=== block 1 ===
==> block_1/clock_map.png <==
Bar = 20 um.
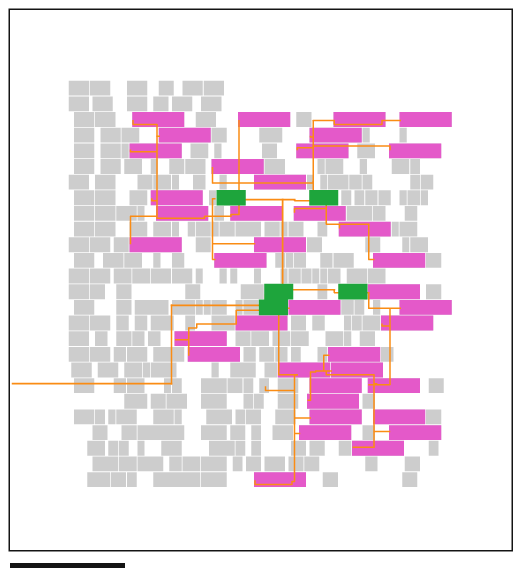
==> block_1/final_congestion.png <==
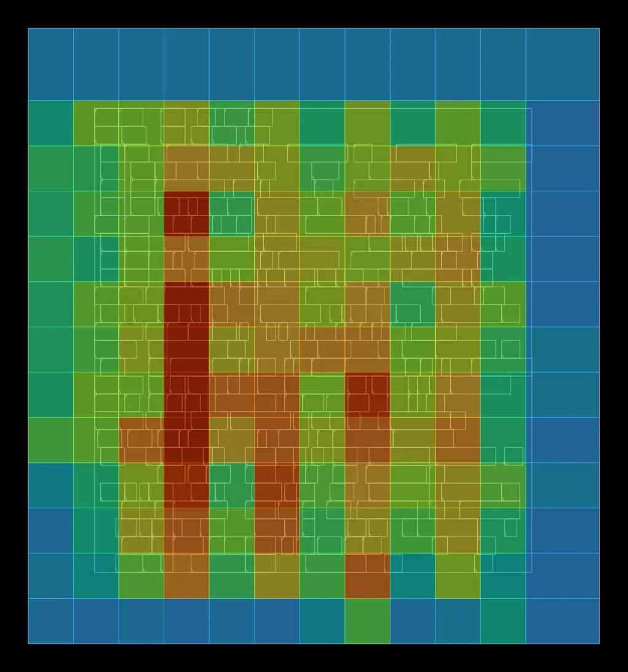
[src/rtl/mmram_ce_sched_pkg.sv]
// mmram_ce_sched_pkg: FSM state encoding and Exb polarity shared by the MMRAM CE scheduler.
package mmram_ce_sched_pkg;
    typedef enum logic [2:0] {
        S_IDLE, S_ARB, S_LOOKUP, S_DECIDE, S_SETUP, S_SEND, S_RELEASE, S_DONE
    } state_t;
    localparam logic EXB_PASS = 1'b1;
    localparam logic EXB_DEL  = 1'b0;
endpackage

[src/rtl/mmram_ce_sched_rr_arbiter.sv]
// mmram_ce_sched_rr_arbiter: picks the first active requester at or after the round-robin pointer.
module mmram_ce_sched_rr_arbiter #(
    parameter int N_REQ = 4
)(
    input  logic [N_REQ-1:0]         i_req,
    input  logic [$clog2(N_REQ)-1:0] i_ptr,
    output logic [N_REQ-1:0]         o_gnt,
    output logic [$clog2(N_REQ)-1:0] o_gnt_idx,
    output logic                     o_any
);
    localparam int PW = $clog2(N_REQ);
    logic [PW:0] w_idx;
    logic        w_found;
    // Wrap by compare so non-power-of-two requester counts rotate correctly.
    always_comb begin
        o_gnt     = '0;
        o_gnt_idx = '0;
        w_found   = 1'b0;
        w_idx     = '0;
        for (int k = 0; k < N_REQ; k++) begin
            w_idx = {1'b0, i_ptr} + (PW+1)'(k);
            if (w_idx >= (PW+1)'(N_REQ)) w_idx = w_idx - (PW+1)'(N_REQ);
            if (!w_found && i_req[w_idx[PW-1:0]]) begin
                o_gnt[w_idx[PW-1:0]] = 1'b1;
                o_gnt_idx            = w_idx[PW-1:0];
                w_found              = 1'b1;
            end
        end
    end
    assign o_any = |i_req;
endmodule

[src/rtl/mmram_ce_sched.sv]
// mmram_ce_sched: arbitrates token requesters, does the matching-memory lookup/update and
// runs one 4-phase Send/Ack handshake with Exb into the self-timed CE stage.
module mmram_ce_sched
    import mmram_ce_sched_pkg::*;
#(
    parameter int N_REQ = 4,
    parameter int TAG_W = 8,
    parameter int TMO_W = 8
)(
    input  logic                   CLK,
    input  logic                   MR_n,
    input  logic [N_REQ-1:0]       req,
    input  logic [N_REQ*TAG_W-1:0] req_tag,
    output logic [N_REQ-1:0]       grant,
    output logic [N_REQ-1:0]       done,
    output logic [TAG_W-1:0]       mem_addr,
    output logic                   mem_rd,
    input  logic                   mem_hit,
    output logic                   mem_wr,
    output logic                   mem_wr_v,
    output logic                   CE_Send,
    input  logic                   CE_Ack,
    output logic                   CE_Exb,
    output logic                   err
);
    localparam int PW = $clog2(N_REQ);
    state_t             r_state;
    logic [N_REQ-1:0]   r_grant, r_done;
    logic [TAG_W-1:0]   r_tag;
    logic [PW-1:0]      r_ptr, r_gidx;
    logic [TMO_W-1:0]   r_cnt;
    logic               r_mem_rd, r_mem_wr, r_wr_v, r_send, r_exb, r_err, r_ack_m, r_ack_s;
    logic [N_REQ-1:0]   w_gnt;
    logic [PW-1:0]      w_gidx, w_ptr_nxt;
    logic               w_any;

    mmram_ce_sched_rr_arbiter #(.N_REQ(N_REQ)) u_arb (
        .i_req(req), .i_ptr(r_ptr), .o_gnt(w_gnt), .o_gnt_idx(w_gidx), .o_any(w_any)
    );

    assign w_ptr_nxt = (r_gidx == PW'(N_REQ-1)) ? '0 : r_gidx + 1'b1;

    always_ff @(posedge CLK or negedge MR_n) begin
        if (!MR_n) begin
            r_state <= S_IDLE;
            r_grant <= '0;
            r_done  <= '0;
            r_tag   <= '0;
            r_ptr   <= '0;
            r_gidx  <= '0;
            r_cnt   <= '0;
            r_mem_rd <= 1'b0;
            r_mem_wr <= 1'b0;
            r_wr_v  <= 1'b0;
            r_send  <= 1'b0;
            r_exb   <= 1'b0;
            r_err   <= 1'b0;
            r_ack_m <= 1'b0;
            r_ack_s <= 1'b0;
        end else begin
            r_ack_m  <= CE_Ack;
            r_ack_s  <= r_ack_m;
            r_mem_rd <= 1'b0;
            r_mem_wr <= 1'b0;
            r_done   <= '0;
            case (r_state)
                S_IDLE: if (|req) r_state <= S_ARB;
                S_ARB: begin
                    if (w_any) begin
                        r_grant  <= w_gnt;
                        r_gidx   <= w_gidx;
                        r_tag    <= req_tag[w_gidx*TAG_W +: TAG_W];
                        r_mem_rd <= 1'b1;
                        r_state  <= S_LOOKUP;
                    end else begin
                        r_state  <= S_IDLE;
                    end
                end
                S_LOOKUP: r_state <= S_DECIDE;
                S_DECIDE: begin
                    r_exb    <= mem_hit ? EXB_PASS : EXB_DEL;
                    r_mem_wr <= 1'b1;
                    r_wr_v   <= ~mem_hit;
                    r_state  <= S_SETUP;
                end
                // Exb is captured by the stage on Send, so it gets a full cycle to settle first.
                S_SETUP: begin
                    if (!r_ack_s) begin
                        r_send  <= 1'b1;
                        r_cnt   <= '0;
                        r_state <= S_SEND;
                    end
                end
                S_SEND, S_RELEASE: begin
                    r_cnt <= r_cnt + 1'b1;
                    if (r_state == S_SEND && r_ack_s) begin
                        r_send  <= 1'b0;
                        r_cnt   <= '0;
                        r_state <= S_RELEASE;
                    end else if (r_state == S_RELEASE && !r_ack_s) begin
                        r_done  <= r_grant;
                        r_grant <= '0;
                        r_state <= S_DONE;
                    end else if (&r_cnt) begin
                        r_err   <= 1'b1;
                        r_send  <= 1'b0;
                        r_grant <= '0;
                        r_ptr   <= w_ptr_nxt;
                        r_state <= S_IDLE;
                    end
                end
                S_DONE: begin
                    r_ptr   <= w_ptr_nxt;
                    r_state <= S_IDLE;
                end
                default: r_state <= S_IDLE;
            endcase
        end
    end

    assign grant    = r_grant;
    assign done     = r_done;
    assign mem_addr = r_tag;
    assign mem_rd   = r_mem_rd;
    assign mem_wr   = r_mem_wr;
    assign mem_wr_v = r_wr_v;
    assign CE_Send  = r_send;
    assign CE_Exb   = r_exb;
    assign err      = r_err;
endmodule

[config.mk]
export PLATFORM = sky130hd
export DESIGN_NAME = mmram_ce_sched
export DESIGN_NICKNAME = d
export VERILOG_FILES = /design/src/rtl/mmram_ce_sched_pkg.sv /design/src/rtl/mmram_ce_sched_rr_arbiter.sv /design/src/rtl/mmram_ce_sched.sv
export SDC_FILE = /design/constraint.sdc
export NUM_CORES = 1
export LEC_CHECK = 0
export ABC_CLOCK_PERIOD_IN_PS = 3000
export CORE_ASPECT_RATIO = 1.1
export CORE_MARGIN = 10
export CORE_UTILIZATION = 50
export DETAILED_ROUTE_END_ITERATION = 6
export GPL_ROUTABILITY_DRIVEN = 0
export PLACE_DENSITY = 0.81
export SKIP_LAST_GASP = 1
export SYNTH_ARGS = -nofsm -noshare
export SYNTH_HDL_FRONTEND = slang
export SYNTH_SLANG_ARGS = --single-unit
[constraint.sdc]
create_clock -name CLK -period 3 [get_ports CLK]
set_input_delay 0.6 -clock CLK [delete_from_list [all_inputs] [get_ports CLK]]
set_output_delay 0.6 -clock CLK [all_outputs]
set_load 0.1 [all_outputs]
==> results_slide.txt <==
Implementation Results

Pwr
  • Switching pwr: 1840 uW
  • Peak supply drop: 0.000498 V

STA
  • Minimum clock period: 2.53 ns
  • Setup_tns: 0 ns

Logic synthesis
  • Arithmetic-cell share of the synthesized area counting full adders, half adders and majority gates: 5.05%
  • Number of distinct library cells after synthesis: 58

Clocking
  • CTS resizes: 0
  • Buffers from clock root to sink, at most: 2
  • Clock tree root buffer cell: clkbuf_8
  • Clock latency on the worst-skew pair: 0.28 ns

Die
  • Share of the core filled by cells before placement: 52.5%
  • Number of tap cells inserted: 56
  • Die Width: 87.1 um

Routing
  • Number of vias per cell: 5.61
  • First-pass iteration count of the detailed router: 4
  • Metal1 wirelength: 2420 um

Final layout
  • Share of final layout cell area taken by clock buffers and inverters: 2.61%
  • Final core utilization: 66.2%
  • Commonest Layout Cell: dfrtp_1
  • Number of filler instances in the final layout: 389
  • Top Layout Cells: dfrtp_1, clkdlybuf4s50_1, buf_4
  • Count of antenna diodes in the layout: 0
  • Seq area share: 31.3%

Setup path
  • Largest incremental delay on the critical path: 0.71 ns
  • Depth of the most critical reg-to-reg path: 8

Global route
  • Maximum number of pins on one net before global-route repair: 40

Worst hold path
  • Hold Path Depth: 0

Outcome
  • Run status: finished, final reports clean

Placement
  • Total of buffers placed on input and output ports: 61
Notes on block_1/clock_map.png above:
- cells driving clock nets: green (count 5)
- flip-flops: magenta (count 39)
- clock wires: orange (length 442 um)
- routed clock nets: 6

Notes on block_1/final_congestion.png above:
met1 track demand over resource in global routing: 17.3%
All-Layer GR Usage: 14.4%


=== block 2 ===
==> src/rtl/cla_adder_pipelined.sv <==
// Pipelined carry-lookahead add/subtract unit with a valid/ready handshake.
// A capture stage folds subtraction into the operands (B' = ~B, carry-in = 1).
// STAGES carry stages follow, and each one resolves an equal slice of 4-bit blocks.
// The whole pipeline advances together unless the output beat is being back-pressured.
module cla_adder_pipelined #(
  parameter int WIDTH  = 16,
  parameter int STAGES = 2
) (
  input  logic               clk,
  input  logic               rst,
  input  logic               in_valid,
  output logic               in_ready,
  input  logic [WIDTH-1:0]   in_a,
  input  logic [WIDTH-1:0]   in_b,
  input  logic               in_cin,
  input  logic               in_sub,
  output logic               out_valid,
  input  logic               out_ready,
  output logic [WIDTH-1:0]   out_sum,
  output logic               out_cout,
  output logic               out_ovf,
  output logic [WIDTH/4-1:0] out_P,
  output logic [WIDTH/4-1:0] out_G
);

  localparam int NB  = WIDTH / 4;   // number of 4-bit blocks
  localparam int BPS = NB / STAGES; // blocks resolved per carry stage

  // Index 0 is the capture stage; index STAGES doubles as the output register.
  logic [STAGES:0]  r_vld;
  logic [WIDTH-1:0] r_a   [0:STAGES];
  logic [WIDTH-1:0] r_b   [0:STAGES];
  logic [WIDTH-1:0] r_sum [0:STAGES];
  logic [NB-1:0]    r_p   [0:STAGES];
  logic [NB-1:0]    r_g   [0:STAGES];
  logic [STAGES:0]  r_c;
  logic             r_ovf;

  logic             w_stall;
  logic [WIDTH-1:0] w_sum_nx [1:STAGES];
  logic [NB-1:0]    w_p_nx   [1:STAGES];
  logic [NB-1:0]    w_g_nx   [1:STAGES];
  logic [STAGES:1]  w_c_nx;
  logic             w_ovf_nx;

  // Block propagate/generate from per-bit p = a ^ b and g = a & b. The result is {P, G}.
  function automatic logic [1:0] blk_pg(input logic [3:0] p, input logic [3:0] g);
    logic bp;
    logic bg;
    bp = &p;
    bg = g[3] | (p[3] & g[2]) | (p[3] & p[2] & g[1]) | (p[3] & p[2] & p[1] & g[0]);
    return {bp, bg};
  endfunction

  // 4-bit lookahead sum. The result is {carry into bit 3, sum[3:0]}.
  function automatic logic [4:0] cla4(input logic [3:0] p, input logic [3:0] g,
                                      input logic ci);
    logic [3:0] c;
    c[0] = ci;
    c[1] = g[0] | (p[0] & ci);
    c[2] = g[1] | (p[1] & g[0]) | (p[1] & p[0] & ci);
    c[3] = g[2] | (p[2] & g[1]) | (p[2] & p[1] & g[0]) | (p[2] & p[1] & p[0] & ci);
    return {c[3], p ^ c};
  endfunction

  // A stall happens only when the output beat is held; then every stage freezes.
  assign w_stall   = r_vld[STAGES] & ~out_ready;
  assign in_ready  = ~w_stall;

  assign out_valid = r_vld[STAGES];
  assign out_sum   = r_sum[STAGES];
  assign out_cout  = r_c[STAGES];
  assign out_ovf   = r_ovf;
  assign out_P     = r_p[STAGES];
  assign out_G     = r_g[STAGES];

  // Per-stage carry resolution: block P/G first, then lookahead carries, then block sums.
  always_comb begin
    logic [WIDTH-1:0] w_sum;
    logic [NB-1:0]    w_p;
    logic [NB-1:0]    w_g;
    logic             w_c;
    logic [3:0]       w_bp;
    logic [3:0]       w_bg;
    logic [4:0]       w_blk;
    // NOTE: every value written here gets a default first, so no path can infer a latch.
    w_sum    = '0;
    w_p      = '0;
    w_g      = '0;
    w_c      = 1'b0;
    w_bp     = '0;
    w_bg     = '0;
    w_blk    = '0;
    w_ovf_nx = 1'b0;
    for (int k = 1; k <= STAGES; k++) begin
      w_sum = r_sum[k-1];
      w_p   = r_p[k-1];
      w_g   = r_g[k-1];
      w_c   = r_c[k-1];
      for (int j = (k - 1) * BPS; j < k * BPS; j++) begin
        w_bp = r_a[k-1][4*j +: 4] ^ r_b[k-1][4*j +: 4];
        w_bg = r_a[k-1][4*j +: 4] & r_b[k-1][4*j +: 4];
        {w_p[j], w_g[j]} = blk_pg(w_bp, w_bg);
      end
      for (int j = (k - 1) * BPS; j < k * BPS; j++) begin
        w_bp  = r_a[k-1][4*j +: 4] ^ r_b[k-1][4*j +: 4];
        w_bg  = r_a[k-1][4*j +: 4] & r_b[k-1][4*j +: 4];
        w_blk = cla4(w_bp, w_bg, w_c);
        w_sum[4*j +: 4] = w_blk[3:0];
        if (j == NB - 1) begin
          w_ovf_nx = w_blk[4] ^ (w_g[j] | (w_p[j] & w_c));
        end
        w_c = w_g[j] | (w_p[j] & w_c);
      end
      w_sum_nx[k] = w_sum;
      w_p_nx[k]   = w_p;
      w_g_nx[k]   = w_g;
      w_c_nx[k]   = w_c;
    end
  end

  // Pipeline registers: capture, carry stages, output. Data moves only with a valid beat.
  always_ff @(posedge clk) begin
    if (rst) begin
      // NOTE: these arrays are pipeline flops, not a RAM. Clearing them keeps every output
      // defined after reset.
      r_vld <= '0;
      r_c   <= '0;
      r_ovf <= 1'b0;
      for (int k = 0; k <= STAGES; k++) begin
        r_a[k]   <= '0;
        r_b[k]   <= '0;
        r_sum[k] <= '0;
        r_p[k]   <= '0;
        r_g[k]   <= '0;
      end
    end else if (!w_stall) begin
      // NOTE: non-blocking assignments make every stage sample the previous stage's old value.
      r_vld[0] <= in_valid;
      if (in_valid) begin
        r_a[0] <= in_a;
        r_b[0] <= in_sub ? ~in_b : in_b;
        r_c[0] <= in_sub | in_cin;
      end
      for (int k = 1; k <= STAGES; k++) begin
        r_vld[k] <= r_vld[k-1];
        if (r_vld[k-1]) begin
          r_a[k]   <= r_a[k-1];
          r_b[k]   <= r_b[k-1];
          r_c[k]   <= w_c_nx[k];
          r_sum[k] <= w_sum_nx[k];
          r_p[k]   <= w_p_nx[k];
          r_g[k]   <= w_g_nx[k];
        end
      end
      if (r_vld[STAGES-1]) begin
        r_ovf <= w_ovf_nx;
      end
    end
  end

endmodule
==> config.mk <==
export PLATFORM = sky130hd
export DESIGN_NAME = cla_adder_pipelined
export DESIGN_NICKNAME = d
export VERILOG_FILES = /design/src/rtl/cla_adder_pipelined.sv
export SDC_FILE = /design/constraint.sdc
export NUM_CORES = 1
export LEC_CHECK = 0
export CAP_MARGIN = 25
export CORE_ASPECT_RATIO = 1.75
export CORE_MARGIN = 5
export CORE_UTILIZATION = 30
export CTS_CLUSTER_DIAMETER = 100
export DETAILED_ROUTE_END_ITERATION = 16
export GPL_TIMING_DRIVEN = 0
export SETUP_SLACK_MARGIN = 0.15
export SLEW_MARGIN = 0
export SYNTH_ARGS = -nofsm -noshare
export SYNTH_HDL_FRONTEND = slang
export SYNTH_SLANG_ARGS = --single-unit
==> constraint.sdc <==
create_clock -name clk -period 2.44 [get_ports clk]
set_input_delay 0.732 -clock clk [delete_from_list [all_inputs] [get_ports clk]]
set_output_delay 0.732 -clock clk [all_outputs]
set_load 0.005 [all_outputs]
==> block_2/final_congestion.png <==
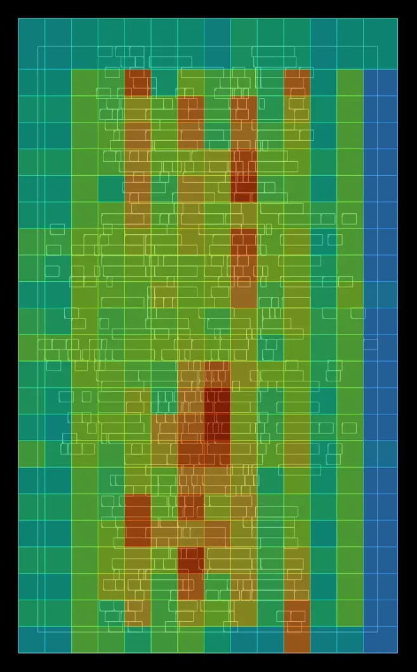
All-Layer GR Usage: 9.81%
post-DR wirelength/cell: 13.1 um
fraction of met3 tracks used by global routing: 2.41%
most used routing layer in global routing: met2
met1 track demand over resource in global routing: 9.17%

==> block_2/registers.png <==
Other sequential cells in the stronger gray, the rest of the logic in the fainter gray.
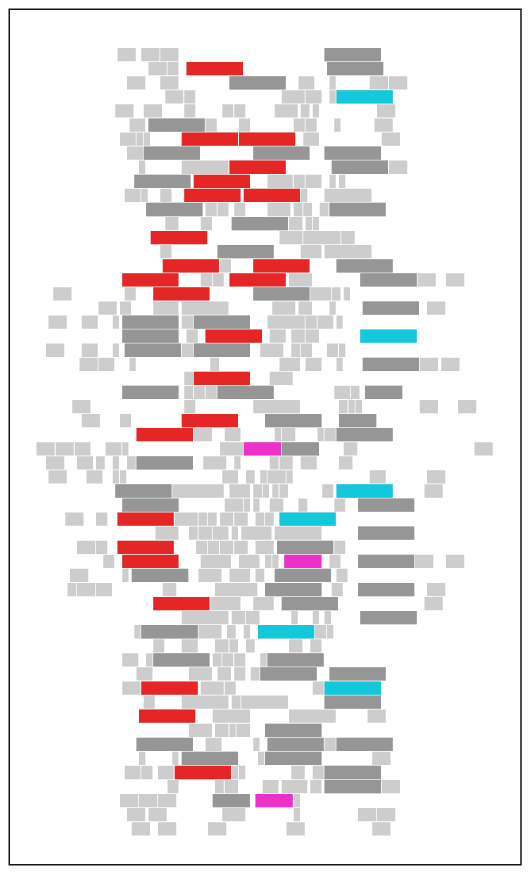
- r_g: cyan (flops 6)
- r_a: red (flops 24)
- r_vld: magenta (flops 3)
- not colored: 58

==> block_2/pins.png <==
Pins as bars across the die edge, other pins in gray.
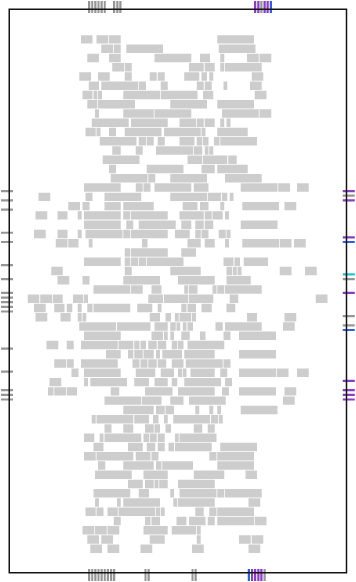
- out_cout: cyan (pins 1; direction output; edge right)
- out_sum: purple (pins 16; direction output; edge 8 right, 4 bottom, 4 top)
- out_G: blue (pins 4; direction output; edge 2 right, 1 bottom, 1 top)
- all pins by edge: 19 bottom, 17 left, 15 top, 15 right

==> results_slide.txt <==
Implementation Results

STA
  • Crit share post-route: 94.2%
  • Clock Skews: 0.00659 ns
  • Hold_ws: 0.456 ns
  • Minimum clock period: 2.30 ns
  • Final setup violation count: 0

Die
  • Count of standard-cell rows: 56
  • Share of the core filled by cells before placement: 30.6%
  • Vert. Die Dim: 165 um
  • Number of tap cells inserted: 174

Setup path
  • Type of the worst setup path: flip-flop to flip-flop
  • Reg-to-reg startpoint: r_b[0][0]
  • Chain of cells forming the critical path: ha_4, a21o_1, a211oi_2, nor2_2, nor2_2, buf_4, buf_4, buf_4, buf_6, buf_6, buf_6, o21ai_4, mux2i_1
  • Largest incremental delay on the critical path: 0.44 ns
  • Launch point of the critical path: r_b[0][0]
  • Kind of start point of the critical path: flip-flop
  • WP data arrival: 2.49 ns

Routing
  • Total DRC errors in the routed layout: 0
  • Highest metal layer with signal wires: met4
  • Metal1 wirelength: 2680 um
  • Number of vias per cell: 4.28
  • Detail Route met3 WL: 303 um

Clocking
  • TritonCTS clock tree: done
  • Clock latency on the worst-skew pair: 0.34 ns
  • CTS resizes: 11

Pwr
  • Internal power of the cells: 2850 uW
  • Top pwr grp: registers
  • Clock Power Share: 35.4%
  • Sequential Power: 1870 uW

Placement
  • Number of placed instances, taps included: 549
  • Weighted congestion reported at the end of routability-driven placement: 0.808
  • Cell area reported after detailed placement: 5010 um^2

Logic synthesis
  • Top area cells in the synthesized netlist: edfxtp_1, and2_1, ha_1
  • Area share of and/or/nand/nor cells after synthesis: 14.7%
  • Total cells reported by yosys after synthesis: 310
  • Area of the mapped netlist: 4120 um^2
  • Share of synthesized area spent on multiplexers: 0.243%
  • Post-synthesis average cell area: 13.3 um^2
  • Top comb family, area: simple AND/OR/NAND/NOR gates

Final layout
  • Leading cell category by total area: flip-flops and latches
  • Commonest Layout Cell: edfxtp_1
  • Ratio of cells with drive above 1 in the final layout: 16.0%

Worst hold path
  • Min-delay src: r_c[2]

Outcome
  • Run status: finished, final reports clean

Run
  • Count of tool warnings: 28

Global route
  • Wire length of the first global-routing pass: 12300 um

=== block 3 ===
==> block_3/met4.png <==
Cells faint in the background.
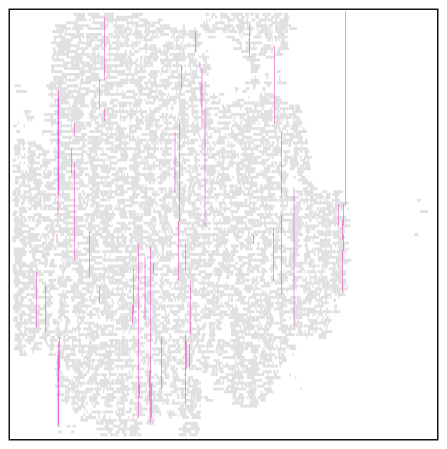
==> config.mk <==
export PLATFORM = sky130hd
export DESIGN_NAME = est_weight_update_flat
export DESIGN_NICKNAME = d
export VERILOG_FILES = /design/src/rtl/est_weight_update_if.sv /design/src/rtl/est_weight_update.sv /design/src/flat_wrapper.sv
export SDC_FILE = /design/constraint.sdc
export NUM_CORES = 2
export LEC_CHECK = 0
export CORE_AREA = 2 2 404 406
export DETAILED_ROUTE_END_ITERATION = 6
export DIE_AREA = 0 0 406 408
export GPL_TIMING_DRIVEN = 0
export REMOVE_ABC_BUFFERS = 1
export SLEW_MARGIN = 20
export SYNTH_ARGS = -nofsm -noshare
export SYNTH_HDL_FRONTEND = slang
export SYNTH_SLANG_ARGS = --single-unit
==> constraint.sdc <==
create_clock -name clk -period 17.7 [get_ports clk]
set_clock_uncertainty 0.2 [all_clocks]
set_input_delay 4.425 -clock clk [delete_from_list [all_inputs] [get_ports clk]]
set_output_delay 4.425 -clock clk [all_outputs]
set_load 0.005 [all_outputs]
==> src/rtl/est_weight_update_if.sv <==
// Handshake and data bundle for est_weight_update.
// master: the side that issues start and feeds dot-product results.
// slave:  the weight-update engine.
interface est_weight_update_if #(
    parameter int DATA_WIDTH = 16,
    parameter int EXT_DIM    = 4
);
    logic                          start;
    logic [DATA_WIDTH*EXT_DIM-1:0] weight_vec;
    logic                          dot_valid;
    logic [DATA_WIDTH-1:0]         dot_in;
    logic [DATA_WIDTH*EXT_DIM-1:0] sample_vec;
    logic                          dot_ready;
    logic                          busy;
    logic [DATA_WIDTH*EXT_DIM-1:0] w_new;
    logic                          done;

    modport master (
        output start, weight_vec, dot_valid, dot_in, sample_vec,
        input  dot_ready, busy, w_new, done
    );

    modport slave (
        input  start, weight_vec, dot_valid, dot_in, sample_vec,
        output dot_ready, busy, w_new, done
    );
endinterface

==> src/rtl/est_weight_update.sv <==
// est_weight_update: one fixed-point FastICA-style weight update,
//   w_new = E{x*y^3} - E{3*y^2}*w, over 2^LOG2_NSAMP samples.
// Each sample passes through CUBE1 (y^2), CUBE2 (y^3) and EXT_DIM ACC
// cycles; FINAL then emits one output element per cycle.
// Optional build macro EST_WUPD_SAT_EN: g and w_new saturate to the
// DATA_WIDTH signed range instead of wrapping to the low bits.
module est_weight_update #(
    parameter int DATA_WIDTH = 16,
    parameter int EXT_DIM    = 4,
    parameter int FRAC_BITS  = 12,
    parameter int ACC_WIDTH  = 40,
    parameter int LOG2_NSAMP = 8
) (
    input  logic               clk,
    input  logic               rst,
    est_weight_update_if.slave bus
);

    localparam int P2    = 2 * DATA_WIDTH;
    localparam int P3    = 3 * DATA_WIDTH;
    localparam int PW    = ACC_WIDTH + DATA_WIDTH;
    localparam int SW    = (PW + 1 > P3) ? PW + 1 : P3;
    localparam int IDX_W = (EXT_DIM > 1) ? $clog2(EXT_DIM) : 1;
    localparam int CW    = LOG2_NSAMP + 1;

    localparam logic [IDX_W-1:0] IDX_LAST  = IDX_W'(EXT_DIM - 1);
    localparam logic [CW-1:0]    CNT_LAST  = CW'((1 << LOG2_NSAMP) - 1);

    typedef enum logic [2:0] {
        IDLE,
        WAIT_DOT,
        CUBE1,
        CUBE2,
        ACC,
        FINAL,
        DONE
    } state_t;

    state_t                          state;
    logic [IDX_W-1:0]                idx;
    logic [CW-1:0]                   cnt;
    logic signed [DATA_WIDTH-1:0]    y_reg;
    logic [DATA_WIDTH*EXT_DIM-1:0]   x_reg;
    logic signed [P2-1:0]            y2_reg;
    logic signed [DATA_WIDTH-1:0]    g_reg;
    logic signed [ACC_WIDTH-1:0]     gp_acc;
    logic signed [ACC_WIDTH-1:0]     acc [EXT_DIM];
    logic [DATA_WIDTH*EXT_DIM-1:0]   w_new_r;
    logic                            dot_ready_r;
    logic                            busy_r;
    logic                            done_r;

    logic signed [DATA_WIDTH-1:0]    x_el;
    logic signed [DATA_WIDTH-1:0]    w_el;
    logic signed [DATA_WIDTH-1:0]    g_next;
    logic signed [DATA_WIDTH-1:0]    wn_el;
    logic signed [P2-1:0]            y2_next;
    logic signed [ACC_WIDTH-1:0]     acc_sel;
    logic signed [ACC_WIDTH-1:0]     m_val;
    logic signed [ACC_WIDTH-1:0]     gp_mean;

`ifdef EST_WUPD_SAT_EN
    // Clamp a wide signed value into the DATA_WIDTH signed range: in range
    // exactly when every bit above the DATA_WIDTH sign bit copies it.
    function automatic logic signed [DATA_WIDTH-1:0] sat_dw(input logic signed [SW-1:0] v);
        if (v[SW-1:DATA_WIDTH-1] == {(SW-DATA_WIDTH+1){v[SW-1]}})
            return v[DATA_WIDTH-1:0];
        else if (v[SW-1])
            return {1'b1, {(DATA_WIDTH-1){1'b0}}};
        else
            return {1'b0, {(DATA_WIDTH-1){1'b1}}};
    endfunction
`endif

    // Datapath: element selection, square, cube and final combine.
    always_comb begin
        // NOTE: every output of a combinational block is assigned on every
        // path (here unconditionally), so no latch can be inferred.
        x_el    = x_reg[(EXT_DIM-1-int'(idx))*DATA_WIDTH +: DATA_WIDTH];
        w_el    = bus.weight_vec[(EXT_DIM-1-int'(idx))*DATA_WIDTH +: DATA_WIDTH];
        acc_sel = acc[idx];
        y2_next = (P2'(y_reg) * P2'(y_reg)) >>> FRAC_BITS;
        m_val   = acc_sel >>> (FRAC_BITS + LOG2_NSAMP);
        gp_mean = gp_acc >>> LOG2_NSAMP;
`ifdef EST_WUPD_SAT_EN
        g_next  = sat_dw(SW'((P3'(y2_reg) * P3'(y_reg)) >>> FRAC_BITS));
        wn_el   = sat_dw(SW'(m_val) - SW'((PW'(gp_mean) * PW'(w_el)) >>> FRAC_BITS));
`else
        g_next  = DATA_WIDTH'((P3'(y2_reg) * P3'(y_reg)) >>> FRAC_BITS);
        wn_el   = DATA_WIDTH'(PW'(m_val) - ((PW'(gp_mean) * PW'(w_el)) >>> FRAC_BITS));
`endif
    end

    // Control FSM with registered outputs, accumulators and result register.
    always_ff @(posedge clk) begin
        // NOTE: all state here uses non-blocking assignments so every
        // register samples pre-edge values regardless of statement order.
        if (rst) begin
            state       <= IDLE;
            idx         <= '0;
            cnt         <= '0;
            y_reg       <= '0;
            x_reg       <= '0;
            y2_reg      <= '0;
            g_reg       <= '0;
            gp_acc      <= '0;
            // NOTE: the accumulator array is reset explicitly because a
            // reset must discard any partial batch; plain storage arrays
            // would normally be left unreset.
            for (int i = 0; i < EXT_DIM; i++) acc[i] <= '0;
            w_new_r     <= '0;
            dot_ready_r <= 1'b0;
            busy_r      <= 1'b0;
            done_r      <= 1'b0;
        end else begin
            done_r <= 1'b0;
            case (state)
                IDLE: begin
                    if (bus.start) begin
                        for (int i = 0; i < EXT_DIM; i++) acc[i] <= '0;
                        gp_acc      <= '0;
                        cnt         <= '0;
                        idx         <= '0;
                        busy_r      <= 1'b1;
                        dot_ready_r <= 1'b1;
                        state       <= WAIT_DOT;
                    end
                end
                WAIT_DOT: begin
                    if (bus.dot_valid) begin
                        y_reg       <= bus.dot_in;
                        x_reg       <= bus.sample_vec;
                        dot_ready_r <= 1'b0;
                        state       <= CUBE1;
                    end
                end
                CUBE1: begin
                    y2_reg <= y2_next;
                    gp_acc <= gp_acc + ACC_WIDTH'(y2_next) + (ACC_WIDTH'(y2_next) <<< 1);
                    state  <= CUBE2;
                end
                CUBE2: begin
                    g_reg <= g_next;
                    idx   <= '0;
                    state <= ACC;
                end
                ACC: begin
                    acc[idx] <= acc[idx] + ACC_WIDTH'(P2'(x_el) * P2'(g_reg));
                    if (idx == IDX_LAST) begin
                        idx <= '0;
                        cnt <= cnt + 1'b1;
                        if (cnt == CNT_LAST) begin
                            state <= FINAL;
                        end else begin
                            dot_ready_r <= 1'b1;
                            state       <= WAIT_DOT;
                        end
                    end else begin
                        idx <= idx + 1'b1;
                    end
                end
                FINAL: begin
                    w_new_r[(EXT_DIM-1-int'(idx))*DATA_WIDTH +: DATA_WIDTH] <= wn_el;
                    if (idx == IDX_LAST) begin
                        idx    <= '0;
                        done_r <= 1'b1;
                        state  <= DONE;
                    end else begin
                        idx <= idx + 1'b1;
                    end
                end
                DONE: begin
                    busy_r <= 1'b0;
                    state  <= IDLE;
                end
                default: begin
                    busy_r      <= 1'b0;
                    dot_ready_r <= 1'b0;
                    state       <= IDLE;
                end
            endcase
        end
    end

    assign bus.dot_ready = dot_ready_r;
    assign bus.busy      = busy_r;
    assign bus.w_new     = w_new_r;
    assign bus.done      = done_r;

endmodule

==> src/flat_wrapper.sv <==
// flat-port wrapper written by rule: the top's interface ports become plain ports
module est_weight_update_flat 
#(
    parameter int DATA_WIDTH = 16,
    parameter int EXT_DIM    = 4,
    parameter int FRAC_BITS  = 12,
    parameter int ACC_WIDTH  = 40,
    parameter int LOG2_NSAMP = 8
)
  (clk, rst, bus_start, bus_weight_vec, bus_dot_valid, bus_dot_in, bus_sample_vec, bus_dot_ready, bus_busy, bus_w_new, bus_done);
  est_weight_update_if #(.DATA_WIDTH(DATA_WIDTH), .EXT_DIM(EXT_DIM)) bus_i ();
  input  logic clk;
  input  logic rst;
  input wire logic [$bits(bus_i.start)-1:0] bus_start;
  input wire logic [$bits(bus_i.weight_vec)-1:0] bus_weight_vec;
  input wire logic [$bits(bus_i.dot_valid)-1:0] bus_dot_valid;
  input wire logic [$bits(bus_i.dot_in)-1:0] bus_dot_in;
  input wire logic [$bits(bus_i.sample_vec)-1:0] bus_sample_vec;
  output wire logic [$bits(bus_i.dot_ready)-1:0] bus_dot_ready;
  output wire logic [$bits(bus_i.busy)-1:0] bus_busy;
  output wire logic [$bits(bus_i.w_new)-1:0] bus_w_new;
  output wire logic [$bits(bus_i.done)-1:0] bus_done;
  assign bus_i.start = bus_start;
  assign bus_i.weight_vec = bus_weight_vec;
  assign bus_i.dot_valid = bus_dot_valid;
  assign bus_i.dot_in = bus_dot_in;
  assign bus_i.sample_vec = bus_sample_vec;
  assign bus_dot_ready = bus_i.dot_ready;
  assign bus_busy = bus_i.busy;
  assign bus_w_new = bus_i.w_new;
  assign bus_done = bus_i.done;
  est_weight_update #(.DATA_WIDTH(DATA_WIDTH), .EXT_DIM(EXT_DIM), .FRAC_BITS(FRAC_BITS), .ACC_WIDTH(ACC_WIDTH), .LOG2_NSAMP(LOG2_NSAMP)) u_core (.clk(clk), .rst(rst), .bus(bus_i));
endmodule
==> results_slide.txt <==
Implementation Results

STA
  • Upper clock frequency limit: 72.6 MHz
  • Tightest Pin Transition: 1.05 ns
  • RSZ-0062 raised after global routing: false
  • Minimum clock period: 13.77 ns

Clocking
  • CTS sink count: 379
  • Clock edge transition at the registers on the reported setup and hold paths: 0.06 ns
  • Number of buffers created by CTS: 43

Logic synthesis
  • Top cells by instance count after synthesis: inv_1, fa_1, nand2_1
  • Share of synthesized registers carrying an async set or reset: 0%
  • Most frequently used cell type in the post-synthesis netlist: inv_1
  • FF+latch count, synth: 379

Routing
  • Routed wire length: 140000 um
  • Metal1 wirelength: 61300 um
  • First-pass iteration count of the detailed router: 5

Pwr
  • Static leakage: 0.0276 uW
  • Power in combinational cells: 2210 uW
  • Internal power of the cells: 2380 uW

Final layout
  • Non-filler instance count after layout: 8162
  • Number of flip-flops under the largest register name: 144
  • Number of logic gates: 4091
  • Share of final layout cell area taken by clock buffers and inverters: 2.31%
  • Count of antenna diodes in the layout: 4
  • Final #Nets: 7588
  • Number of filler instances in the final layout: 16000
  • Seq area share: 14.6%
  • Count of plain and timing-repair buffers in the layout: 251

Setup path
  • Launch point of the critical path: bus_weight_vec[50]
  • Top Family by Delay on Critical Path: adder cells
  • Largest incremental delay on the critical path: 0.77 ns
  • Reg-to-reg slack, setup: 6.31 ns

Worst hold path
  • Hold Path Depth: 2

Outcome
  • Run status: finished, final reports clean

Placement
  • Detail Placement HPWL: 111000 um

Run
  • Count of tool warnings: 45
## Picture notes: block_3/met4.png
- main direction: vertical
- longest straight run: 185 um
- share of all routed wire: 2.0%
- wire length on this layer: 2720 um


=== block 4 ===
### src/rtl/seq_div24.sv
// Sequential restoring divider: DW-bit unsigned dividend by VW-bit unsigned divisor,
// one quotient bit per clock, with a start/busy/done handshake and held results.
module seq_div24 #(
    parameter int DW = 24,
    parameter int VW = 12
) (
    input  logic          clk,
    input  logic          rst_n,
    input  logic          start,
    input  logic [DW-1:0] dividend,
    input  logic [VW-1:0] divisor,
    output logic          busy,
    output logic          done,
    output logic [DW-1:0] quotient,
    output logic [VW-1:0] remainder,
    output logic          dbz
);

    localparam int CW = $clog2(DW + 1);

    typedef enum logic [1:0] {
        IDLE,
        RUN,
        DONE
    } state_t;

    state_t        state_reg;
    logic [DW-1:0] q_reg;
    logic [VW-1:0] r_reg;
    logic [VW-1:0] d_reg;
    logic [CW-1:0] count_reg;

    logic [VW:0]   trial;
    logic [VW:0]   diff;
    logic          take;
    logic [VW-1:0] r_next;
    logic [DW-1:0] q_next;

    // R stays below D, so trial <= 2D-1 and the borrow bit of trial-D alone
    // decides whether the divisor fits.
    always_comb begin
        trial  = {r_reg, q_reg[DW-1]};
        diff   = trial - {1'b0, d_reg};
        take   = ~diff[VW];
        r_next = take ? diff[VW-1:0] : trial[VW-1:0];
        q_next = {q_reg[DW-2:0], take};
    end

    always_ff @(posedge clk or negedge rst_n) begin
        if (!rst_n) begin
            state_reg <= IDLE;
            q_reg     <= '0;
            r_reg     <= '0;
            d_reg     <= '0;
            count_reg <= '0;
            busy      <= 1'b0;
            done      <= 1'b0;
            quotient  <= '0;
            remainder <= '0;
            dbz       <= 1'b0;
        end else begin
            case (state_reg)
                IDLE, DONE: begin
                    if (start) begin
                        d_reg     <= divisor;
                        q_reg     <= dividend;
                        r_reg     <= '0;
                        count_reg <= '0;
                        if (divisor == '0) begin
                            state_reg <= DONE;
                            busy      <= 1'b0;
                            done      <= 1'b1;
                            quotient  <= '1;
                            remainder <= dividend[VW-1:0];
                            dbz       <= 1'b1;
                        end else begin
                            state_reg <= RUN;
                            busy      <= 1'b1;
                            done      <= 1'b0;
                            dbz       <= 1'b0;
                        end
                    end else begin
                        state_reg <= IDLE;
                        done      <= 1'b0;
                    end
                end
                RUN: begin
                    q_reg     <= q_next;
                    r_reg     <= r_next;
                    count_reg <= count_reg + 1'b1;
                    if (count_reg == CW'(DW - 1)) begin
                        state_reg <= DONE;
                        busy      <= 1'b0;
                        done      <= 1'b1;
                        quotient  <= q_next;
                        remainder <= r_next;
                    end
                end
                default: begin
                    state_reg <= IDLE;
                    busy      <= 1'b0;
                    done      <= 1'b0;
                end
            endcase
        end
    end

endmodule

### config.mk
export PLATFORM = sky130hd
export DESIGN_NAME = seq_div24
export DESIGN_NICKNAME = d
export VERILOG_FILES = /design/src/rtl/seq_div24.sv
export SDC_FILE = /design/constraint.sdc
export NUM_CORES = 1
export LEC_CHECK = 0
export CORE_UTILIZATION = 45
export DETAILED_ROUTE_END_ITERATION = 10
export GPL_TIMING_DRIVEN = 1
export PLACE_DENSITY_LB_ADDON = 0.1
export SLEW_MARGIN = 20
export SYNTH_ARGS = -nofsm -noshare
export SYNTH_HDL_FRONTEND = slang
export SYNTH_SLANG_ARGS = --single-unit
### constraint.sdc
create_clock -name clk -period 4.3 [get_ports clk]
set_clock_uncertainty 0.1 [all_clocks]
set_input_delay 0.86 -clock clk [delete_from_list [all_inputs] [get_ports clk]]
set_output_delay 0.86 -clock clk [all_outputs]
set_load 0.03 [all_outputs]
==> block_4/registers.png <==
Other sequential cells in the stronger gray, the rest of the logic in the fainter gray.
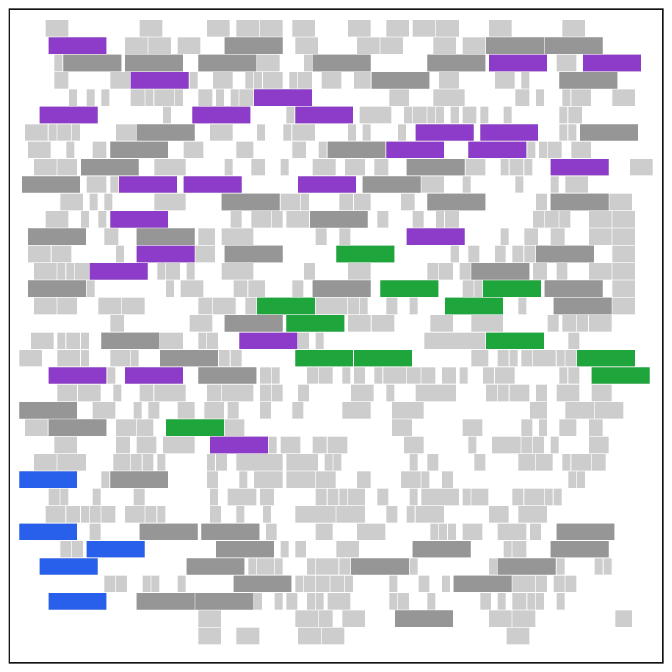
- count_reg: blue (flops 5; where lower left)
- r_reg: green (flops 12)
- q_reg: purple (flops 24)
- not colored: 52

==> results_slide.txt <==
Implementation Results

Outcome
  • Run status: finished, final reports clean

Die
  • Die Width: 102 um
  • DIE AREA: 10400 um^2

Placement
  • Total of buffers placed on input and output ports: 77

Logic synthesis
  • Top cells by instance count after synthesis: dfrtp_1, nand2_1, nor2_1
  • Area share of and/or/nand/nor cells after synthesis: 16.3%
  • Yosys synthesis warning count: 0
  • Share of synthesized area spent on multiplexers: 1.55%
  • Post-synth top area cell: dfrtp_1
  • FF+latch count, synth: 93
  • Yosys top cell area share: 51.6%
  • Most frequently used cell type in the post-synthesis netlist: dfrtp_1
  • Post-Syn Instances: 475
  • Most used DFF post-synth: dfrtp_1
  • Top comb family, area: AND-OR/OR-AND gates

Pwr
  • Power in combinational cells: 2880 uW
  • Sequential share of power: 31.4%
  • Sequential Power: 1570 uW
  • Final Power: 5010 uW

Final layout
  • Final #Nets: 594
  • Non-filler instance count after layout: 679
  • Data-path buffer share of cell area in the final layout: 14.7%
  • Count of flip-flops and latches: 93
  • Synthesis-to-finish area growth: 23.4%
  • Ratio of cells with drive above 1 in the final layout: 6.59%
  • Non-clk invs: 19

Setup path
  • Depth of the most critical reg-to-reg path: 10
  • Critical Path End: remainder[0]
  • Worst endpoint required time: 4.45 ns
  • WP data arrival: 3.36 ns
  • Largest fanout on the critical path: 14

Clocking
  • Clock latency on the worst-skew pair: 0.36 ns

Run
  • Number of maximum-capacitance violations: 0

Routing
  • First-pass iteration count of the detailed router: 4
  • Highest metal layer with signal wires: met4
  • Number of nets still failing antenna checks after routing: 0
  • Total DRC errors in the routed layout: 0
  • Detail Route met3 WL: 478 um

STA
  • Tightest Pin Transition: 0.747 ns
  • Upper clock frequency limit: 311 MHz
  • Final setup violation count: 0
  • Worst-case setup margin in the final layout: 1.09 ns

Global route
  • All-Layer GR Usage: 22.7%
==> block_4/final_congestion.png <==
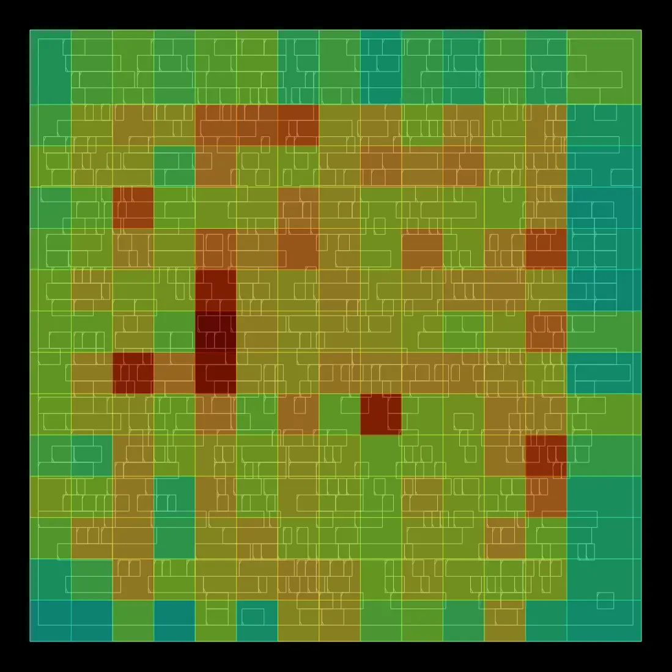
met1 track demand over resource in global routing: 32.1%
most used routing layer in global routing: met2


=== block 5 ===
### config.mk
export PLATFORM = sky130hd
export DESIGN_NAME = ripple_adder_4b
export DESIGN_NICKNAME = d
export VERILOG_FILES = /design/src/rtl/ripple_adder_4b.sv
export SDC_FILE = /design/constraint.sdc
export NUM_CORES = 1
export LEC_CHECK = 0
export ABC_AREA = 0
export CORE_MARGIN = 2
export CORE_UTILIZATION = 30
export CTS_CLUSTER_SIZE = 25
export DETAILED_ROUTE_END_ITERATION = 8
export GPL_ROUTABILITY_DRIVEN = 1
export GPL_TIMING_DRIVEN = 0
export MAX_ROUTING_LAYER = met4
export PLACE_DENSITY = 0.72
export SLEW_MARGIN = 20
export SYNTH_ARGS = -nofsm -noshare
export SYNTH_HDL_FRONTEND = slang
export SYNTH_HIERARCHICAL = 1
export SYNTH_SLANG_ARGS = --single-unit
export TNS_END_PERCENT = 1
### constraint.sdc
create_clock -name clk -period 4.14 [get_ports clk]
set_input_delay 0.828 -clock clk [delete_from_list [all_inputs] [get_ports clk]]
set_output_delay 0.828 -clock clk [all_outputs]
set_load 0.01 [all_outputs]
### src/rtl/ripple_adder_4b.sv
// ripple_adder_4b: registered ripple-carry adder.
//   Sums a + b + cin through a chain of WIDTH full-adder cells and registers
//   the sum, every per-stage carry and the final carry-out. Latency is 1 cycle.
//
// Parameters
//   WIDTH      operand/sum width (2..32, default 4)
// Ports
//   clk        rising-edge clock
//   rst        synchronous active-high reset; clears all outputs, wins over in_valid
//   in_valid   qualifies a, b, cin this cycle
//   a, b       WIDTH-bit operands
//   cin        carry into bit 0
//   sum        registered a + b + cin mod 2^WIDTH (held while in_valid=0)
//   carry      registered per-stage carries; carry[i] = carry out of bit i
//   cout       registered carry out of the MSB (== carry[WIDTH-1])
//   overflow   registered signed overflow, present only when
//              RIPPLE_ADDER_OVERFLOW_EN is defined
//   out_valid  registered in_valid

module ripple_adder_4b_fa (
  input  logic a,
  input  logic b,
  input  logic ci,
  output logic s,
  output logic co
);
  always_comb begin
    s  = a ^ b ^ ci;
    co = (a & b) | (ci & (a ^ b));
  end
endmodule

module ripple_adder_4b #(
  parameter int unsigned WIDTH = 4
) (
  input  logic             clk,
  input  logic             rst,
  input  logic             in_valid,
  input  logic [WIDTH-1:0] a,
  input  logic [WIDTH-1:0] b,
  input  logic             cin,
  output logic [WIDTH-1:0] sum,
  output logic [WIDTH-1:0] carry,
  output logic             cout,
`ifdef RIPPLE_ADDER_OVERFLOW_EN
  output logic             overflow,
`endif
  output logic             out_valid
);

  // c[i] is the carry into bit i; c[WIDTH] is the final carry-out.
  logic [WIDTH:0]   c;
  logic [WIDTH-1:0] s;

  assign c[0] = cin;

  for (genvar i = 0; i < WIDTH; i++) begin : g_fa
    ripple_adder_4b_fa u_fa (
      .a  (a[i]),
      .b  (b[i]),
      .ci (c[i]),
      .s  (s[i]),
      .co (c[i+1])
    );
  end

  logic [WIDTH-1:0] sum_d, sum_q;
  logic [WIDTH-1:0] carry_d, carry_q;
  logic             out_valid_d, out_valid_q;

  always_comb begin
    sum_d       = sum_q;
    carry_d     = carry_q;
    out_valid_d = in_valid;
    // Mux on in_valid keeps unknown operands out of the held registers.
    if (in_valid) begin
      sum_d   = s;
      carry_d = c[WIDTH:1];
    end
  end

  always_ff @(posedge clk) begin
    if (rst) begin
      sum_q       <= '0;
      carry_q     <= '0;
      out_valid_q <= 1'b0;
    end else begin
      sum_q       <= sum_d;
      carry_q     <= carry_d;
      out_valid_q <= out_valid_d;
    end
  end

`ifdef RIPPLE_ADDER_OVERFLOW_EN
  logic overflow_d, overflow_q;

  always_comb begin
    overflow_d = overflow_q;
    if (in_valid) begin
      overflow_d = c[WIDTH] ^ c[WIDTH-1];
    end
  end

  always_ff @(posedge clk) begin
    if (rst) begin
      overflow_q <= 1'b0;
    end else begin
      overflow_q <= overflow_d;
    end
  end

  assign overflow = overflow_q;
`endif

  assign sum       = sum_q;
  assign carry     = carry_q;
  // The MSB carry register doubles as the carry-out flop, so the two can never disagree.
  assign cout      = carry_q[WIDTH-1];
  assign out_valid = out_valid_q;

endmodule

==> block_5/met3.png <==
Bar = 10 um.
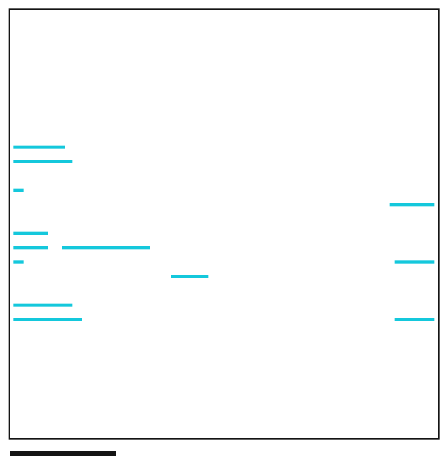
- main direction: horizontal
- longest straight run: 8.10 um
- nets with wire on the layer: 12

==> results_slide.txt <==
Implementation Results

Setup path
  • Kind of start point of the critical path: primary input
  • Critical path buffers and inverters: 1
  • Depth of the most critical reg-to-reg path: 2
  • Critical Path End: sum[3]
  • Largest incremental delay on the critical path: 0.46 ns
  • Largest fanout on the critical path: 2

Global route
  • Vias in the first global route: 281
  • Wire length of the first global-routing pass: 1190 um

Final layout
  • Clock Buffer Count: 4
  • Number of filler instances in the final layout: 130
  • Non-filler instance count after layout: 71
  • Number of logic gates: 21
  • Leading cell category by total area: buffers
  • Reg area: 180 um^2

Logic synthesis
  • Synthesized Nets: 49
  • EDFF count, synth: 0
  • Fraction of the yosys area taken by sequential cells: 45.0%
  • Number of distinct library cells after synthesis: 8
  • Share of synthesized registers carrying an async set or reset: 0%
  • Area share of and/or/nand/nor cells after synthesis: 9.06%
  • Yosys synthesis warning count: 6

Clocking
  • TritonCTS clock tree: done
  • CTS resizes: 0

STA
  • Crit share post-route: 73.8%
  • Slew headroom: 88.0%

Routing
  • Post-DR wirelength/cell: 10.6 um
  • Length of routed met2 wiring: 352 um

Worst hold path
  • Hold Path Depth: 2

Pwr
  • Top pwr grp: registers
  • Static leakage: 0.000269 uW
  • Clock Power Share: 31.5%

Outcome
  • Run status: finished, final reports clean

Placement
  • Number of placed instances, taps included: 67

Run
  • Number of maximum-capacitance violations: 0
==> block_5/clock_map.png <==
Bar = 10 um.
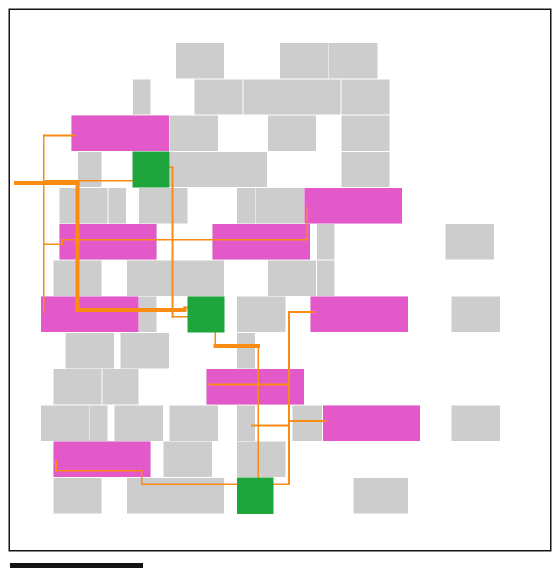
- cells driving clock nets: green (count 3)
- flip-flops: magenta (count 9)
- clock wires: orange (length 149 um)
- routed clock nets: 4


=== block 6 ===
[src/rtl/issue_rf_read_pkg.sv]
// Shared widths for the register-read stage between the reservation station and EX.
// Physical-register and PC widths are fixed machine-wide; the rest are per-instance defaults.
package issue_rf_read_pkg;

    localparam int DEF_DW                = 64;
    localparam int DEF_P_ROB_DEPTH       = 4;
    localparam int DEF_P_COMMIT_WIDTH    = 1;
    localparam int DEF_UOP_W             = 32;
    localparam int PRF_AW                = 6;
    localparam int PC_W                  = 32;

endpackage

[src/rtl/issue_rf_read_if.sv]
// Valid/ready channel carrying an operand-complete uop from the register-read stage to EX.
interface issue_rf_read_if
    import issue_rf_read_pkg::*;
#(
    parameter int DW     = DEF_DW,
    parameter int ROB_W  = DEF_P_ROB_DEPTH,
    parameter int BANK_W = DEF_P_COMMIT_WIDTH,
    parameter int UW     = DEF_UOP_W
) ();

    logic              ex_valid;
    logic              ex_ready;
    logic [UW-1:0]     ex_uop;
    logic [PC_W-1:0]   ex_pc;
    logic [DW-1:0]     ex_imm;
    logic [PRF_AW-1:0] ex_prd;
    logic              ex_prd_we;
    logic [ROB_W-1:0]  ex_rob_id;
    logic [BANK_W-1:0] ex_rob_bank;
    logic [DW-1:0]     ex_opnd1;
    logic [DW-1:0]     ex_opnd2;

    modport master (
        output ex_valid, ex_uop, ex_pc, ex_imm, ex_prd, ex_prd_we,
               ex_rob_id, ex_rob_bank, ex_opnd1, ex_opnd2,
        input  ex_ready
    );

    modport slave (
        input  ex_valid, ex_uop, ex_pc, ex_imm, ex_prd, ex_prd_we,
               ex_rob_id, ex_rob_bank, ex_opnd1, ex_opnd2,
        output ex_ready
    );

endinterface

[src/rtl/issue_opnd_byp.sv]
// Resolves one source operand in S1: PRF/held base, pop-cycle writeback overlay,
// live writeback overlay (highest priority), then zeroing of unread sources.
module issue_opnd_byp
    import issue_rf_read_pkg::*;
#(
    parameter int DW = DEF_DW
) (
    input  logic              fresh,
    input  logic [DW-1:0]     prf_rdat,
    input  logic [DW-1:0]     opnd_q,
    input  logic              re,
    input  logic [PRF_AW-1:0] prs,
    input  logic              lbyp_we,
    input  logic [PRF_AW-1:0] lbyp_prd,
    input  logic [DW-1:0]     lbyp_dat,
    input  logic              byp_we,
    input  logic [PRF_AW-1:0] byp_prd,
    input  logic [DW-1:0]     byp_dat,
    output logic [DW-1:0]     opnd
);

    always_comb begin
        opnd = fresh ? prf_rdat : opnd_q;
        if (lbyp_we && (lbyp_prd == prs)) begin
            opnd = lbyp_dat;
        end
        if (byp_we && (byp_prd == prs)) begin
            opnd = byp_dat;
        end
        if (!re) begin
            opnd = '0;
        end
    end

endmodule

[src/rtl/issue_rf_read.sv]
// Register-read stage: pops a uop from the RS, reads the synchronous PRF with writeback
// bypass, and hands an operand-complete uop to EX through a two-stage valid/ready pipe.
module issue_rf_read
    import issue_rf_read_pkg::*;
#(
    parameter int CONFIG_DW             = DEF_DW,
    parameter int CONFIG_P_ROB_DEPTH    = DEF_P_ROB_DEPTH,
    parameter int CONFIG_P_COMMIT_WIDTH = DEF_P_COMMIT_WIDTH,
    parameter int UOP_W                 = DEF_UOP_W
) (
    input  logic                             clk,
    input  logic                             rst,
    input  logic                             flush,
    input  logic                             ro_valid,
    output logic                             ro_rs_pop,
    input  logic [UOP_W-1:0]                 ro_uop,
    input  logic [PC_W-1:0]                  ro_pc,
    input  logic [CONFIG_DW-1:0]             ro_imm,
    input  logic [PRF_AW-1:0]                ro_prs1,
    input  logic [PRF_AW-1:0]                ro_prs2,
    input  logic                             ro_prs1_re,
    input  logic                             ro_prs2_re,
    input  logic [PRF_AW-1:0]                ro_prd,
    input  logic                             ro_prd_we,
    input  logic [CONFIG_P_ROB_DEPTH-1:0]    ro_rob_id,
    input  logic [CONFIG_P_COMMIT_WIDTH-1:0] ro_rob_bank,
    output logic                             prf_re,
    output logic [PRF_AW-1:0]                prf_raddr1,
    output logic [PRF_AW-1:0]                prf_raddr2,
    input  logic [CONFIG_DW-1:0]             prf_rdat1,
    input  logic [CONFIG_DW-1:0]             prf_rdat2,
    input  logic                             byp_we,
    input  logic [PRF_AW-1:0]                byp_prd,
    input  logic [CONFIG_DW-1:0]             byp_dat,
    issue_rf_read_if.master                  ex
);

    localparam int DW  = CONFIG_DW;
    localparam int RW  = CONFIG_P_ROB_DEPTH;
    localparam int BW  = CONFIG_P_COMMIT_WIDTH;

    logic s2_rdy;
    logic s1_rdy;
    logic pop;

    logic s1_vld_q, s1_vld_d;
    logic s2_vld_q, s2_vld_d;
    logic s1_fresh_q, s1_fresh_d;
    logic s1_lbyp_we_q, s1_lbyp_we_d;

    logic [UOP_W-1:0]  s1_uop_q, s1_uop_d, s2_uop_q, s2_uop_d;
    logic [PC_W-1:0]   s1_pc_q, s1_pc_d, s2_pc_q, s2_pc_d;
    logic [DW-1:0]     s1_imm_q, s1_imm_d, s2_imm_q, s2_imm_d;
    logic [PRF_AW-1:0] s1_prd_q, s1_prd_d, s2_prd_q, s2_prd_d;
    logic              s1_prd_we_q, s1_prd_we_d, s2_prd_we_q, s2_prd_we_d;
    logic [RW-1:0]     s1_rob_id_q, s1_rob_id_d, s2_rob_id_q, s2_rob_id_d;
    logic [BW-1:0]     s1_rob_bank_q, s1_rob_bank_d, s2_rob_bank_q, s2_rob_bank_d;
    logic [PRF_AW-1:0] s1_prs1_q, s1_prs1_d, s1_prs2_q, s1_prs2_d;
    logic              s1_re1_q, s1_re1_d, s1_re2_q, s1_re2_d;
    logic [PRF_AW-1:0] s1_lbyp_prd_q, s1_lbyp_prd_d;
    logic [DW-1:0]     s1_lbyp_dat_q, s1_lbyp_dat_d;
    logic [DW-1:0]     s1_opnd1_q, s1_opnd1_d, s1_opnd2_q, s1_opnd2_d;
    logic [DW-1:0]     s2_opnd1_q, s2_opnd1_d, s2_opnd2_q, s2_opnd2_d;
    logic [DW-1:0]     s1_view1, s1_view2;

    assign s2_rdy     = ~s2_vld_q | ex.ex_ready;
    assign s1_rdy     = ~s1_vld_q | s2_rdy;
    assign pop        = ro_valid & s1_rdy & ~flush;
    assign ro_rs_pop  = pop;
    assign prf_re     = pop;
    assign prf_raddr1 = ro_prs1;
    assign prf_raddr2 = ro_prs2;

    // The latched pop-cycle writeback only matters in the fresh cycle; after that it is folded into s1_opnd_q.
    issue_opnd_byp #(.DW(DW)) u_byp1 (
        .fresh    (s1_fresh_q),
        .prf_rdat (prf_rdat1),
        .opnd_q   (s1_opnd1_q),
        .re       (s1_re1_q),
        .prs      (s1_prs1_q),
        .lbyp_we  (s1_lbyp_we_q & s1_fresh_q),
        .lbyp_prd (s1_lbyp_prd_q),
        .lbyp_dat (s1_lbyp_dat_q),
        .byp_we   (byp_we),
        .byp_prd  (byp_prd),
        .byp_dat  (byp_dat),
        .opnd     (s1_view1)
    );

    issue_opnd_byp #(.DW(DW)) u_byp2 (
        .fresh    (s1_fresh_q),
        .prf_rdat (prf_rdat2),
        .opnd_q   (s1_opnd2_q),
        .re       (s1_re2_q),
        .prs      (s1_prs2_q),
        .lbyp_we  (s1_lbyp_we_q & s1_fresh_q),
        .lbyp_prd (s1_lbyp_prd_q),
        .lbyp_dat (s1_lbyp_dat_q),
        .byp_we   (byp_we),
        .byp_prd  (byp_prd),
        .byp_dat  (byp_dat),
        .opnd     (s1_view2)
    );

    always_comb begin
        s1_vld_d     = flush ? 1'b0 : (pop ? 1'b1 : (s2_rdy ? 1'b0 : s1_vld_q));
        s2_vld_d     = flush ? 1'b0 : (s2_rdy ? s1_vld_q : s2_vld_q);
        s1_fresh_d   = pop;
        s1_lbyp_we_d = pop & byp_we;
    end

    always_comb begin
        s1_uop_d      = s1_uop_q;
        s1_pc_d       = s1_pc_q;
        s1_imm_d      = s1_imm_q;
        s1_prd_d      = s1_prd_q;
        s1_prd_we_d   = s1_prd_we_q;
        s1_rob_id_d   = s1_rob_id_q;
        s1_rob_bank_d = s1_rob_bank_q;
        s1_prs1_d     = s1_prs1_q;
        s1_prs2_d     = s1_prs2_q;
        s1_re1_d      = s1_re1_q;
        s1_re2_d      = s1_re2_q;
        s1_lbyp_prd_d = s1_lbyp_prd_q;
        s1_lbyp_dat_d = s1_lbyp_dat_q;
        s1_opnd1_d    = s1_opnd1_q;
        s1_opnd2_d    = s1_opnd2_q;
        s2_uop_d      = s2_uop_q;
        s2_pc_d       = s2_pc_q;
        s2_imm_d      = s2_imm_q;
        s2_prd_d      = s2_prd_q;
        s2_prd_we_d   = s2_prd_we_q;
        s2_rob_id_d   = s2_rob_id_q;
        s2_rob_bank_d = s2_rob_bank_q;
        s2_opnd1_d    = s2_opnd1_q;
        s2_opnd2_d    = s2_opnd2_q;

        if (pop) begin
            s1_uop_d      = ro_uop;
            s1_pc_d       = ro_pc;
            s1_imm_d      = ro_imm;
            s1_prd_d      = ro_prd;
            s1_prd_we_d   = ro_prd_we;
            s1_rob_id_d   = ro_rob_id;
            s1_rob_bank_d = ro_rob_bank;
            s1_prs1_d     = ro_prs1;
            s1_prs2_d     = ro_prs2;
            s1_re1_d      = ro_prs1_re;
            s1_re2_d      = ro_prs2_re;
            s1_lbyp_prd_d = byp_prd;
            s1_lbyp_dat_d = byp_dat;
        end

        // A stalled S1 keeps its resolved view so the one-shot PRF data survives.
        if (s1_vld_q && !s2_rdy) begin
            s1_opnd1_d = s1_view1;
            s1_opnd2_d = s1_view2;
        end

        if (s1_vld_q && s2_rdy) begin
            s2_uop_d      = s1_uop_q;
            s2_pc_d       = s1_pc_q;
            s2_imm_d      = s1_imm_q;
            s2_prd_d      = s1_prd_q;
            s2_prd_we_d   = s1_prd_we_q;
            s2_rob_id_d   = s1_rob_id_q;
            s2_rob_bank_d = s1_rob_bank_q;
            s2_opnd1_d    = s1_view1;
            s2_opnd2_d    = s1_view2;
        end
    end

    always_ff @(posedge clk) begin
        if (rst) begin
            s1_vld_q     <= 1'b0;
            s2_vld_q     <= 1'b0;
            s1_fresh_q   <= 1'b0;
            s1_lbyp_we_q <= 1'b0;
        end else begin
            s1_vld_q     <= s1_vld_d;
            s2_vld_q     <= s2_vld_d;
            s1_fresh_q   <= s1_fresh_d;
            s1_lbyp_we_q <= s1_lbyp_we_d;
        end
    end

    always_ff @(posedge clk) begin
        s1_uop_q      <= s1_uop_d;
        s1_pc_q       <= s1_pc_d;
        s1_imm_q      <= s1_imm_d;
        s1_prd_q      <= s1_prd_d;
        s1_prd_we_q   <= s1_prd_we_d;
        s1_rob_id_q   <= s1_rob_id_d;
        s1_rob_bank_q <= s1_rob_bank_d;
        s1_prs1_q     <= s1_prs1_d;
        s1_prs2_q     <= s1_prs2_d;
        s1_re1_q      <= s1_re1_d;
        s1_re2_q      <= s1_re2_d;
        s1_lbyp_prd_q <= s1_lbyp_prd_d;
        s1_lbyp_dat_q <= s1_lbyp_dat_d;
        s1_opnd1_q    <= s1_opnd1_d;
        s1_opnd2_q    <= s1_opnd2_d;
        s2_uop_q      <= s2_uop_d;
        s2_pc_q       <= s2_pc_d;
        s2_imm_q      <= s2_imm_d;
        s2_prd_q      <= s2_prd_d;
        s2_prd_we_q   <= s2_prd_we_d;
        s2_rob_id_q   <= s2_rob_id_d;
        s2_rob_bank_q <= s2_rob_bank_d;
        s2_opnd1_q    <= s2_opnd1_d;
        s2_opnd2_q    <= s2_opnd2_d;
    end

    assign ex.ex_valid    = s2_vld_q;
    assign ex.ex_uop      = s2_uop_q;
    assign ex.ex_pc       = s2_pc_q;
    assign ex.ex_imm      = s2_imm_q;
    assign ex.ex_prd      = s2_prd_q;
    assign ex.ex_prd_we   = s2_prd_we_q;
    assign ex.ex_rob_id   = s2_rob_id_q;
    assign ex.ex_rob_bank = s2_rob_bank_q;
    assign ex.ex_opnd1    = s2_opnd1_q;
    assign ex.ex_opnd2    = s2_opnd2_q;

endmodule
[src/flat_wrapper.sv]
// flat-port wrapper written by rule: the top's interface ports become plain ports
module issue_rf_read_flat import issue_rf_read_pkg::*;
#(
    parameter int CONFIG_DW             = DEF_DW,
    parameter int CONFIG_P_ROB_DEPTH    = DEF_P_ROB_DEPTH,
    parameter int CONFIG_P_COMMIT_WIDTH = DEF_P_COMMIT_WIDTH,
    parameter int UOP_W                 = DEF_UOP_W
)
  (clk, rst, flush, ro_valid, ro_rs_pop, ro_uop, ro_pc, ro_imm, ro_prs1, ro_prs2, ro_prs1_re, ro_prs2_re, ro_prd, ro_prd_we, ro_rob_id, ro_rob_bank, prf_re, prf_raddr1, prf_raddr2, prf_rdat1, prf_rdat2, byp_we, byp_prd, byp_dat, ex_ex_valid, ex_ex_uop, ex_ex_pc, ex_ex_imm, ex_ex_prd, ex_ex_prd_we, ex_ex_rob_id, ex_ex_rob_bank, ex_ex_opnd1, ex_ex_opnd2, ex_ex_ready);
  issue_rf_read_if ex_i ();
  input  logic clk;
  input  logic rst;
  input  logic flush;
  input  logic ro_valid;
  output logic ro_rs_pop;
  input  logic [UOP_W-1:0] ro_uop;
  input  logic [PC_W-1:0] ro_pc;
  input  logic [CONFIG_DW-1:0] ro_imm;
  input  logic [PRF_AW-1:0] ro_prs1;
  input  logic [PRF_AW-1:0] ro_prs2;
  input  logic ro_prs1_re;
  input  logic ro_prs2_re;
  input  logic [PRF_AW-1:0] ro_prd;
  input  logic ro_prd_we;
  input  logic [CONFIG_P_ROB_DEPTH-1:0] ro_rob_id;
  input  logic [CONFIG_P_COMMIT_WIDTH-1:0] ro_rob_bank;
  output logic prf_re;
  output logic [PRF_AW-1:0] prf_raddr1;
  output logic [PRF_AW-1:0] prf_raddr2;
  input  logic [CONFIG_DW-1:0] prf_rdat1;
  input  logic [CONFIG_DW-1:0] prf_rdat2;
  input  logic byp_we;
  input  logic [PRF_AW-1:0] byp_prd;
  input  logic [CONFIG_DW-1:0] byp_dat;
  output wire logic [$bits(ex_i.ex_valid)-1:0] ex_ex_valid;
  output wire logic [$bits(ex_i.ex_uop)-1:0] ex_ex_uop;
  output wire logic [$bits(ex_i.ex_pc)-1:0] ex_ex_pc;
  output wire logic [$bits(ex_i.ex_imm)-1:0] ex_ex_imm;
  output wire logic [$bits(ex_i.ex_prd)-1:0] ex_ex_prd;
  output wire logic [$bits(ex_i.ex_prd_we)-1:0] ex_ex_prd_we;
  output wire logic [$bits(ex_i.ex_rob_id)-1:0] ex_ex_rob_id;
  output wire logic [$bits(ex_i.ex_rob_bank)-1:0] ex_ex_rob_bank;
  output wire logic [$bits(ex_i.ex_opnd1)-1:0] ex_ex_opnd1;
  output wire logic [$bits(ex_i.ex_opnd2)-1:0] ex_ex_opnd2;
  input wire logic [$bits(ex_i.ex_ready)-1:0] ex_ex_ready;
  assign ex_ex_valid = ex_i.ex_valid;
  assign ex_ex_uop = ex_i.ex_uop;
  assign ex_ex_pc = ex_i.ex_pc;
  assign ex_ex_imm = ex_i.ex_imm;
  assign ex_ex_prd = ex_i.ex_prd;
  assign ex_ex_prd_we = ex_i.ex_prd_we;
  assign ex_ex_rob_id = ex_i.ex_rob_id;
  assign ex_ex_rob_bank = ex_i.ex_rob_bank;
  assign ex_ex_opnd1 = ex_i.ex_opnd1;
  assign ex_ex_opnd2 = ex_i.ex_opnd2;
  assign ex_i.ex_ready = ex_ex_ready;
  issue_rf_read #(.CONFIG_DW(CONFIG_DW), .CONFIG_P_ROB_DEPTH(CONFIG_P_ROB_DEPTH), .CONFIG_P_COMMIT_WIDTH(CONFIG_P_COMMIT_WIDTH), .UOP_W(UOP_W)) u_core (.clk(clk), .rst(rst), .flush(flush), .ro_valid(ro_valid), .ro_rs_pop(ro_rs_pop), .ro_uop(ro_uop), .ro_pc(ro_pc), .ro_imm(ro_imm), .ro_prs1(ro_prs1), .ro_prs2(ro_prs2), .ro_prs1_re(ro_prs1_re), .ro_prs2_re(ro_prs2_re), .ro_prd(ro_prd), .ro_prd_we(ro_prd_we), .ro_rob_id(ro_rob_id), .ro_rob_bank(ro_rob_bank), .prf_re(prf_re), .prf_raddr1(prf_raddr1), .prf_raddr2(prf_raddr2), .prf_rdat1(prf_rdat1), .prf_rdat2(prf_rdat2), .byp_we(byp_we), .byp_prd(byp_prd), .byp_dat(byp_dat), .ex(ex_i));
endmodule
[config.mk]
export PLATFORM = sky130hd
export DESIGN_NAME = issue_rf_read_flat
export DESIGN_NICKNAME = d
export VERILOG_FILES = /design/src/rtl/issue_rf_read_pkg.sv /design/src/rtl/issue_rf_read_if.sv /design/src/rtl/issue_opnd_byp.sv /design/src/rtl/issue_rf_read.sv /design/src/flat_wrapper.sv
export SDC_FILE = /design/constraint.sdc
export NUM_CORES = 1
export LEC_CHECK = 0
export ABC_AREA = 1
export CELL_PAD_IN_SITES_DETAIL_PLACEMENT = 0
export CELL_PAD_IN_SITES_GLOBAL_PLACEMENT = 1
export CORE_ASPECT_RATIO = 0.75
export CORE_MARGIN = 3
export CORE_UTILIZATION = 42
export DETAILED_ROUTE_END_ITERATION = 8
export GPL_ROUTABILITY_DRIVEN = 1
export PLACE_DENSITY_LB_ADDON = 0.1
export SLEW_MARGIN = 30
export SYNTH_ARGS = -nofsm -noshare
export SYNTH_HDL_FRONTEND = slang
export SYNTH_SLANG_ARGS = --single-unit
export TNS_END_PERCENT = 30
[constraint.sdc]
create_clock -name clk -period 36 [get_ports clk]
set_input_delay 5.4 -clock clk [delete_from_list [all_inputs] [get_ports clk]]
set_output_delay 5.4 -clock clk [all_outputs]
set_load 0.01 [all_outputs]
==> block_6/clock_map.png <==
Bar = 100 um.
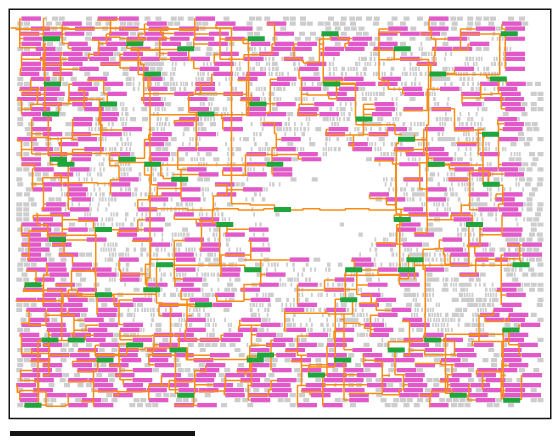
- clock wires: orange (length 7780 um)
- cells driving clock nets: green (count 60)
- flip-flops: magenta (count 624)
- flops lie: spread over the die

==> results_slide.txt <==
Implementation Results

Placement
  • Minimum setup slack after placement: 22.37 ns

Logic synthesis
  • Top cells by instance count after synthesis: nand2_1, edfxtp_1, inv_1
  • Post-synth top area cell: edfxtp_1
  • Post-Syn Instances: 2218

Pwr
  • Internal power of the cells: 1240 uW
  • Clock Power Share: 40.6%
  • Static leakage: 0.0141 uW

Global route
  • Met1 track demand over resource in global routing: 33.4%
  • Vias in the first global route: 18300
  • GRT overflow: 0

Clocking
  • Number of buffers created by CTS: 60
  • Clock edge transition at the registers on the reported setup and hold paths: 0.06 ns

Final layout
  • Number of logic gates: 1156
  • Count of plain and timing-repair buffers in the layout: 667

Setup path
  • Reg-to-reg slack, setup: 32.42 ns
  • Top Family by Delay on Critical Path: buffers and inverters

STA
  • Hold_ws: 0.414 ns
  • Max Transition Viols Final: 0
  • Clock Skews: 0.0334 ns
  • Setup_tns: 0 ns

Routing
  • First-pass iteration count of the detailed router: 5
  • Highest metal layer with signal wires: met5

Die
  • Share of the core filled by cells before placement: 42.6%
  • I/O Pins: 641

Outcome
  • Run status: finished, final reports clean
==> block_6/metal_stack.png <==
Bar = 100 um.
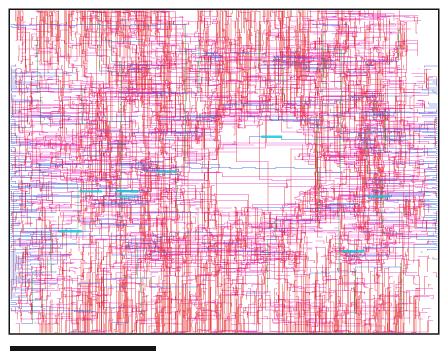
- met4: green (wire length 1060 um)
- met3: blue (wire length 6570 um)
- met2: red (wire length 39.7 mm)
- met5: cyan (wire length 109 um)
- met1: magenta (wire length 34.0 mm)


=== block 7 ===
--- src/rtl/press_classifier_amisha.sv ---
// Press classifier: turns a debounced switch level/tick into short, long and
// double press event pulses, plus a wrapping count of press starts.
module press_classifier_amisha #(
  parameter int unsigned LONG_CYCLES    = 50000000,
  parameter int unsigned DBL_GAP_CYCLES = 15000000,
  parameter int unsigned TMR_W          = 26,
  parameter int unsigned CNT_W          = 8
) (
  input  logic             clk_amisha,
  input  logic             reset_amisha,
  input  logic             db_level_amisha,
  input  logic             db_tick_amisha,
  output logic             short_tick_amisha,
  output logic             long_tick_amisha,
  output logic             double_tick_amisha,
  output logic [CNT_W-1:0] press_count_amisha,
  output logic             busy_amisha
);

  localparam logic [2:0] S_IDLE      = 3'd0;
  localparam logic [2:0] S_PRESSED   = 3'd1;
  localparam logic [2:0] S_LONG_HELD = 3'd2;
  localparam logic [2:0] S_WAIT_2ND  = 3'd3;
  localparam logic [2:0] S_PRESSED_2 = 3'd4;

  localparam logic [TMR_W-1:0] LONG_LAST = TMR_W'(LONG_CYCLES - 1);
  localparam logic [TMR_W-1:0] GAP_LAST  = TMR_W'(DBL_GAP_CYCLES - 1);

  logic [2:0]       r_state;
  logic [TMR_W-1:0] r_timer;
  logic             r_lvl_q;
  logic             r_short;
  logic             r_long;
  logic             r_double;
  logic             r_busy;
  logic [CNT_W-1:0] r_count;

  logic [2:0]       w_state_d;
  logic [TMR_W-1:0] w_timer_d;
  logic             w_short_d;
  logic             w_long_d;
  logic             w_double_d;
  logic             w_rel;
  logic [CNT_W-1:0] w_count_d;

  assign w_rel     = r_lvl_q & ~db_level_amisha;
  assign w_count_d = r_count + {{(CNT_W-1){1'b0}}, db_tick_amisha};

  // Release takes priority over the long timeout, and a new press over the
  // gap timeout, so both checks come first in their states.
  always_comb begin
    w_state_d  = r_state;
    w_timer_d  = r_timer;
    w_short_d  = 1'b0;
    w_long_d   = 1'b0;
    w_double_d = 1'b0;
    case (r_state)
      S_IDLE: begin
        if (db_tick_amisha) begin
          w_state_d = S_PRESSED;
          w_timer_d = '0;
        end
      end
      S_PRESSED: begin
        if (w_rel) begin
          w_state_d = S_WAIT_2ND;
          w_timer_d = '0;
        end else if (r_timer == LONG_LAST) begin
          w_state_d = S_LONG_HELD;
          w_timer_d = '0;
          w_long_d  = 1'b1;
        end else begin
          w_timer_d = r_timer + 1'b1;
        end
      end
      S_LONG_HELD: begin
        if (w_rel) begin
          w_state_d = S_IDLE;
        end
      end
      S_WAIT_2ND: begin
        if (db_tick_amisha) begin
          w_state_d = S_PRESSED_2;
          w_timer_d = '0;
        end else if (r_timer == GAP_LAST) begin
          w_state_d = S_IDLE;
          w_timer_d = '0;
          w_short_d = 1'b1;
        end else begin
          w_timer_d = r_timer + 1'b1;
        end
      end
      S_PRESSED_2: begin
        if (w_rel) begin
          w_state_d  = S_IDLE;
          w_timer_d  = '0;
          w_double_d = 1'b1;
        end else if (r_timer == LONG_LAST) begin
          w_state_d = S_LONG_HELD;
          w_timer_d = '0;
          w_long_d  = 1'b1;
        end else begin
          w_timer_d = r_timer + 1'b1;
        end
      end
      default: begin
        w_state_d = S_IDLE;
        w_timer_d = '0;
      end
    endcase
  end

  always_ff @(posedge clk_amisha or negedge reset_amisha) begin
    if (!reset_amisha) begin
      r_state  <= S_IDLE;
      r_timer  <= '0;
      r_lvl_q  <= 1'b0;
      r_short  <= 1'b0;
      r_long   <= 1'b0;
      r_double <= 1'b0;
      r_busy   <= 1'b0;
      r_count  <= '0;
    end else begin
      r_state  <= w_state_d;
      r_timer  <= w_timer_d;
      r_lvl_q  <= db_level_amisha;
      r_short  <= w_short_d;
      r_long   <= w_long_d;
      r_double <= w_double_d;
      r_busy   <= (w_state_d != S_IDLE);
      r_count  <= w_count_d;
    end
  end

  assign short_tick_amisha  = r_short;
  assign long_tick_amisha   = r_long;
  assign double_tick_amisha = r_double;
  assign busy_amisha        = r_busy;
  assign press_count_amisha = r_count;

endmodule

--- config.mk ---
export PLATFORM = sky130hd
export DESIGN_NAME = press_classifier_amisha
export DESIGN_NICKNAME = d
export VERILOG_FILES = /design/src/rtl/press_classifier_amisha.sv
export SDC_FILE = /design/constraint.sdc
export NUM_CORES = 1
export LEC_CHECK = 0
export CORE_ASPECT_RATIO = 2
export CORE_MARGIN = 3
export CORE_UTILIZATION = 58
export CTS_CLUSTER_DIAMETER = 100
export DETAILED_ROUTE_END_ITERATION = 8
export PLACE_DENSITY_LB_ADDON = 0.12
export SLEW_MARGIN = 20
export SYNTH_ARGS = -nofsm -noshare
export SYNTH_HDL_FRONTEND = slang
export SYNTH_SLANG_ARGS = --single-unit
--- constraint.sdc ---
create_clock -name clk_amisha -period 2.5 [get_ports clk_amisha]
set_input_delay 0.625 -clock clk_amisha [delete_from_list [all_inputs] [get_ports clk_amisha]]
set_output_delay 0.625 -clock clk_amisha [all_outputs]
set_load 0.01 [all_outputs]
==> block_7/clock_map.png <==
Bar = 20 um.
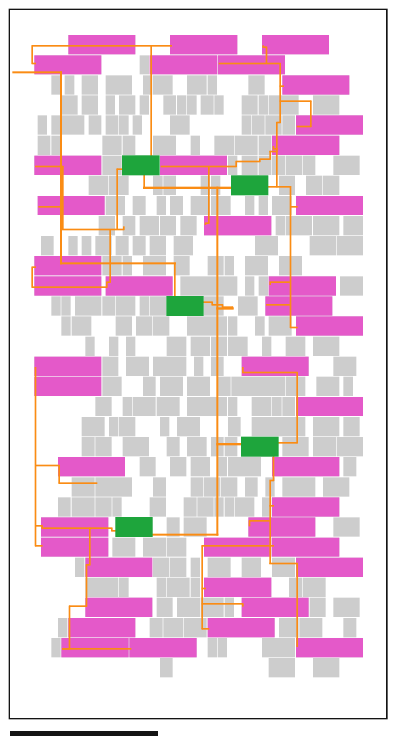
- cells driving clock nets: green (count 5)
- clock wires: orange (length 508 um)
- flip-flops: magenta (count 42)
- routed clock nets: 6
- flops lie: spread over the die

==> block_7/final_congestion.png <==
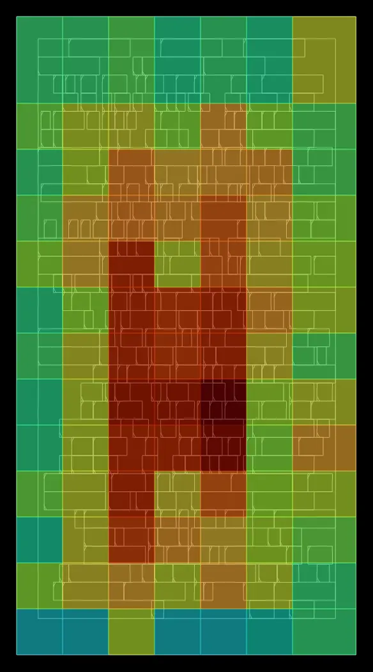
met1 track demand over resource in global routing: 27.7%
fraction of met3 tracks used by global routing: 4.34%
most used routing layer in global routing: met2
post-DR wirelength/cell: 16.6 um

==> results_slide.txt <==
Implementation Results

Setup path
  • Element type at the critical path end: flip-flop
  • Chain of cells forming the critical path: or4_4, nor4_4, o22ai_4, nor2_1, nor2_1
  • Launch point of the critical path: r_timer[11]
  • Kind of start point of the critical path: flip-flop
  • Critical Path End: r_timer[16]

Logic synthesis
  • Yosys top cell area share: 44.9%
  • Most frequently used cell type in the post-synthesis netlist: dfrtp_1
  • Post-synthesis average cell area: 9.32 um^2
  • Area of the mapped netlist: 2340 um^2
  • Total cells reported by yosys after synthesis: 251
  • Total cell area reported by yosys after synthesis: 2340 um^2

Placement
  • Cell area reported after detailed placement: 2680 um^2
  • Weighted congestion reported at the end of routability-driven placement: 0.920

Final layout
  • Ratio of cells with drive above 1 in the final layout: 15.6%
  • Count of antenna diodes in the layout: 0
  • Share of final layout cell area taken by clock buffers and inverters: 3.29%
  • Top Layout Cells: dfrtp_1, nand2_1, nor2_1
  • Commonest Layout Cell: dfrtp_1

STA
  • Final setup violation count: 0
  • Tightest Pin Transition: 0.754 ns
  • RSZ-0062 raised after global routing: false
  • Final hold violation count: 0

Routing
  • Highest metal layer with signal wires: met4
  • Length of routed met2 wiring: 3000 um

Outcome
  • Run status: finished, final reports clean

Pwr
  • Power density over the cells: 880 nW/um^2

Clocking
  • CTS Hold Bufs: 0

=== block 8 ===
==> block_8/final_congestion.png <==
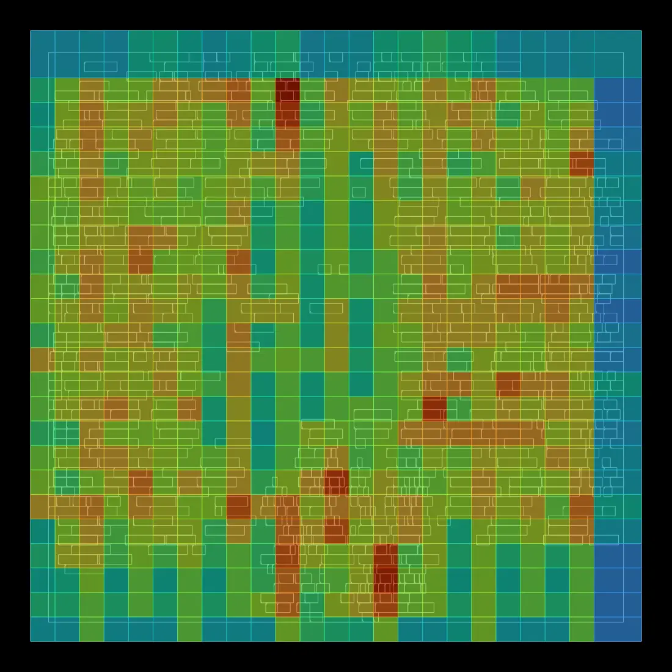
==> block_8/clock_map.png <==
Bar = 50 um.
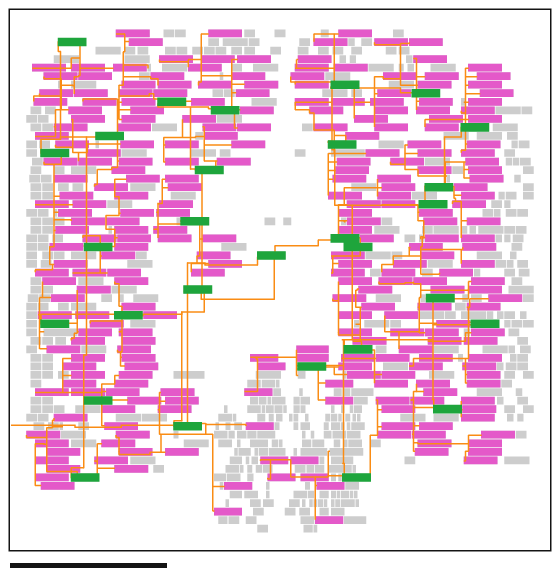
`src/rtl/if_pkg.sv`:
```
// Shared widths, constants and queue-entry type for the instruction-fetch front end.
package if_pkg;

    localparam int XLEN = 32;
    localparam logic [XLEN-1:0] NOP_INSTR = 32'h0000_0013;

    typedef struct packed {
        logic [XLEN-1:0] pc;
        logic [XLEN-1:0] instr;
        logic            filled;
    } fetch_entry_t;

endpackage

```
`src/rtl/fetch_slot_array.sv`:
```
// DEPTH-entry register file of fetch slots: PC written at allocation,
// instruction written at fill, filled bit qualifies the entry.
module fetch_slot_array
    import if_pkg::*;
#(
    parameter int DEPTH = 4
) (
    input  logic                     clk,
    input  logic                     rst_n,
    input  logic                     alloc_en_i,
    input  logic [$clog2(DEPTH)-1:0] alloc_idx_i,
    input  logic [XLEN-1:0]          alloc_pc_i,
    input  logic                     fill_en_i,
    input  logic [$clog2(DEPTH)-1:0] fill_idx_i,
    input  logic [XLEN-1:0]          fill_instr_i,
    input  logic                     clr_en_i,
    input  logic [$clog2(DEPTH)-1:0] clr_idx_i,
    input  logic                     flush_i,
    input  logic [$clog2(DEPTH)-1:0] rd_idx_i,
    output fetch_entry_t             rd_entry_o
);

    logic [XLEN-1:0]  pc_q    [DEPTH];
    logic [XLEN-1:0]  instr_q [DEPTH];
    logic [DEPTH-1:0] filled_q;
    logic [DEPTH-1:0] filled_d;

    always_comb begin
        // NOTE: start from the held value so every path assigns filled_d and no latch is inferred.
        filled_d = filled_q;
        if (clr_en_i)   filled_d[clr_idx_i]   = 1'b0;
        if (fill_en_i)  filled_d[fill_idx_i]  = 1'b1;
        if (alloc_en_i) filled_d[alloc_idx_i] = 1'b0;
        if (flush_i)    filled_d = '0;
    end

    always_ff @(posedge clk or posedge rst_n) begin
        // NOTE: non-blocking assignments keep every register updating from pre-edge values.
        if (rst_n) filled_q <= '0;
        else       filled_q <= filled_d;
    end

    // NOTE: payload storage is deliberately not reset; an entry is meaningful only while filled.
    always_ff @(posedge clk) begin
        if (alloc_en_i) pc_q[alloc_idx_i]   <= alloc_pc_i;
        if (fill_en_i)  instr_q[fill_idx_i] <= fill_instr_i;
    end

    always_comb begin
        rd_entry_o.pc     = pc_q[rd_idx_i];
        rd_entry_o.instr  = instr_q[rd_idx_i];
        rd_entry_o.filled = filled_q[rd_idx_i];
    end

endmodule

```
`src/rtl/if_fetch_queue.sv`:
```
// Fetch front end: issues in-order imem requests, queues returned instructions
// with their PCs for decode, and drops stale responses after a redirect.
module if_fetch_queue
    import if_pkg::*;
#(
    parameter int DEPTH = 4
) (
    input  logic            clk,
    input  logic            rst_n,
    input  logic [XLEN-1:0] pc_in,
    output logic            pc_en,
    output logic            imem_req_valid,
    output logic [XLEN-1:0] imem_req_addr,
    input  logic            imem_req_ready,
    input  logic            imem_rsp_valid,
    input  logic [XLEN-1:0] imem_rsp_data,
    input  logic            redirect,
    output logic            id_valid,
    output logic [XLEN-1:0] id_instr,
    output logic [XLEN-1:0] id_pc,
    input  logic            id_ready
);

    localparam int IW = $clog2(DEPTH);
    localparam int PW = IW + 1;
    localparam logic [PW-1:0] DEPTH_P = PW'(DEPTH);
    localparam logic [PW-1:0] ONE     = PW'(1);

    logic [PW-1:0] alloc_q, alloc_d;
    logic [PW-1:0] fill_q,  fill_d;
    logic [PW-1:0] rd_q,    rd_d;
    logic [PW-1:0] drop_q,  drop_d;
    logic [PW-1:0] occupancy;
    logic [PW-1:0] inflight;
    logic          rsp_fill;
    logic          deq;
    fetch_entry_t  head;

    assign occupancy = alloc_q - rd_q;
    assign inflight  = alloc_q - fill_q;

    // Request window uses registered occupancy, so a dequeue only reopens it next cycle.
    assign imem_req_valid = !rst_n && !redirect && (occupancy < DEPTH_P);
    assign imem_req_addr  = pc_in;
    assign pc_en          = imem_req_valid && imem_req_ready;

    assign rsp_fill = imem_rsp_valid && !redirect && (drop_q == '0) && (inflight != '0);
    assign id_valid = !rst_n && !redirect && head.filled && (occupancy != '0);
    assign deq      = id_valid && id_ready;
    assign id_instr = id_valid ? head.instr : NOP_INSTR;
    assign id_pc    = head.pc;

    always_comb begin
        alloc_d = alloc_q;
        fill_d  = fill_q;
        rd_d    = rd_q;
        drop_d  = drop_q;
        if (redirect) begin
            // Every outstanding request becomes stale; a response arriving now is the first one dropped.
            fill_d = alloc_q;
            rd_d   = alloc_q;
            drop_d = drop_q + inflight;
            if (imem_rsp_valid && (drop_d != '0)) drop_d = drop_d - ONE;
        end else begin
            if (pc_en)    alloc_d = alloc_q + ONE;
            if (rsp_fill) fill_d = fill_q + ONE;
            else if (imem_rsp_valid && (drop_q != '0)) drop_d = drop_q - ONE;
            if (deq)      rd_d = rd_q + ONE;
        end
    end

    always_ff @(posedge clk or posedge rst_n) begin
        if (rst_n) begin
            alloc_q <= '0;
            fill_q  <= '0;
            rd_q    <= '0;
            drop_q  <= '0;
        end else begin
            alloc_q <= alloc_d;
            fill_q  <= fill_d;
            rd_q    <= rd_d;
            drop_q  <= drop_d;
        end
    end

    fetch_slot_array #(
        .DEPTH(DEPTH)
    ) u_slots (
        .clk         (clk),
        .rst_n       (rst_n),
        .alloc_en_i  (pc_en),
        .alloc_idx_i (alloc_q[IW-1:0]),
        .alloc_pc_i  (pc_in),
        .fill_en_i   (rsp_fill),
        .fill_idx_i  (fill_q[IW-1:0]),
        .fill_instr_i(imem_rsp_data),
        .clr_en_i    (deq),
        .clr_idx_i   (rd_q[IW-1:0]),
        .flush_i     (redirect),
        .rd_idx_i    (rd_q[IW-1:0]),
        .rd_entry_o  (head)
    );

    // Memory may only answer requests that are actually outstanding.
    a_rsp_outstanding: assert property (@(posedge clk) disable iff (rst_n)
        imem_rsp_valid |-> ((inflight != '0) || (drop_q != '0)));

    a_drop_bound: assert property (@(posedge clk) disable iff (rst_n)
        drop_q <= DEPTH_P);

endmodule

```
`config.mk`:
```
export PLATFORM = sky130hd
export DESIGN_NAME = if_fetch_queue
export DESIGN_NICKNAME = d
export VERILOG_FILES = /design/src/rtl/if_pkg.sv /design/src/rtl/fetch_slot_array.sv /design/src/rtl/if_fetch_queue.sv
export SDC_FILE = /design/constraint.sdc
export NUM_CORES = 1
export LEC_CHECK = 0
export CAP_MARGIN = 20
export CORE_MARGIN = 5
export CORE_UTILIZATION = 42
export DETAILED_ROUTE_END_ITERATION = 10
export PLACE_DENSITY = 0.72
export SETUP_SLACK_MARGIN = 0.05
export SYNTH_ARGS = -nofsm -noshare
export SYNTH_HDL_FRONTEND = slang
export SYNTH_SLANG_ARGS = --single-unit
export TNS_END_PERCENT = 30
```
`constraint.sdc`:
```
create_clock -name clk -period 10.45 [get_ports clk]
set_input_delay 3.135 -clock clk [delete_from_list [all_inputs] [get_ports clk]]
set_output_delay 3.135 -clock clk [all_outputs]
set_load 0.05 [all_outputs]
```
==> results_slide.txt <==
Implementation Results

STA
  • Crit share post-route: 84.5%
  • Slew headroom: 27.8%
  • RSZ-0062 raised after global routing: false

Global route
  • All-Layer GR Usage: 14.3%

Setup path
  • Total number of cells along the worst setup path: 7
  • Kind of start point of the critical path: primary input

Logic synthesis
  • Most used DFF post-synth: edfxtp_1
  • Most frequently used cell type in the post-synthesis netlist: edfxtp_1
  • Ao+oa area frac: 1.88%

Die
  • Number of tap cells inserted: 335

Final layout
  • Non-clk invs: 28
  • Count of antenna diodes in the layout: 0
  • Number of logic gates: 197
  • Seq area share: 58.6%

Outcome
  • Run status: finished, final reports clean
Notes on block_8/final_congestion.png above:
post-DR wirelength/cell: 20.1 um
most used routing layer in global routing: met2
global-route track usage on met2: 23.8%
met1 track demand over resource in global routing: 19.7%

Notes on block_8/clock_map.png above:
- cells driving clock nets: green (count 29)
- clock wires: orange (length 2890 um)
- flip-flops: magenta (count 272)
- flops lie: spread over the die


=== block 9 ===
==> block_9/met4.png <==
Cells faint in the background.
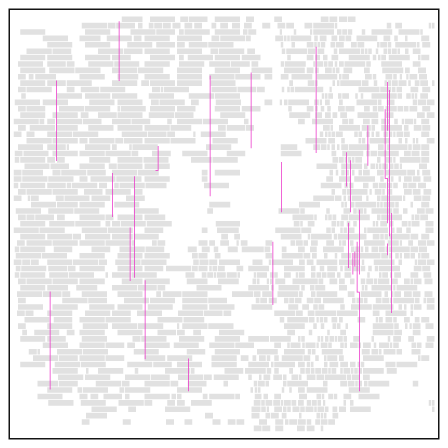
==> block_9/clock_map.png <==
Bar = 50 um.
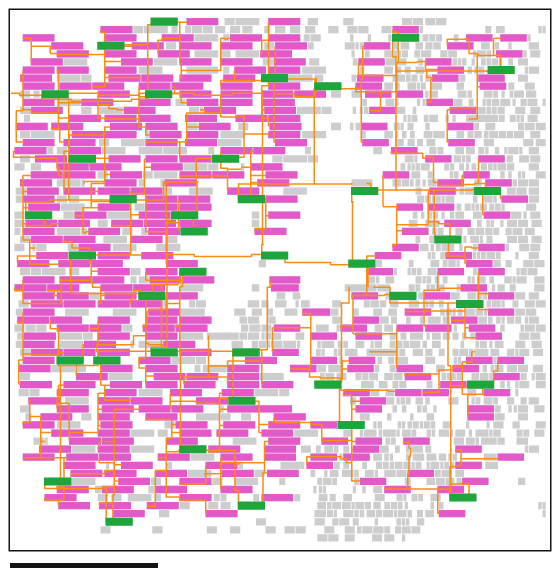
==> block_9/registers.png <==
Other sequential cells in the stronger gray, the rest of the logic in the fainter gray.
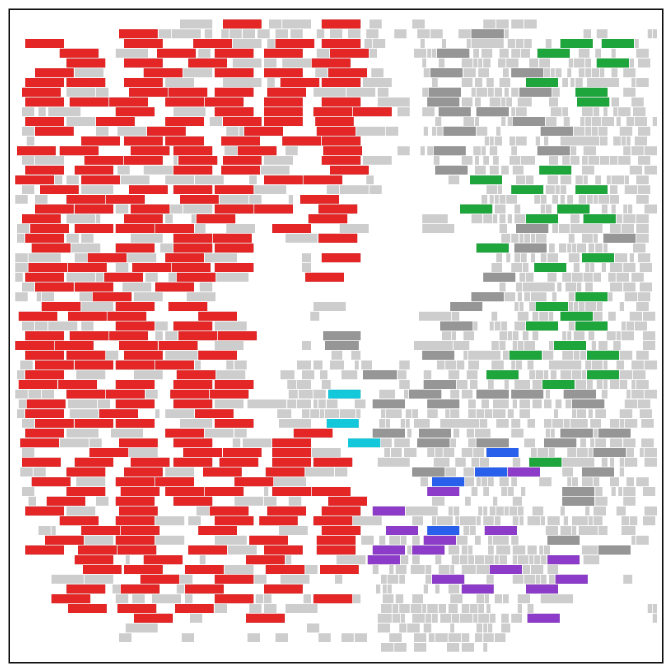
$ cat src/rtl/nios_system_copy_pkg.sv
// Shared definitions for the nios_system copy master: FSM encoding and
// Avalon word constants.
package nios_system_copy_pkg;

    typedef enum logic [1:0] {
        ST_IDLE = 2'd0,
        ST_RD   = 2'd1,
        ST_WR   = 2'd2,
        ST_DONE = 2'd3
    } state_t;

    localparam logic [3:0] BYTEENA_ALL = 4'hF;
    localparam int         WORD_BYTES  = 4;

endpackage

$ cat src/rtl/nios_system_copy_fifo.sv
// Synchronous FIFO that stages one read batch before it is written back out.
// Push and pop together on a non-empty FIFO leave the count unchanged.
module nios_system_copy_fifo #(
    parameter int WIDTH = 32,
    parameter int DEPTH = 8,
    parameter int CNT_W = $clog2(DEPTH) + 1
) (
    input  logic             clk,
    input  logic             reset_n,
    input  logic             i_push,
    input  logic [WIDTH-1:0] i_data,
    input  logic             i_pop,
    output logic [WIDTH-1:0] o_data,
    output logic             o_empty,
    output logic             o_full,
    output logic [CNT_W-1:0] o_count
);

    localparam int IDX_W = $clog2(DEPTH);

    logic [WIDTH-1:0] r_mem [DEPTH];
    logic [IDX_W-1:0] r_wr_idx;
    logic [IDX_W-1:0] r_rd_idx;
    logic [CNT_W-1:0] r_count;
    logic             w_do_push;
    logic             w_do_pop;

    assign w_do_push = i_push && !o_full;
    assign w_do_pop  = i_pop && !o_empty;

    always_ff @(posedge clk) begin
        if (w_do_push) begin
            r_mem[r_wr_idx] <= i_data;
        end
    end

    // Indices wrap naturally because DEPTH is a power of two.
    always_ff @(posedge clk or negedge reset_n) begin
        if (!reset_n) begin
            r_wr_idx <= '0;
            r_rd_idx <= '0;
            r_count  <= '0;
        end else begin
            if (w_do_push) r_wr_idx <= r_wr_idx + 1'b1;
            if (w_do_pop)  r_rd_idx <= r_rd_idx + 1'b1;
            case ({w_do_push, w_do_pop})
                2'b10:   r_count <= r_count + 1'b1;
                2'b01:   r_count <= r_count - 1'b1;
                default: r_count <= r_count;
            endcase
        end
    end

    assign o_data  = r_mem[r_rd_idx];
    assign o_empty = (r_count == '0);
    assign o_full  = (r_count == CNT_W'(DEPTH));
    assign o_count = r_count;

endmodule

$ cat src/rtl/nios_system_mem_copy_master.sv
// Avalon-MM copy engine: reads up to FIFO_DEPTH words into a local FIFO,
// writes them to the destination, and repeats until the block is copied.
module nios_system_mem_copy_master
    import nios_system_copy_pkg::*;
#(
    parameter int ADDR_W     = 32,
    parameter int LEN_W      = 16,
    parameter int FIFO_DEPTH = 8
) (
    input  logic              clk,
    input  logic              reset_n,
    input  logic              start,
    input  logic [ADDR_W-1:0] src_addr,
    input  logic [ADDR_W-1:0] dst_addr,
    input  logic [LEN_W-1:0]  len,
    output logic              busy,
    output logic              done,
    output logic [ADDR_W-1:0] m_address,
    output logic              m_read,
    output logic              m_write,
    output logic [3:0]        m_byteenable,
    output logic [31:0]       m_writedata,
    input  logic              m_waitrequest,
    input  logic [31:0]       m_readdata,
    input  logic              m_readdatavalid
);

    localparam int CNT_W = $clog2(FIFO_DEPTH) + 1;

    state_t            r_state;
    state_t            w_next;
    logic [ADDR_W-1:0] r_rd_ptr;
    logic [ADDR_W-1:0] r_wr_ptr;
    logic [LEN_W-1:0]  r_remaining;
    logic [CNT_W-1:0]  r_batch;
    logic [CNT_W-1:0]  r_issued;
    logic [CNT_W-1:0]  r_received;
    logic [CNT_W-1:0]  w_rcv_next;
    logic [CNT_W-1:0]  w_fifo_count;
    logic [31:0]       w_fifo_head;
    logic              w_fifo_empty;
    logic              w_fifo_full;
    logic              w_start_ok;
    logic              w_rd_accept;
    logic              w_push;
    logic              w_pop;
    logic              w_last_pop;
    logic              r_done;
    logic              w_unused;

    function automatic logic [CNT_W-1:0] f_batch(input logic [LEN_W-1:0] rem);
        if (rem >= LEN_W'(FIFO_DEPTH)) return CNT_W'(FIFO_DEPTH);
        return CNT_W'(rem);
    endfunction

    assign w_unused    = ^{src_addr[1:0], dst_addr[1:0]};
    assign w_start_ok  = (r_state == ST_IDLE) && start && !r_done;
    assign w_rd_accept = m_read && !m_waitrequest;
    assign w_push      = (r_state == ST_RD) && m_readdatavalid;
    assign w_pop       = (r_state == ST_WR) && !m_waitrequest;
    assign w_last_pop  = w_pop && (w_fifo_count == CNT_W'(1));
    assign w_rcv_next  = r_received + CNT_W'(w_push);

    nios_system_copy_fifo #(
        .WIDTH (32),
        .DEPTH (FIFO_DEPTH),
        .CNT_W (CNT_W)
    ) u_fifo (
        .clk     (clk),
        .reset_n (reset_n),
        .i_push  (w_push),
        .i_data  (m_readdata),
        .i_pop   (w_pop),
        .o_data  (w_fifo_head),
        .o_empty (w_fifo_empty),
        .o_full  (w_fifo_full),
        .o_count (w_fifo_count)
    );

    always_ff @(posedge clk or negedge reset_n) begin
        if (!reset_n) r_state <= ST_IDLE;
        else          r_state <= w_next;
    end

    always_comb begin
        w_next = r_state;
        case (r_state)
            ST_IDLE: if (w_start_ok) w_next = (len == '0) ? ST_DONE : ST_RD;
            ST_RD:   if (w_rcv_next == r_batch) w_next = ST_WR;
            ST_WR:   if (w_last_pop) w_next = (r_remaining == '0) ? ST_DONE : ST_RD;
            ST_DONE: w_next = ST_IDLE;
            default: w_next = ST_IDLE;
        endcase
    end

    // done is registered off the DONE state, so busy covers it explicitly.
    always_comb begin
        m_read      = 1'b0;
        m_write     = 1'b0;
        m_address   = '0;
        m_writedata = '0;
        case (r_state)
            ST_RD: begin
                m_read    = (r_issued != r_batch) && !w_fifo_full;
                m_address = r_rd_ptr;
            end
            ST_WR: begin
                m_write     = !w_fifo_empty;
                m_address   = r_wr_ptr;
                m_writedata = w_fifo_head;
            end
            default: ;
        endcase
    end

    assign m_byteenable = BYTEENA_ALL;
    assign busy         = (r_state != ST_IDLE) || r_done;
    assign done         = r_done;

    always_ff @(posedge clk or negedge reset_n) begin
        if (!reset_n) begin
            r_done      <= 1'b0;
            r_rd_ptr    <= '0;
            r_wr_ptr    <= '0;
            r_remaining <= '0;
            r_batch     <= '0;
            r_issued    <= '0;
            r_received  <= '0;
        end else begin
            r_done <= (r_state == ST_DONE);
            if (w_start_ok) begin
                r_rd_ptr    <= {src_addr[ADDR_W-1:2], 2'b00};
                r_wr_ptr    <= {dst_addr[ADDR_W-1:2], 2'b00};
                r_batch     <= f_batch(len);
                r_remaining <= len - LEN_W'(f_batch(len));
            end else begin
                if (w_rd_accept) r_rd_ptr <= r_rd_ptr + ADDR_W'(WORD_BYTES);
                if (w_pop)       r_wr_ptr <= r_wr_ptr + ADDR_W'(WORD_BYTES);
                if (w_last_pop && (r_remaining != '0)) begin
                    r_batch     <= f_batch(r_remaining);
                    r_remaining <= r_remaining - LEN_W'(f_batch(r_remaining));
                end
            end
            if (r_state != ST_RD) begin
                r_issued   <= '0;
                r_received <= '0;
            end else begin
                if (w_rd_accept) r_issued <= r_issued + 1'b1;
                r_received <= w_rcv_next;
            end
        end
    end

endmodule

$ cat config.mk
export PLATFORM = sky130hd
export DESIGN_NAME = nios_system_mem_copy_master
export DESIGN_NICKNAME = d
export VERILOG_FILES = /design/src/rtl/nios_system_copy_pkg.sv /design/src/rtl/nios_system_copy_fifo.sv /design/src/rtl/nios_system_mem_copy_master.sv
export SDC_FILE = /design/constraint.sdc
export NUM_CORES = 1
export LEC_CHECK = 0
export CAP_MARGIN = 10
export CORE_UTILIZATION = 50
export DETAILED_ROUTE_END_ITERATION = 16
export HOLD_SLACK_MARGIN = 0.1
export PLACE_DENSITY = 0.79
export SYNTH_ARGS = -nofsm -noshare
export SYNTH_HDL_FRONTEND = slang
export SYNTH_SLANG_ARGS = --single-unit
$ cat constraint.sdc
create_clock -name clk -period 10.2 [get_ports clk]
set_input_delay 2.04 -clock clk [delete_from_list [all_inputs] [get_ports clk]]
set_output_delay 2.04 -clock clk [all_outputs]
set_load 0.005 [all_outputs]
==> results_slide.txt <==
Implementation Results

Routing
  • Routed wire length: 35800 um
  • First-pass iteration count of the detailed router: 5
  • Highest metal layer with signal wires: met4
  • Post-DR wirelength/cell: 20.2 um

Pwr
  • Internal power of the cells: 3470 uW
  • Power in combinational cells: 1650 uW
  • Static leakage: 0.00665 uW

Logic synthesis
  • Top area cells in the synthesized netlist: edfxtp_1, dfrtp_1, mux4_2
  • Area of the mapped netlist: 16200 um^2
  • Fraction of the yosys area taken by sequential cells: 63.0%
  • Area share of and/or/nand/nor cells after synthesis: 11.7%
  • Number of distinct library cells after synthesis: 57
  • EDFF count, synth: 256
  • Arithmetic-cell share of the synthesized area counting full adders, half adders and majority gates: 1.31%
  • Top comb family, area: simple AND/OR/NAND/NOR gates
  • Xor/xnor share: 5.24%
  • Most used DFF post-synth: edfxtp_1
  • Post-synth top area cell: edfxtp_1

Clocking
  • CTS Hold Bufs: 0
  • CTS resizes: 0
  • H-tree lvl count: 2
  • TritonCTS clock tree: done
  • CTS sink count: 357

Setup path
  • WP data arrival: 3.43 ns
  • Top Family by Delay on Critical Path: buffers and inverters
  • Worst endpoint required time: 8.16 ns

Global route
  • All-Layer GR Usage: 22.0%
  • Met1 track demand over resource in global routing: 29.5%
  • Wire length of the first global-routing pass: 56500 um
  • Fraction of met3 tracks used by global routing: 3.61%

Outcome
  • Run status: finished, final reports clean

STA
  • Hold_ws: 0.492 ns
  • Final setup violation count: 0
  • Minimum clock period: 5.47 ns
  • Tightest Pin Transition: 1.07 ns

Die
  • Count of standard-cell rows: 65

Final layout
  • Count of flip-flops and latches: 357
  • Final core utilization: 62.1%
  • Number of flip-flops under the largest register name: 256
  • Commonest Layout Cell: edfxtp_1
  • Top Layout Cells: edfxtp_1, clkdlybuf4s50_1, nand2_1
  • Final #Nets: 1475
## Picture notes: block_9/met4.png
- longest straight run: 61.9 um
- wire length on this layer: 775 um
- nets with wire on the layer: 18
- share of all routed wire: 2.2%

## Picture notes: block_9/clock_map.png
- clock wires: orange (length 4090 um)
- cells driving clock nets: green (count 38)
- flip-flops: magenta (count 357)
- flops lie: spread over the die
- routed clock nets: 39

## Picture notes: block_9/registers.png
- r_remaining: purple (flops 16)
- r_batch: blue (flops 4)
- u_fifo.r_mem: red (flops 256)
- u_fifo.r_wr_idx: cyan (flops 3)
- r_rd_ptr: green (flops 30)
- not colored: 48


=== block 10 ===
`src/rtl/ddr3_pkg.sv`:
```
// ddr3_pkg: command codes, DDR3 pin encodings and burst constants shared by the DFI scheduler.
package ddr3_pkg;
    localparam logic [2:0] CMD_ACT  = 3'd0;
    localparam logic [2:0] CMD_RD   = 3'd1;
    localparam logic [2:0] CMD_WR   = 3'd2;
    localparam logic [2:0] CMD_PRE  = 3'd3;
    localparam logic [2:0] CMD_PREA = 3'd4;
    localparam logic [2:0] CMD_REF  = 3'd5;
    localparam logic [2:0] CMD_NOP  = 3'd6;

    // {cs, ras, cas, we}, active low
    localparam logic [3:0] PINS_ACT  = 4'b0011;
    localparam logic [3:0] PINS_RD   = 4'b0101;
    localparam logic [3:0] PINS_WR   = 4'b0100;
    localparam logic [3:0] PINS_PRE  = 4'b0010;
    localparam logic [3:0] PINS_REF  = 4'b0001;
    localparam logic [3:0] PINS_IDLE = 4'b1111;

    localparam int BL8_BEATS = 4;

    function automatic logic [3:0] cmd_pins(input logic [2:0] code);
        return code == CMD_ACT ? PINS_ACT :
               code == CMD_RD  ? PINS_RD  :
               code == CMD_WR  ? PINS_WR  :
               (code == CMD_PRE || code == CMD_PREA) ? PINS_PRE :
               code == CMD_REF ? PINS_REF : PINS_IDLE;
    endfunction
endpackage

```
`src/rtl/ddr3_gap_timer.sv`:
```
// ddr3_gap_timer: saturating down-counter that enforces a minimum gap of GAP cycles after a load.
module ddr3_gap_timer #(
    parameter int GAP = 1,
    parameter int W   = 8
) (
    input  logic         clock,
    input  logic         reset,
    input  logic         load,
    output logic [W-1:0] value,
    output logic         zero
);
    localparam logic [W-1:0] INIT = W'(GAP > 0 ? GAP - 1 : 0);

    always_ff @(posedge clock) begin
        if (reset)
            value <= '0;
        else if (load)
            value <= INIT;
        else if (value != '0)
            value <= value - 1'b1;
    end

    assign zero = (value == '0);
endmodule

```
`src/rtl/ddr3_dfi_sched.sv`:
```
// ddr3_dfi_sched: issues one abstract command at a time onto the DFI pins, enforcing global
// DDR3 gap timers and generating the BL8 write/read data windows.
module ddr3_dfi_sched
    import ddr3_pkg::*;
#(
    parameter int DDR3_WIDTH = 16,
    parameter int ADDR_BITS  = 14,
    parameter int CL         = 6,
    parameter int CWL        = 5,
    parameter int TRCD       = 6,
    parameter int TRP        = 6,
    parameter int TRFC       = 64,
    parameter int TWR        = 6,
    parameter int TWTR       = 4,
    parameter int TCCD       = 4
) (
    input  logic                      clock,
    input  logic                      reset,
    input  logic                      cmd_valid_i,
    output logic                      cmd_ready_o,
    input  logic [2:0]                cmd_code_i,
    input  logic [2:0]                cmd_bank_i,
    input  logic [ADDR_BITS-1:0]      cmd_addr_i,
    output logic                      wr_next_o,
    input  logic [2*DDR3_WIDTH/8-1:0] wr_mask_i,
    input  logic [2*DDR3_WIDTH-1:0]   wr_data_i,
    output logic                      dfi_cs_no,
    output logic                      dfi_ras_no,
    output logic                      dfi_cas_no,
    output logic                      dfi_we_no,
    output logic [2:0]                dfi_bank_o,
    output logic [ADDR_BITS-1:0]      dfi_addr_o,
    output logic                      dfi_odt_o,
    output logic                      dfi_wstb_o,
    output logic                      dfi_wren_o,
    output logic [2*DDR3_WIDTH/8-1:0] dfi_mask_o,
    output logic [2*DDR3_WIDTH-1:0]   dfi_data_o,
    output logic                      dfi_rden_o,
    output logic                      busy_o
);
    localparam int WP = CWL + BL8_BEATS;
    localparam int RP = CL + BL8_BEATS;
    localparam int TW = $clog2(TRCD + TCCD + TWTR + TWR + TRP + TRFC + CL + 2 * CWL + 16);
    localparam int T_RCD = 0, T_CCD = 1, T_WTR = 2, T_RTW = 3;
    localparam int T_RTP = 4, T_WTP = 5, T_RP = 6, T_RFC = 7;
    localparam int GAPS [8] = '{TRCD, TCCD, CWL + BL8_BEATS + TWTR, CL + TCCD + 2 - CWL,
                                BL8_BEATS, CWL + BL8_BEATS + TWR, TRP, TRFC};

    logic is_act, is_rd, is_wr, is_pre, is_prea, is_ref, issue, tmr_busy;
    logic [7:0]           ld, z;
    logic [TW-1:0]        tv [8];
    logic [ADDR_BITS-1:0] addr_fix;
    logic [WP-1:0]        wr_pipe;
    logic [RP-1:0]        rd_pipe;
    logic                 odt_tail;

    assign is_act  = cmd_code_i == CMD_ACT;
    assign is_rd   = cmd_code_i == CMD_RD;
    assign is_wr   = cmd_code_i == CMD_WR;
    assign is_pre  = cmd_code_i == CMD_PRE;
    assign is_prea = cmd_code_i == CMD_PREA;
    assign is_ref  = cmd_code_i == CMD_REF;

    for (genvar g = 0; g < 8; g++) begin : g_tmr
        ddr3_gap_timer #(.GAP(GAPS[g]), .W(TW)) u_tmr (
            .clock(clock),
            .reset(reset),
            .load (ld[g]),
            .value(tv[g]),
            .zero (z[g])
        );
    end

    always_comb begin
        cmd_ready_o = is_rd ? z[T_RCD] & z[T_CCD] & z[T_WTR] & z[T_RFC] :
                      is_wr ? z[T_RCD] & z[T_CCD] & z[T_RTW] & z[T_RFC] :
                      (is_act | is_ref) ? z[T_RP] & z[T_RFC] :
                      (is_pre | is_prea) ? z[T_WTP] & z[T_RTP] & z[T_RFC] : 1'b1;
        issue = cmd_valid_i & cmd_ready_o & (cmd_code_i < CMD_NOP);
        ld = issue ? {is_ref, is_pre | is_prea, is_wr, is_rd, is_rd, is_wr, is_rd | is_wr, is_act} : 8'd0;
        // A10 carries auto-precharge on RD/WR and the all-banks select on PRE/PREA
        addr_fix = (is_act | is_ref) ? cmd_addr_i : {cmd_addr_i[ADDR_BITS-1:11], is_prea, cmd_addr_i[9:0]};
        tmr_busy = 1'b0;
        for (int k = 0; k < 8; k++)
            tmr_busy = tmr_busy | (tv[k] != '0);
    end

    always_ff @(posedge clock) begin
        if (reset) begin
            {dfi_cs_no, dfi_ras_no, dfi_cas_no, dfi_we_no} <= PINS_IDLE;
            dfi_bank_o <= '0;
            dfi_addr_o <= '0;
            wr_pipe    <= '0;
            rd_pipe    <= '0;
            odt_tail   <= 1'b0;
            dfi_data_o <= '0;
            dfi_mask_o <= '0;
        end else begin
            {dfi_cs_no, dfi_ras_no, dfi_cas_no, dfi_we_no} <= issue ? cmd_pins(cmd_code_i) : PINS_IDLE;
            if (issue) begin
                dfi_bank_o <= cmd_bank_i;
                dfi_addr_o <= addr_fix;
            end
            // each issue ORs a burst into the head, so TCCD-spaced bursts merge into one window
            wr_pipe  <= {wr_pipe[WP-2:0], 1'b0} | {{(WP-BL8_BEATS){1'b0}}, {BL8_BEATS{issue & is_wr}}};
            rd_pipe  <= {rd_pipe[RP-2:0], 1'b0} | {{(RP-BL8_BEATS){1'b0}}, {BL8_BEATS{issue & is_rd}}};
            odt_tail <= dfi_wren_o;
            if (wr_next_o) begin
                dfi_data_o <= wr_data_i;
                dfi_mask_o <= wr_mask_i;
            end
        end
    end

    assign wr_next_o  = wr_pipe[WP-2];
    assign dfi_wren_o = wr_pipe[WP-1];
    assign dfi_wstb_o = wr_next_o & ~dfi_wren_o;
    assign dfi_odt_o  = wr_next_o | dfi_wren_o | odt_tail;
    assign dfi_rden_o = rd_pipe[RP-1];
    assign busy_o     = (|wr_pipe) | (|rd_pipe) | odt_tail | tmr_busy;
endmodule

```
`config.mk`:
```
export PLATFORM = sky130hd
export DESIGN_NAME = ddr3_dfi_sched
export DESIGN_NICKNAME = d
export VERILOG_FILES = /design/src/rtl/ddr3_pkg.sv /design/src/rtl/ddr3_gap_timer.sv /design/src/rtl/ddr3_dfi_sched.sv
export SDC_FILE = /design/constraint.sdc
export NUM_CORES = 1
export LEC_CHECK = 0
export CORE_AREA = 2 2 105 107
export CTS_BUF_LIST = sky130_fd_sc_hd__clkbuf_8 sky130_fd_sc_hd__clkbuf_16
export CTS_CLUSTER_SIZE = 10
export DETAILED_ROUTE_END_ITERATION = 8
export DIE_AREA = 0 0 107 109
export GPL_TIMING_DRIVEN = 0
export PLACE_DENSITY_LB_ADDON = 0.1
export SLEW_MARGIN = 20
export SYNTH_ARGS = -nofsm -noshare
export SYNTH_HDL_FRONTEND = slang
export SYNTH_SLANG_ARGS = --single-unit
```
`constraint.sdc`:
```
create_clock -name clock -period 7.1 [get_ports clock]
set_input_delay 1.42 -clock clock [delete_from_list [all_inputs] [get_ports clock]]
set_output_delay 1.42 -clock clock [all_outputs]
set_load 0.05 [all_outputs]
```
==> block_10/registers.png <==
Other sequential cells in the stronger gray, the rest of the logic in the fainter gray.
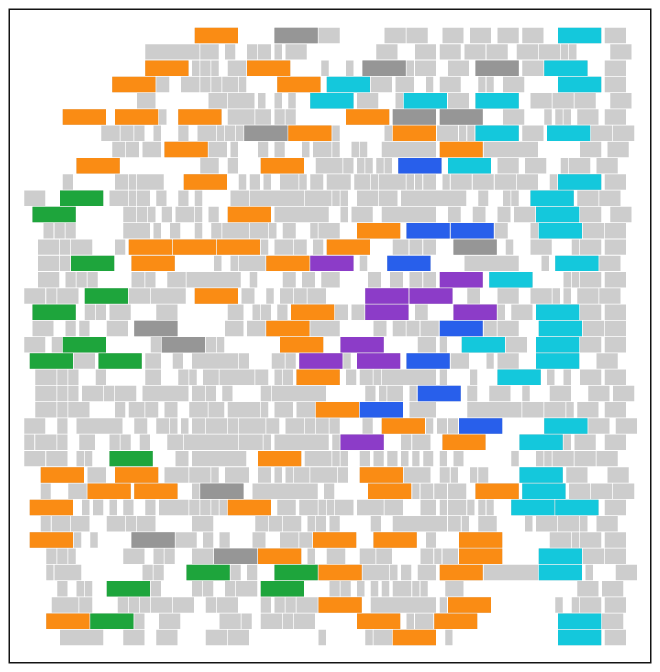
- wr_pipe: blue (flops 9)
- dfi_addr_o: green (flops 14)
- dfi_data_o: cyan (flops 32; where a vertical strip on the right)
- rd_pipe: purple (flops 10; where center)
- g_tmr.u_tmr.value: orange (flops 56)

==> results_slide.txt <==
Implementation Results

Clocking
  • Clock tree root buffer cell: clkbuf_8

Pwr
  • Sequential share of power: 35.6%
  • Fraction of power consumed by combinational cells: 34.6%
  • Switching share of power: 34.6%
  • Switching pwr: 1000 uW
  • Peak supply drop: 0.000199 V

Final layout
  • Registers with the most flip-flops: g_tmr.u_tmr.value (56), dfi_data_o (32), dfi_addr_o (14)
  • Post-route standard cell area excluding fillers: 7530 um^2
  • Share of final layout cell area taken by clock buffers and inverters: 7.81%
  • Non-clk invs: 25

Die
  • I/O Pins: 123

Placement
  • Detail Placement HPWL: 9080 um
  • Number of placed instances, taps included: 858
  • Total of buffers placed on input and output ports: 119

Routing
  • Routed wire length: 12800 um
  • Post-DR wirelength/cell: 14.3 um

STA
  • Final hold violation count: 0
  • Minimum clock period: 5.72 ns

Logic synthesis
  • EDFF count, synth: 0
  • Post-synth top area cell: dfxtp_1
  • Total cell area reported by yosys after synthesis: 5570 um^2
  • Yosys synthesis warning count: 0
  • Most frequently used cell type in the post-synthesis netlist: dfxtp_1
  • Synthesized Nets: 674
  • Yosys top cell area share: 47.8%
  • Xor/xnor share: 6.29%

Worst hold path
  • Min-delay src: rd_pipe[0]
  • End of the worst hold path: rd_pipe[1]

Global route
  • Wire length of the first global-routing pass: 20600 um
  • Most used routing layer in global routing: met2

Outcome
  • Run status: finished, final reports clean

Setup path
  • Critical Path End: cmd_ready_o
  • Largest fanout on the critical path: 10
  • Kind of start point of the critical path: primary input
  • Element type at the critical path end: primary output

=== block 11 ===
==> block_11/final_congestion.png <==
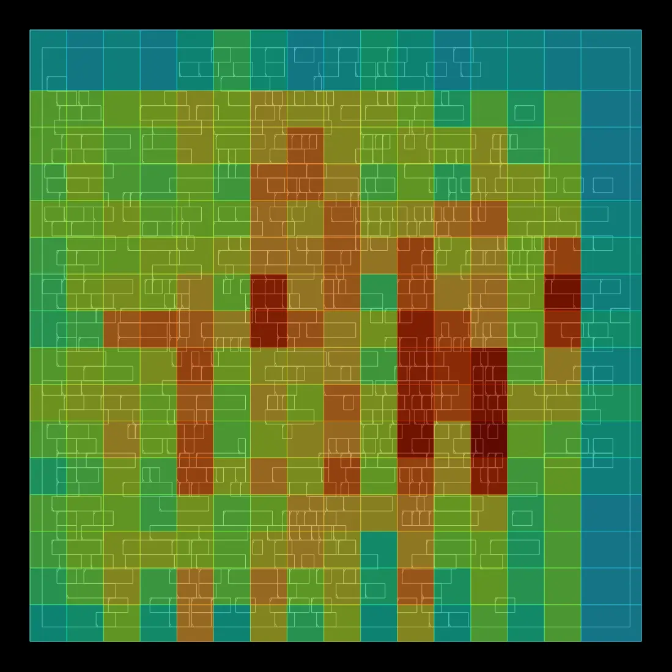
==> block_11/met4.png <==
Cells faint in the background.
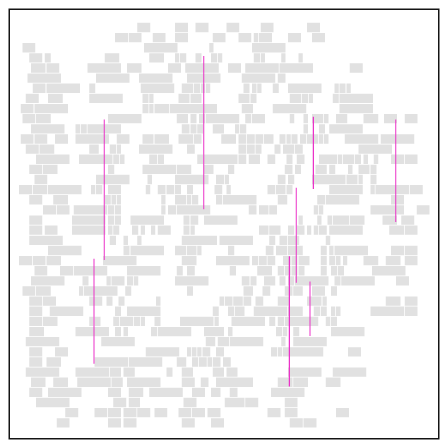
### src/rtl/sik_fetch.sv
// Dual-thread SIK instruction fetch: alternates the two thread PCs, folds PRE
// prefix words into the following instruction and hands decode one registered word.
module sik_fetch #(
    parameter logic [15:0] T0_START = 16'h0000,
    parameter logic [15:0] T1_START = 16'h8000
) (
    input  logic        clk,
    input  logic        reset,
    output logic [15:0] imem_addr,
    input  logic [15:0] imem_data,
    output logic        out_valid,
    input  logic        out_ready,
    output logic [15:0] out_inst,
    output logic        out_tid,
    output logic [15:0] out_pc,
    output logic [3:0]  out_pre,
    output logic        out_pre_valid,
    input  logic        redirect_valid,
    input  logic        redirect_tid,
    input  logic [15:0] redirect_pc,
    input  logic [1:0]  halt_req,
    output logic        halted
);
    localparam int unsigned AW     = 16;
    localparam int unsigned PW     = 4;
    localparam logic [3:0]  PRE_OP = 4'hF;

    logic [1:0][AW-1:0] pc_q, pc_d;
    logic [1:0][PW-1:0] pre_val_q, pre_val_d;
    logic [1:0]         pre_pend_q, pre_pend_d;
    logic [1:0]         thread_halt_q, thread_halt_d;
    logic               sel_q, sel_d;
    logic               valid_d, tid_d, pre_valid_d, halted_d;
    logic [AW-1:0]      inst_d, opc_d;
    logic [PW-1:0]      pre_d;
    logic               adv, live, cand, kill, is_pre;

    // Candidate thread: the selected one unless it is halted.
    always_comb begin
        adv    = !out_valid || out_ready;
        live   = !(&thread_halt_q);
        cand   = thread_halt_q[sel_q] ? ~sel_q : sel_q;
        kill   = halt_req[cand] || (redirect_valid && (redirect_tid == cand));
        is_pre = (imem_data[AW-1 -: PW] == PRE_OP);
    end

    assign imem_addr = pc_q[cand];

    always_comb begin
        pc_d          = pc_q;
        sel_d         = sel_q;
        pre_pend_d    = pre_pend_q;
        pre_val_d     = pre_val_q;
        thread_halt_d = thread_halt_q | halt_req;
        valid_d       = out_valid;
        inst_d        = out_inst;
        tid_d         = out_tid;
        opc_d         = out_pc;
        pre_d         = out_pre;
        pre_valid_d   = out_pre_valid;
        halted_d      = halted || ((&thread_halt_q) && !out_valid);

        if (adv) begin
            valid_d = 1'b0;
            if (live) begin
                sel_d = ~sel_q;
                // A fetch of a thread being redirected or halted this cycle is dropped.
                if (!kill) begin
                    pc_d[cand] = pc_q[cand] + AW'(1);
                    if (is_pre) begin
                        pre_pend_d[cand] = 1'b1;
                        pre_val_d[cand]  = imem_data[PW-1:0];
                    end else begin
                        valid_d          = 1'b1;
                        inst_d           = imem_data;
                        tid_d            = cand;
                        opc_d            = pc_q[cand];
                        pre_d            = pre_val_q[cand];
                        pre_valid_d      = pre_pend_q[cand];
                        pre_pend_d[cand] = 1'b0;
                        pre_val_d[cand]  = '0;
                    end
                end
            end
        end else if (redirect_valid && (redirect_tid == out_tid)) begin
            valid_d = 1'b0;
        end

        if (redirect_valid) begin
            pc_d[redirect_tid]       = redirect_pc;
            pre_pend_d[redirect_tid] = 1'b0;
            pre_val_d[redirect_tid]  = '0;
        end
    end

    always_ff @(posedge clk or posedge reset) begin
        if (reset) begin
            pc_q          <= {T1_START, T0_START};
            pre_val_q     <= '0;
            pre_pend_q    <= '0;
            thread_halt_q <= '0;
            sel_q         <= 1'b0;
            out_valid     <= 1'b0;
            out_inst      <= '0;
            out_tid       <= 1'b0;
            out_pc        <= '0;
            out_pre       <= '0;
            out_pre_valid <= 1'b0;
            halted        <= 1'b0;
        end else begin
            pc_q          <= pc_d;
            pre_val_q     <= pre_val_d;
            pre_pend_q    <= pre_pend_d;
            thread_halt_q <= thread_halt_d;
            sel_q         <= sel_d;
            out_valid     <= valid_d;
            out_inst      <= inst_d;
            out_tid       <= tid_d;
            out_pc        <= opc_d;
            out_pre       <= pre_d;
            out_pre_valid <= pre_valid_d;
            halted        <= halted_d;
        end
    end
endmodule

### config.mk
export PLATFORM = sky130hd
export DESIGN_NAME = sik_fetch
export DESIGN_NICKNAME = d
export VERILOG_FILES = /design/src/rtl/sik_fetch.sv
export SDC_FILE = /design/constraint.sdc
export NUM_CORES = 1
export LEC_CHECK = 0
export CORE_MARGIN = 2
export CORE_UTILIZATION = 35
export DETAILED_ROUTE_END_ITERATION = 8
export HOLD_SLACK_MARGIN = 0.05
export PLACE_DENSITY_LB_ADDON = 0.15
export SYNTH_ARGS = -nofsm -noshare
export SYNTH_HDL_FRONTEND = slang
export SYNTH_SLANG_ARGS = --single-unit
### constraint.sdc
create_clock -name clk -period 7.8 [get_ports clk]
set_input_delay 1.17 -clock clk [delete_from_list [all_inputs] [get_ports clk]]
set_output_delay 1.17 -clock clk [all_outputs]
set_load 0.03 [all_outputs]
==> results_slide.txt <==
Implementation Results

STA
  • Setup_tns: 0 ns
  • Hold_ws: 0.485 ns
  • Upper clock frequency limit: 246 MHz
  • Crit share post-route: 52.1%

Final layout
  • Commonest Layout Cell: clkdlybuf4s50_1
  • Number of flip-flops under the largest register name: 32
  • Number of logic gates: 315

Placement
  • Detail Placement HPWL: 8180 um
  • Number of placed instances, taps included: 655

Setup path
  • Element type at the critical path end: primary output
  • Reg-to-reg startpoint: sel_q

Pwr
  • Peak supply drop: 0.000123 V
  • Reported clock group power: 390 uW
  • Final Power: 1440 uW

Logic synthesis
  • Post-Syn Instances: 436

Worst hold path
  • Hold Path Depth: 1

Die
  • Share of the core filled by cells before placement: 35.8%
  • Number of tap cells inserted: 147

Outcome
  • Run status: finished, final reports clean

Global route
  • Wire length of the first global-routing pass: 19300 um
  • Maximum number of pins on one net before global-route repair: 61

Clocking
  • Number of setup buffers added after CTS: 0

Routing
  • Post-DR wirelength/cell: 18.0 um
  • Length of routed met2 wiring: 5780 um
About block_11/final_congestion.png:
global-route track usage on met2: 31.1%
most used routing layer in global routing: met2
fraction of met3 tracks used by global routing: 3.69%

About block_11/met4.png:
- main direction: vertical
- wire length on this layer: 226 um



==> notes/layouts.md <==
Pictures saved along the way, in no particular order.

Pin placement.
Pins as bars across the die edge, other pins in gray.
Plate I
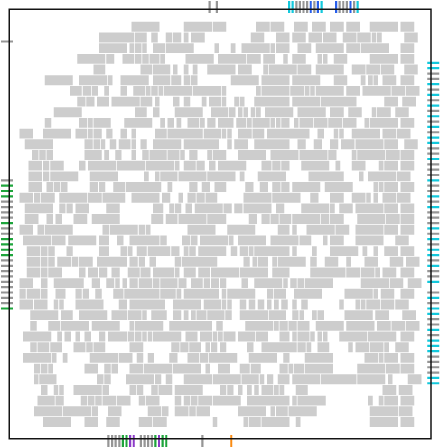
Plate II
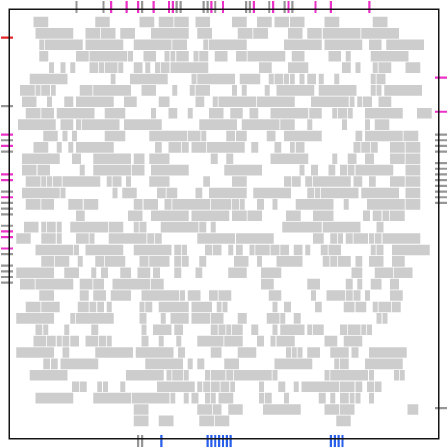
Plate III
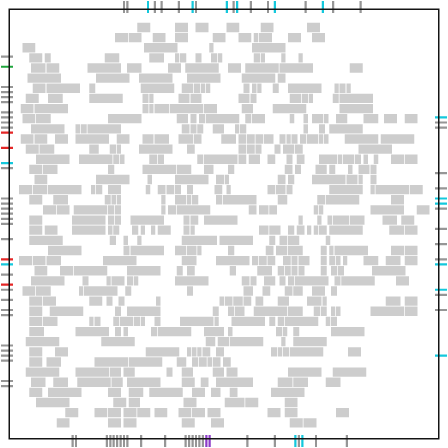
Plate IV
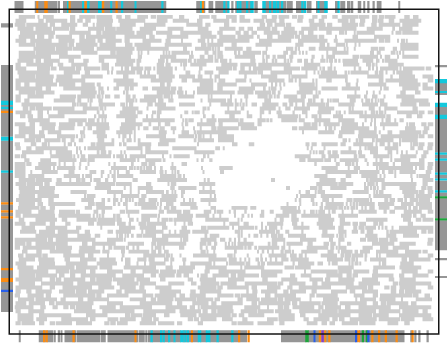
Plate V
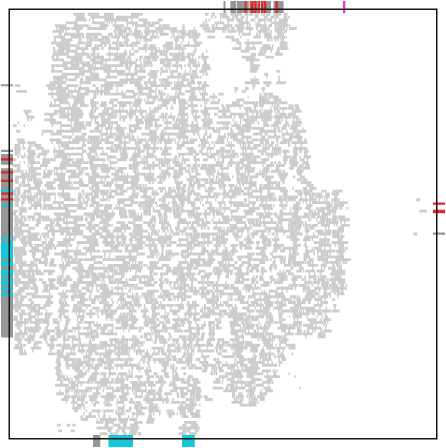
Plate VI
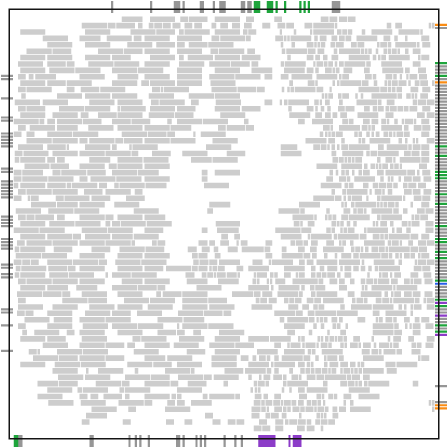
Plate VI -> block 9
Plate III -> block 11
Plate I -> block 10
Plate V -> block 3
Plate IV -> block 6
Plate II -> block 4
Of these, most pins: Plate IV
Of these, fewest pins: Plate II


## Gallery

Signal wires by layer.
image #1
Bar = 10 um.
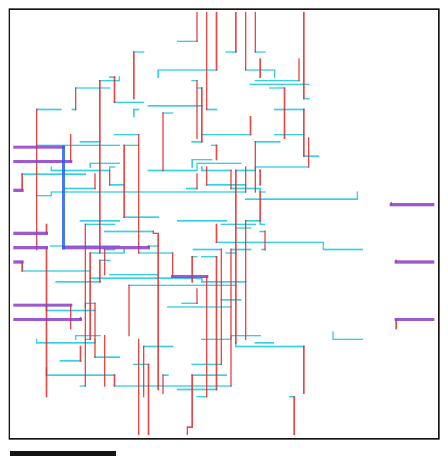
image #2
Bar = 20 um.
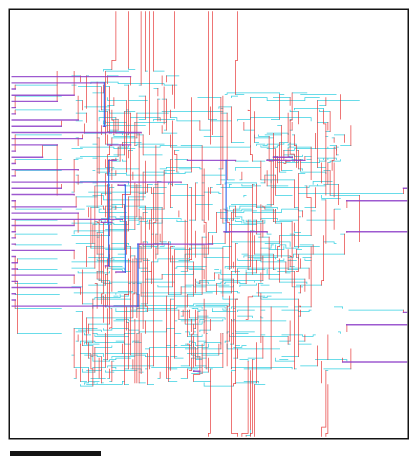
image #3
Bar = 20 um.
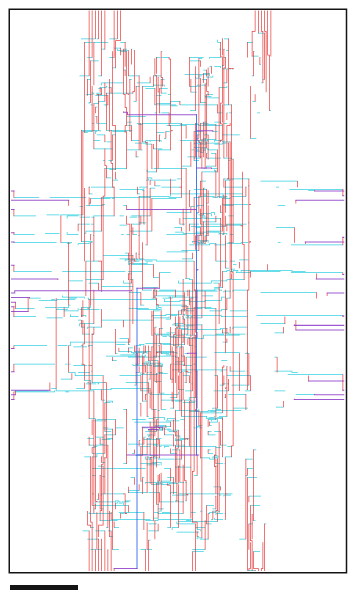
| from | picture |
|---|---|
| block 5 | image #1 |
| block 2 | image #3 |
| block 1 | image #2 |

Key to image #1:
- met4: blue (wire length 9.50 um)
- met2: red (wire length 353 um)
- met3: purple (wire length 50.8 um)
- met1: cyan (wire length 341 um)

No activity file was given, so power comes from the tool's default toggle rates.
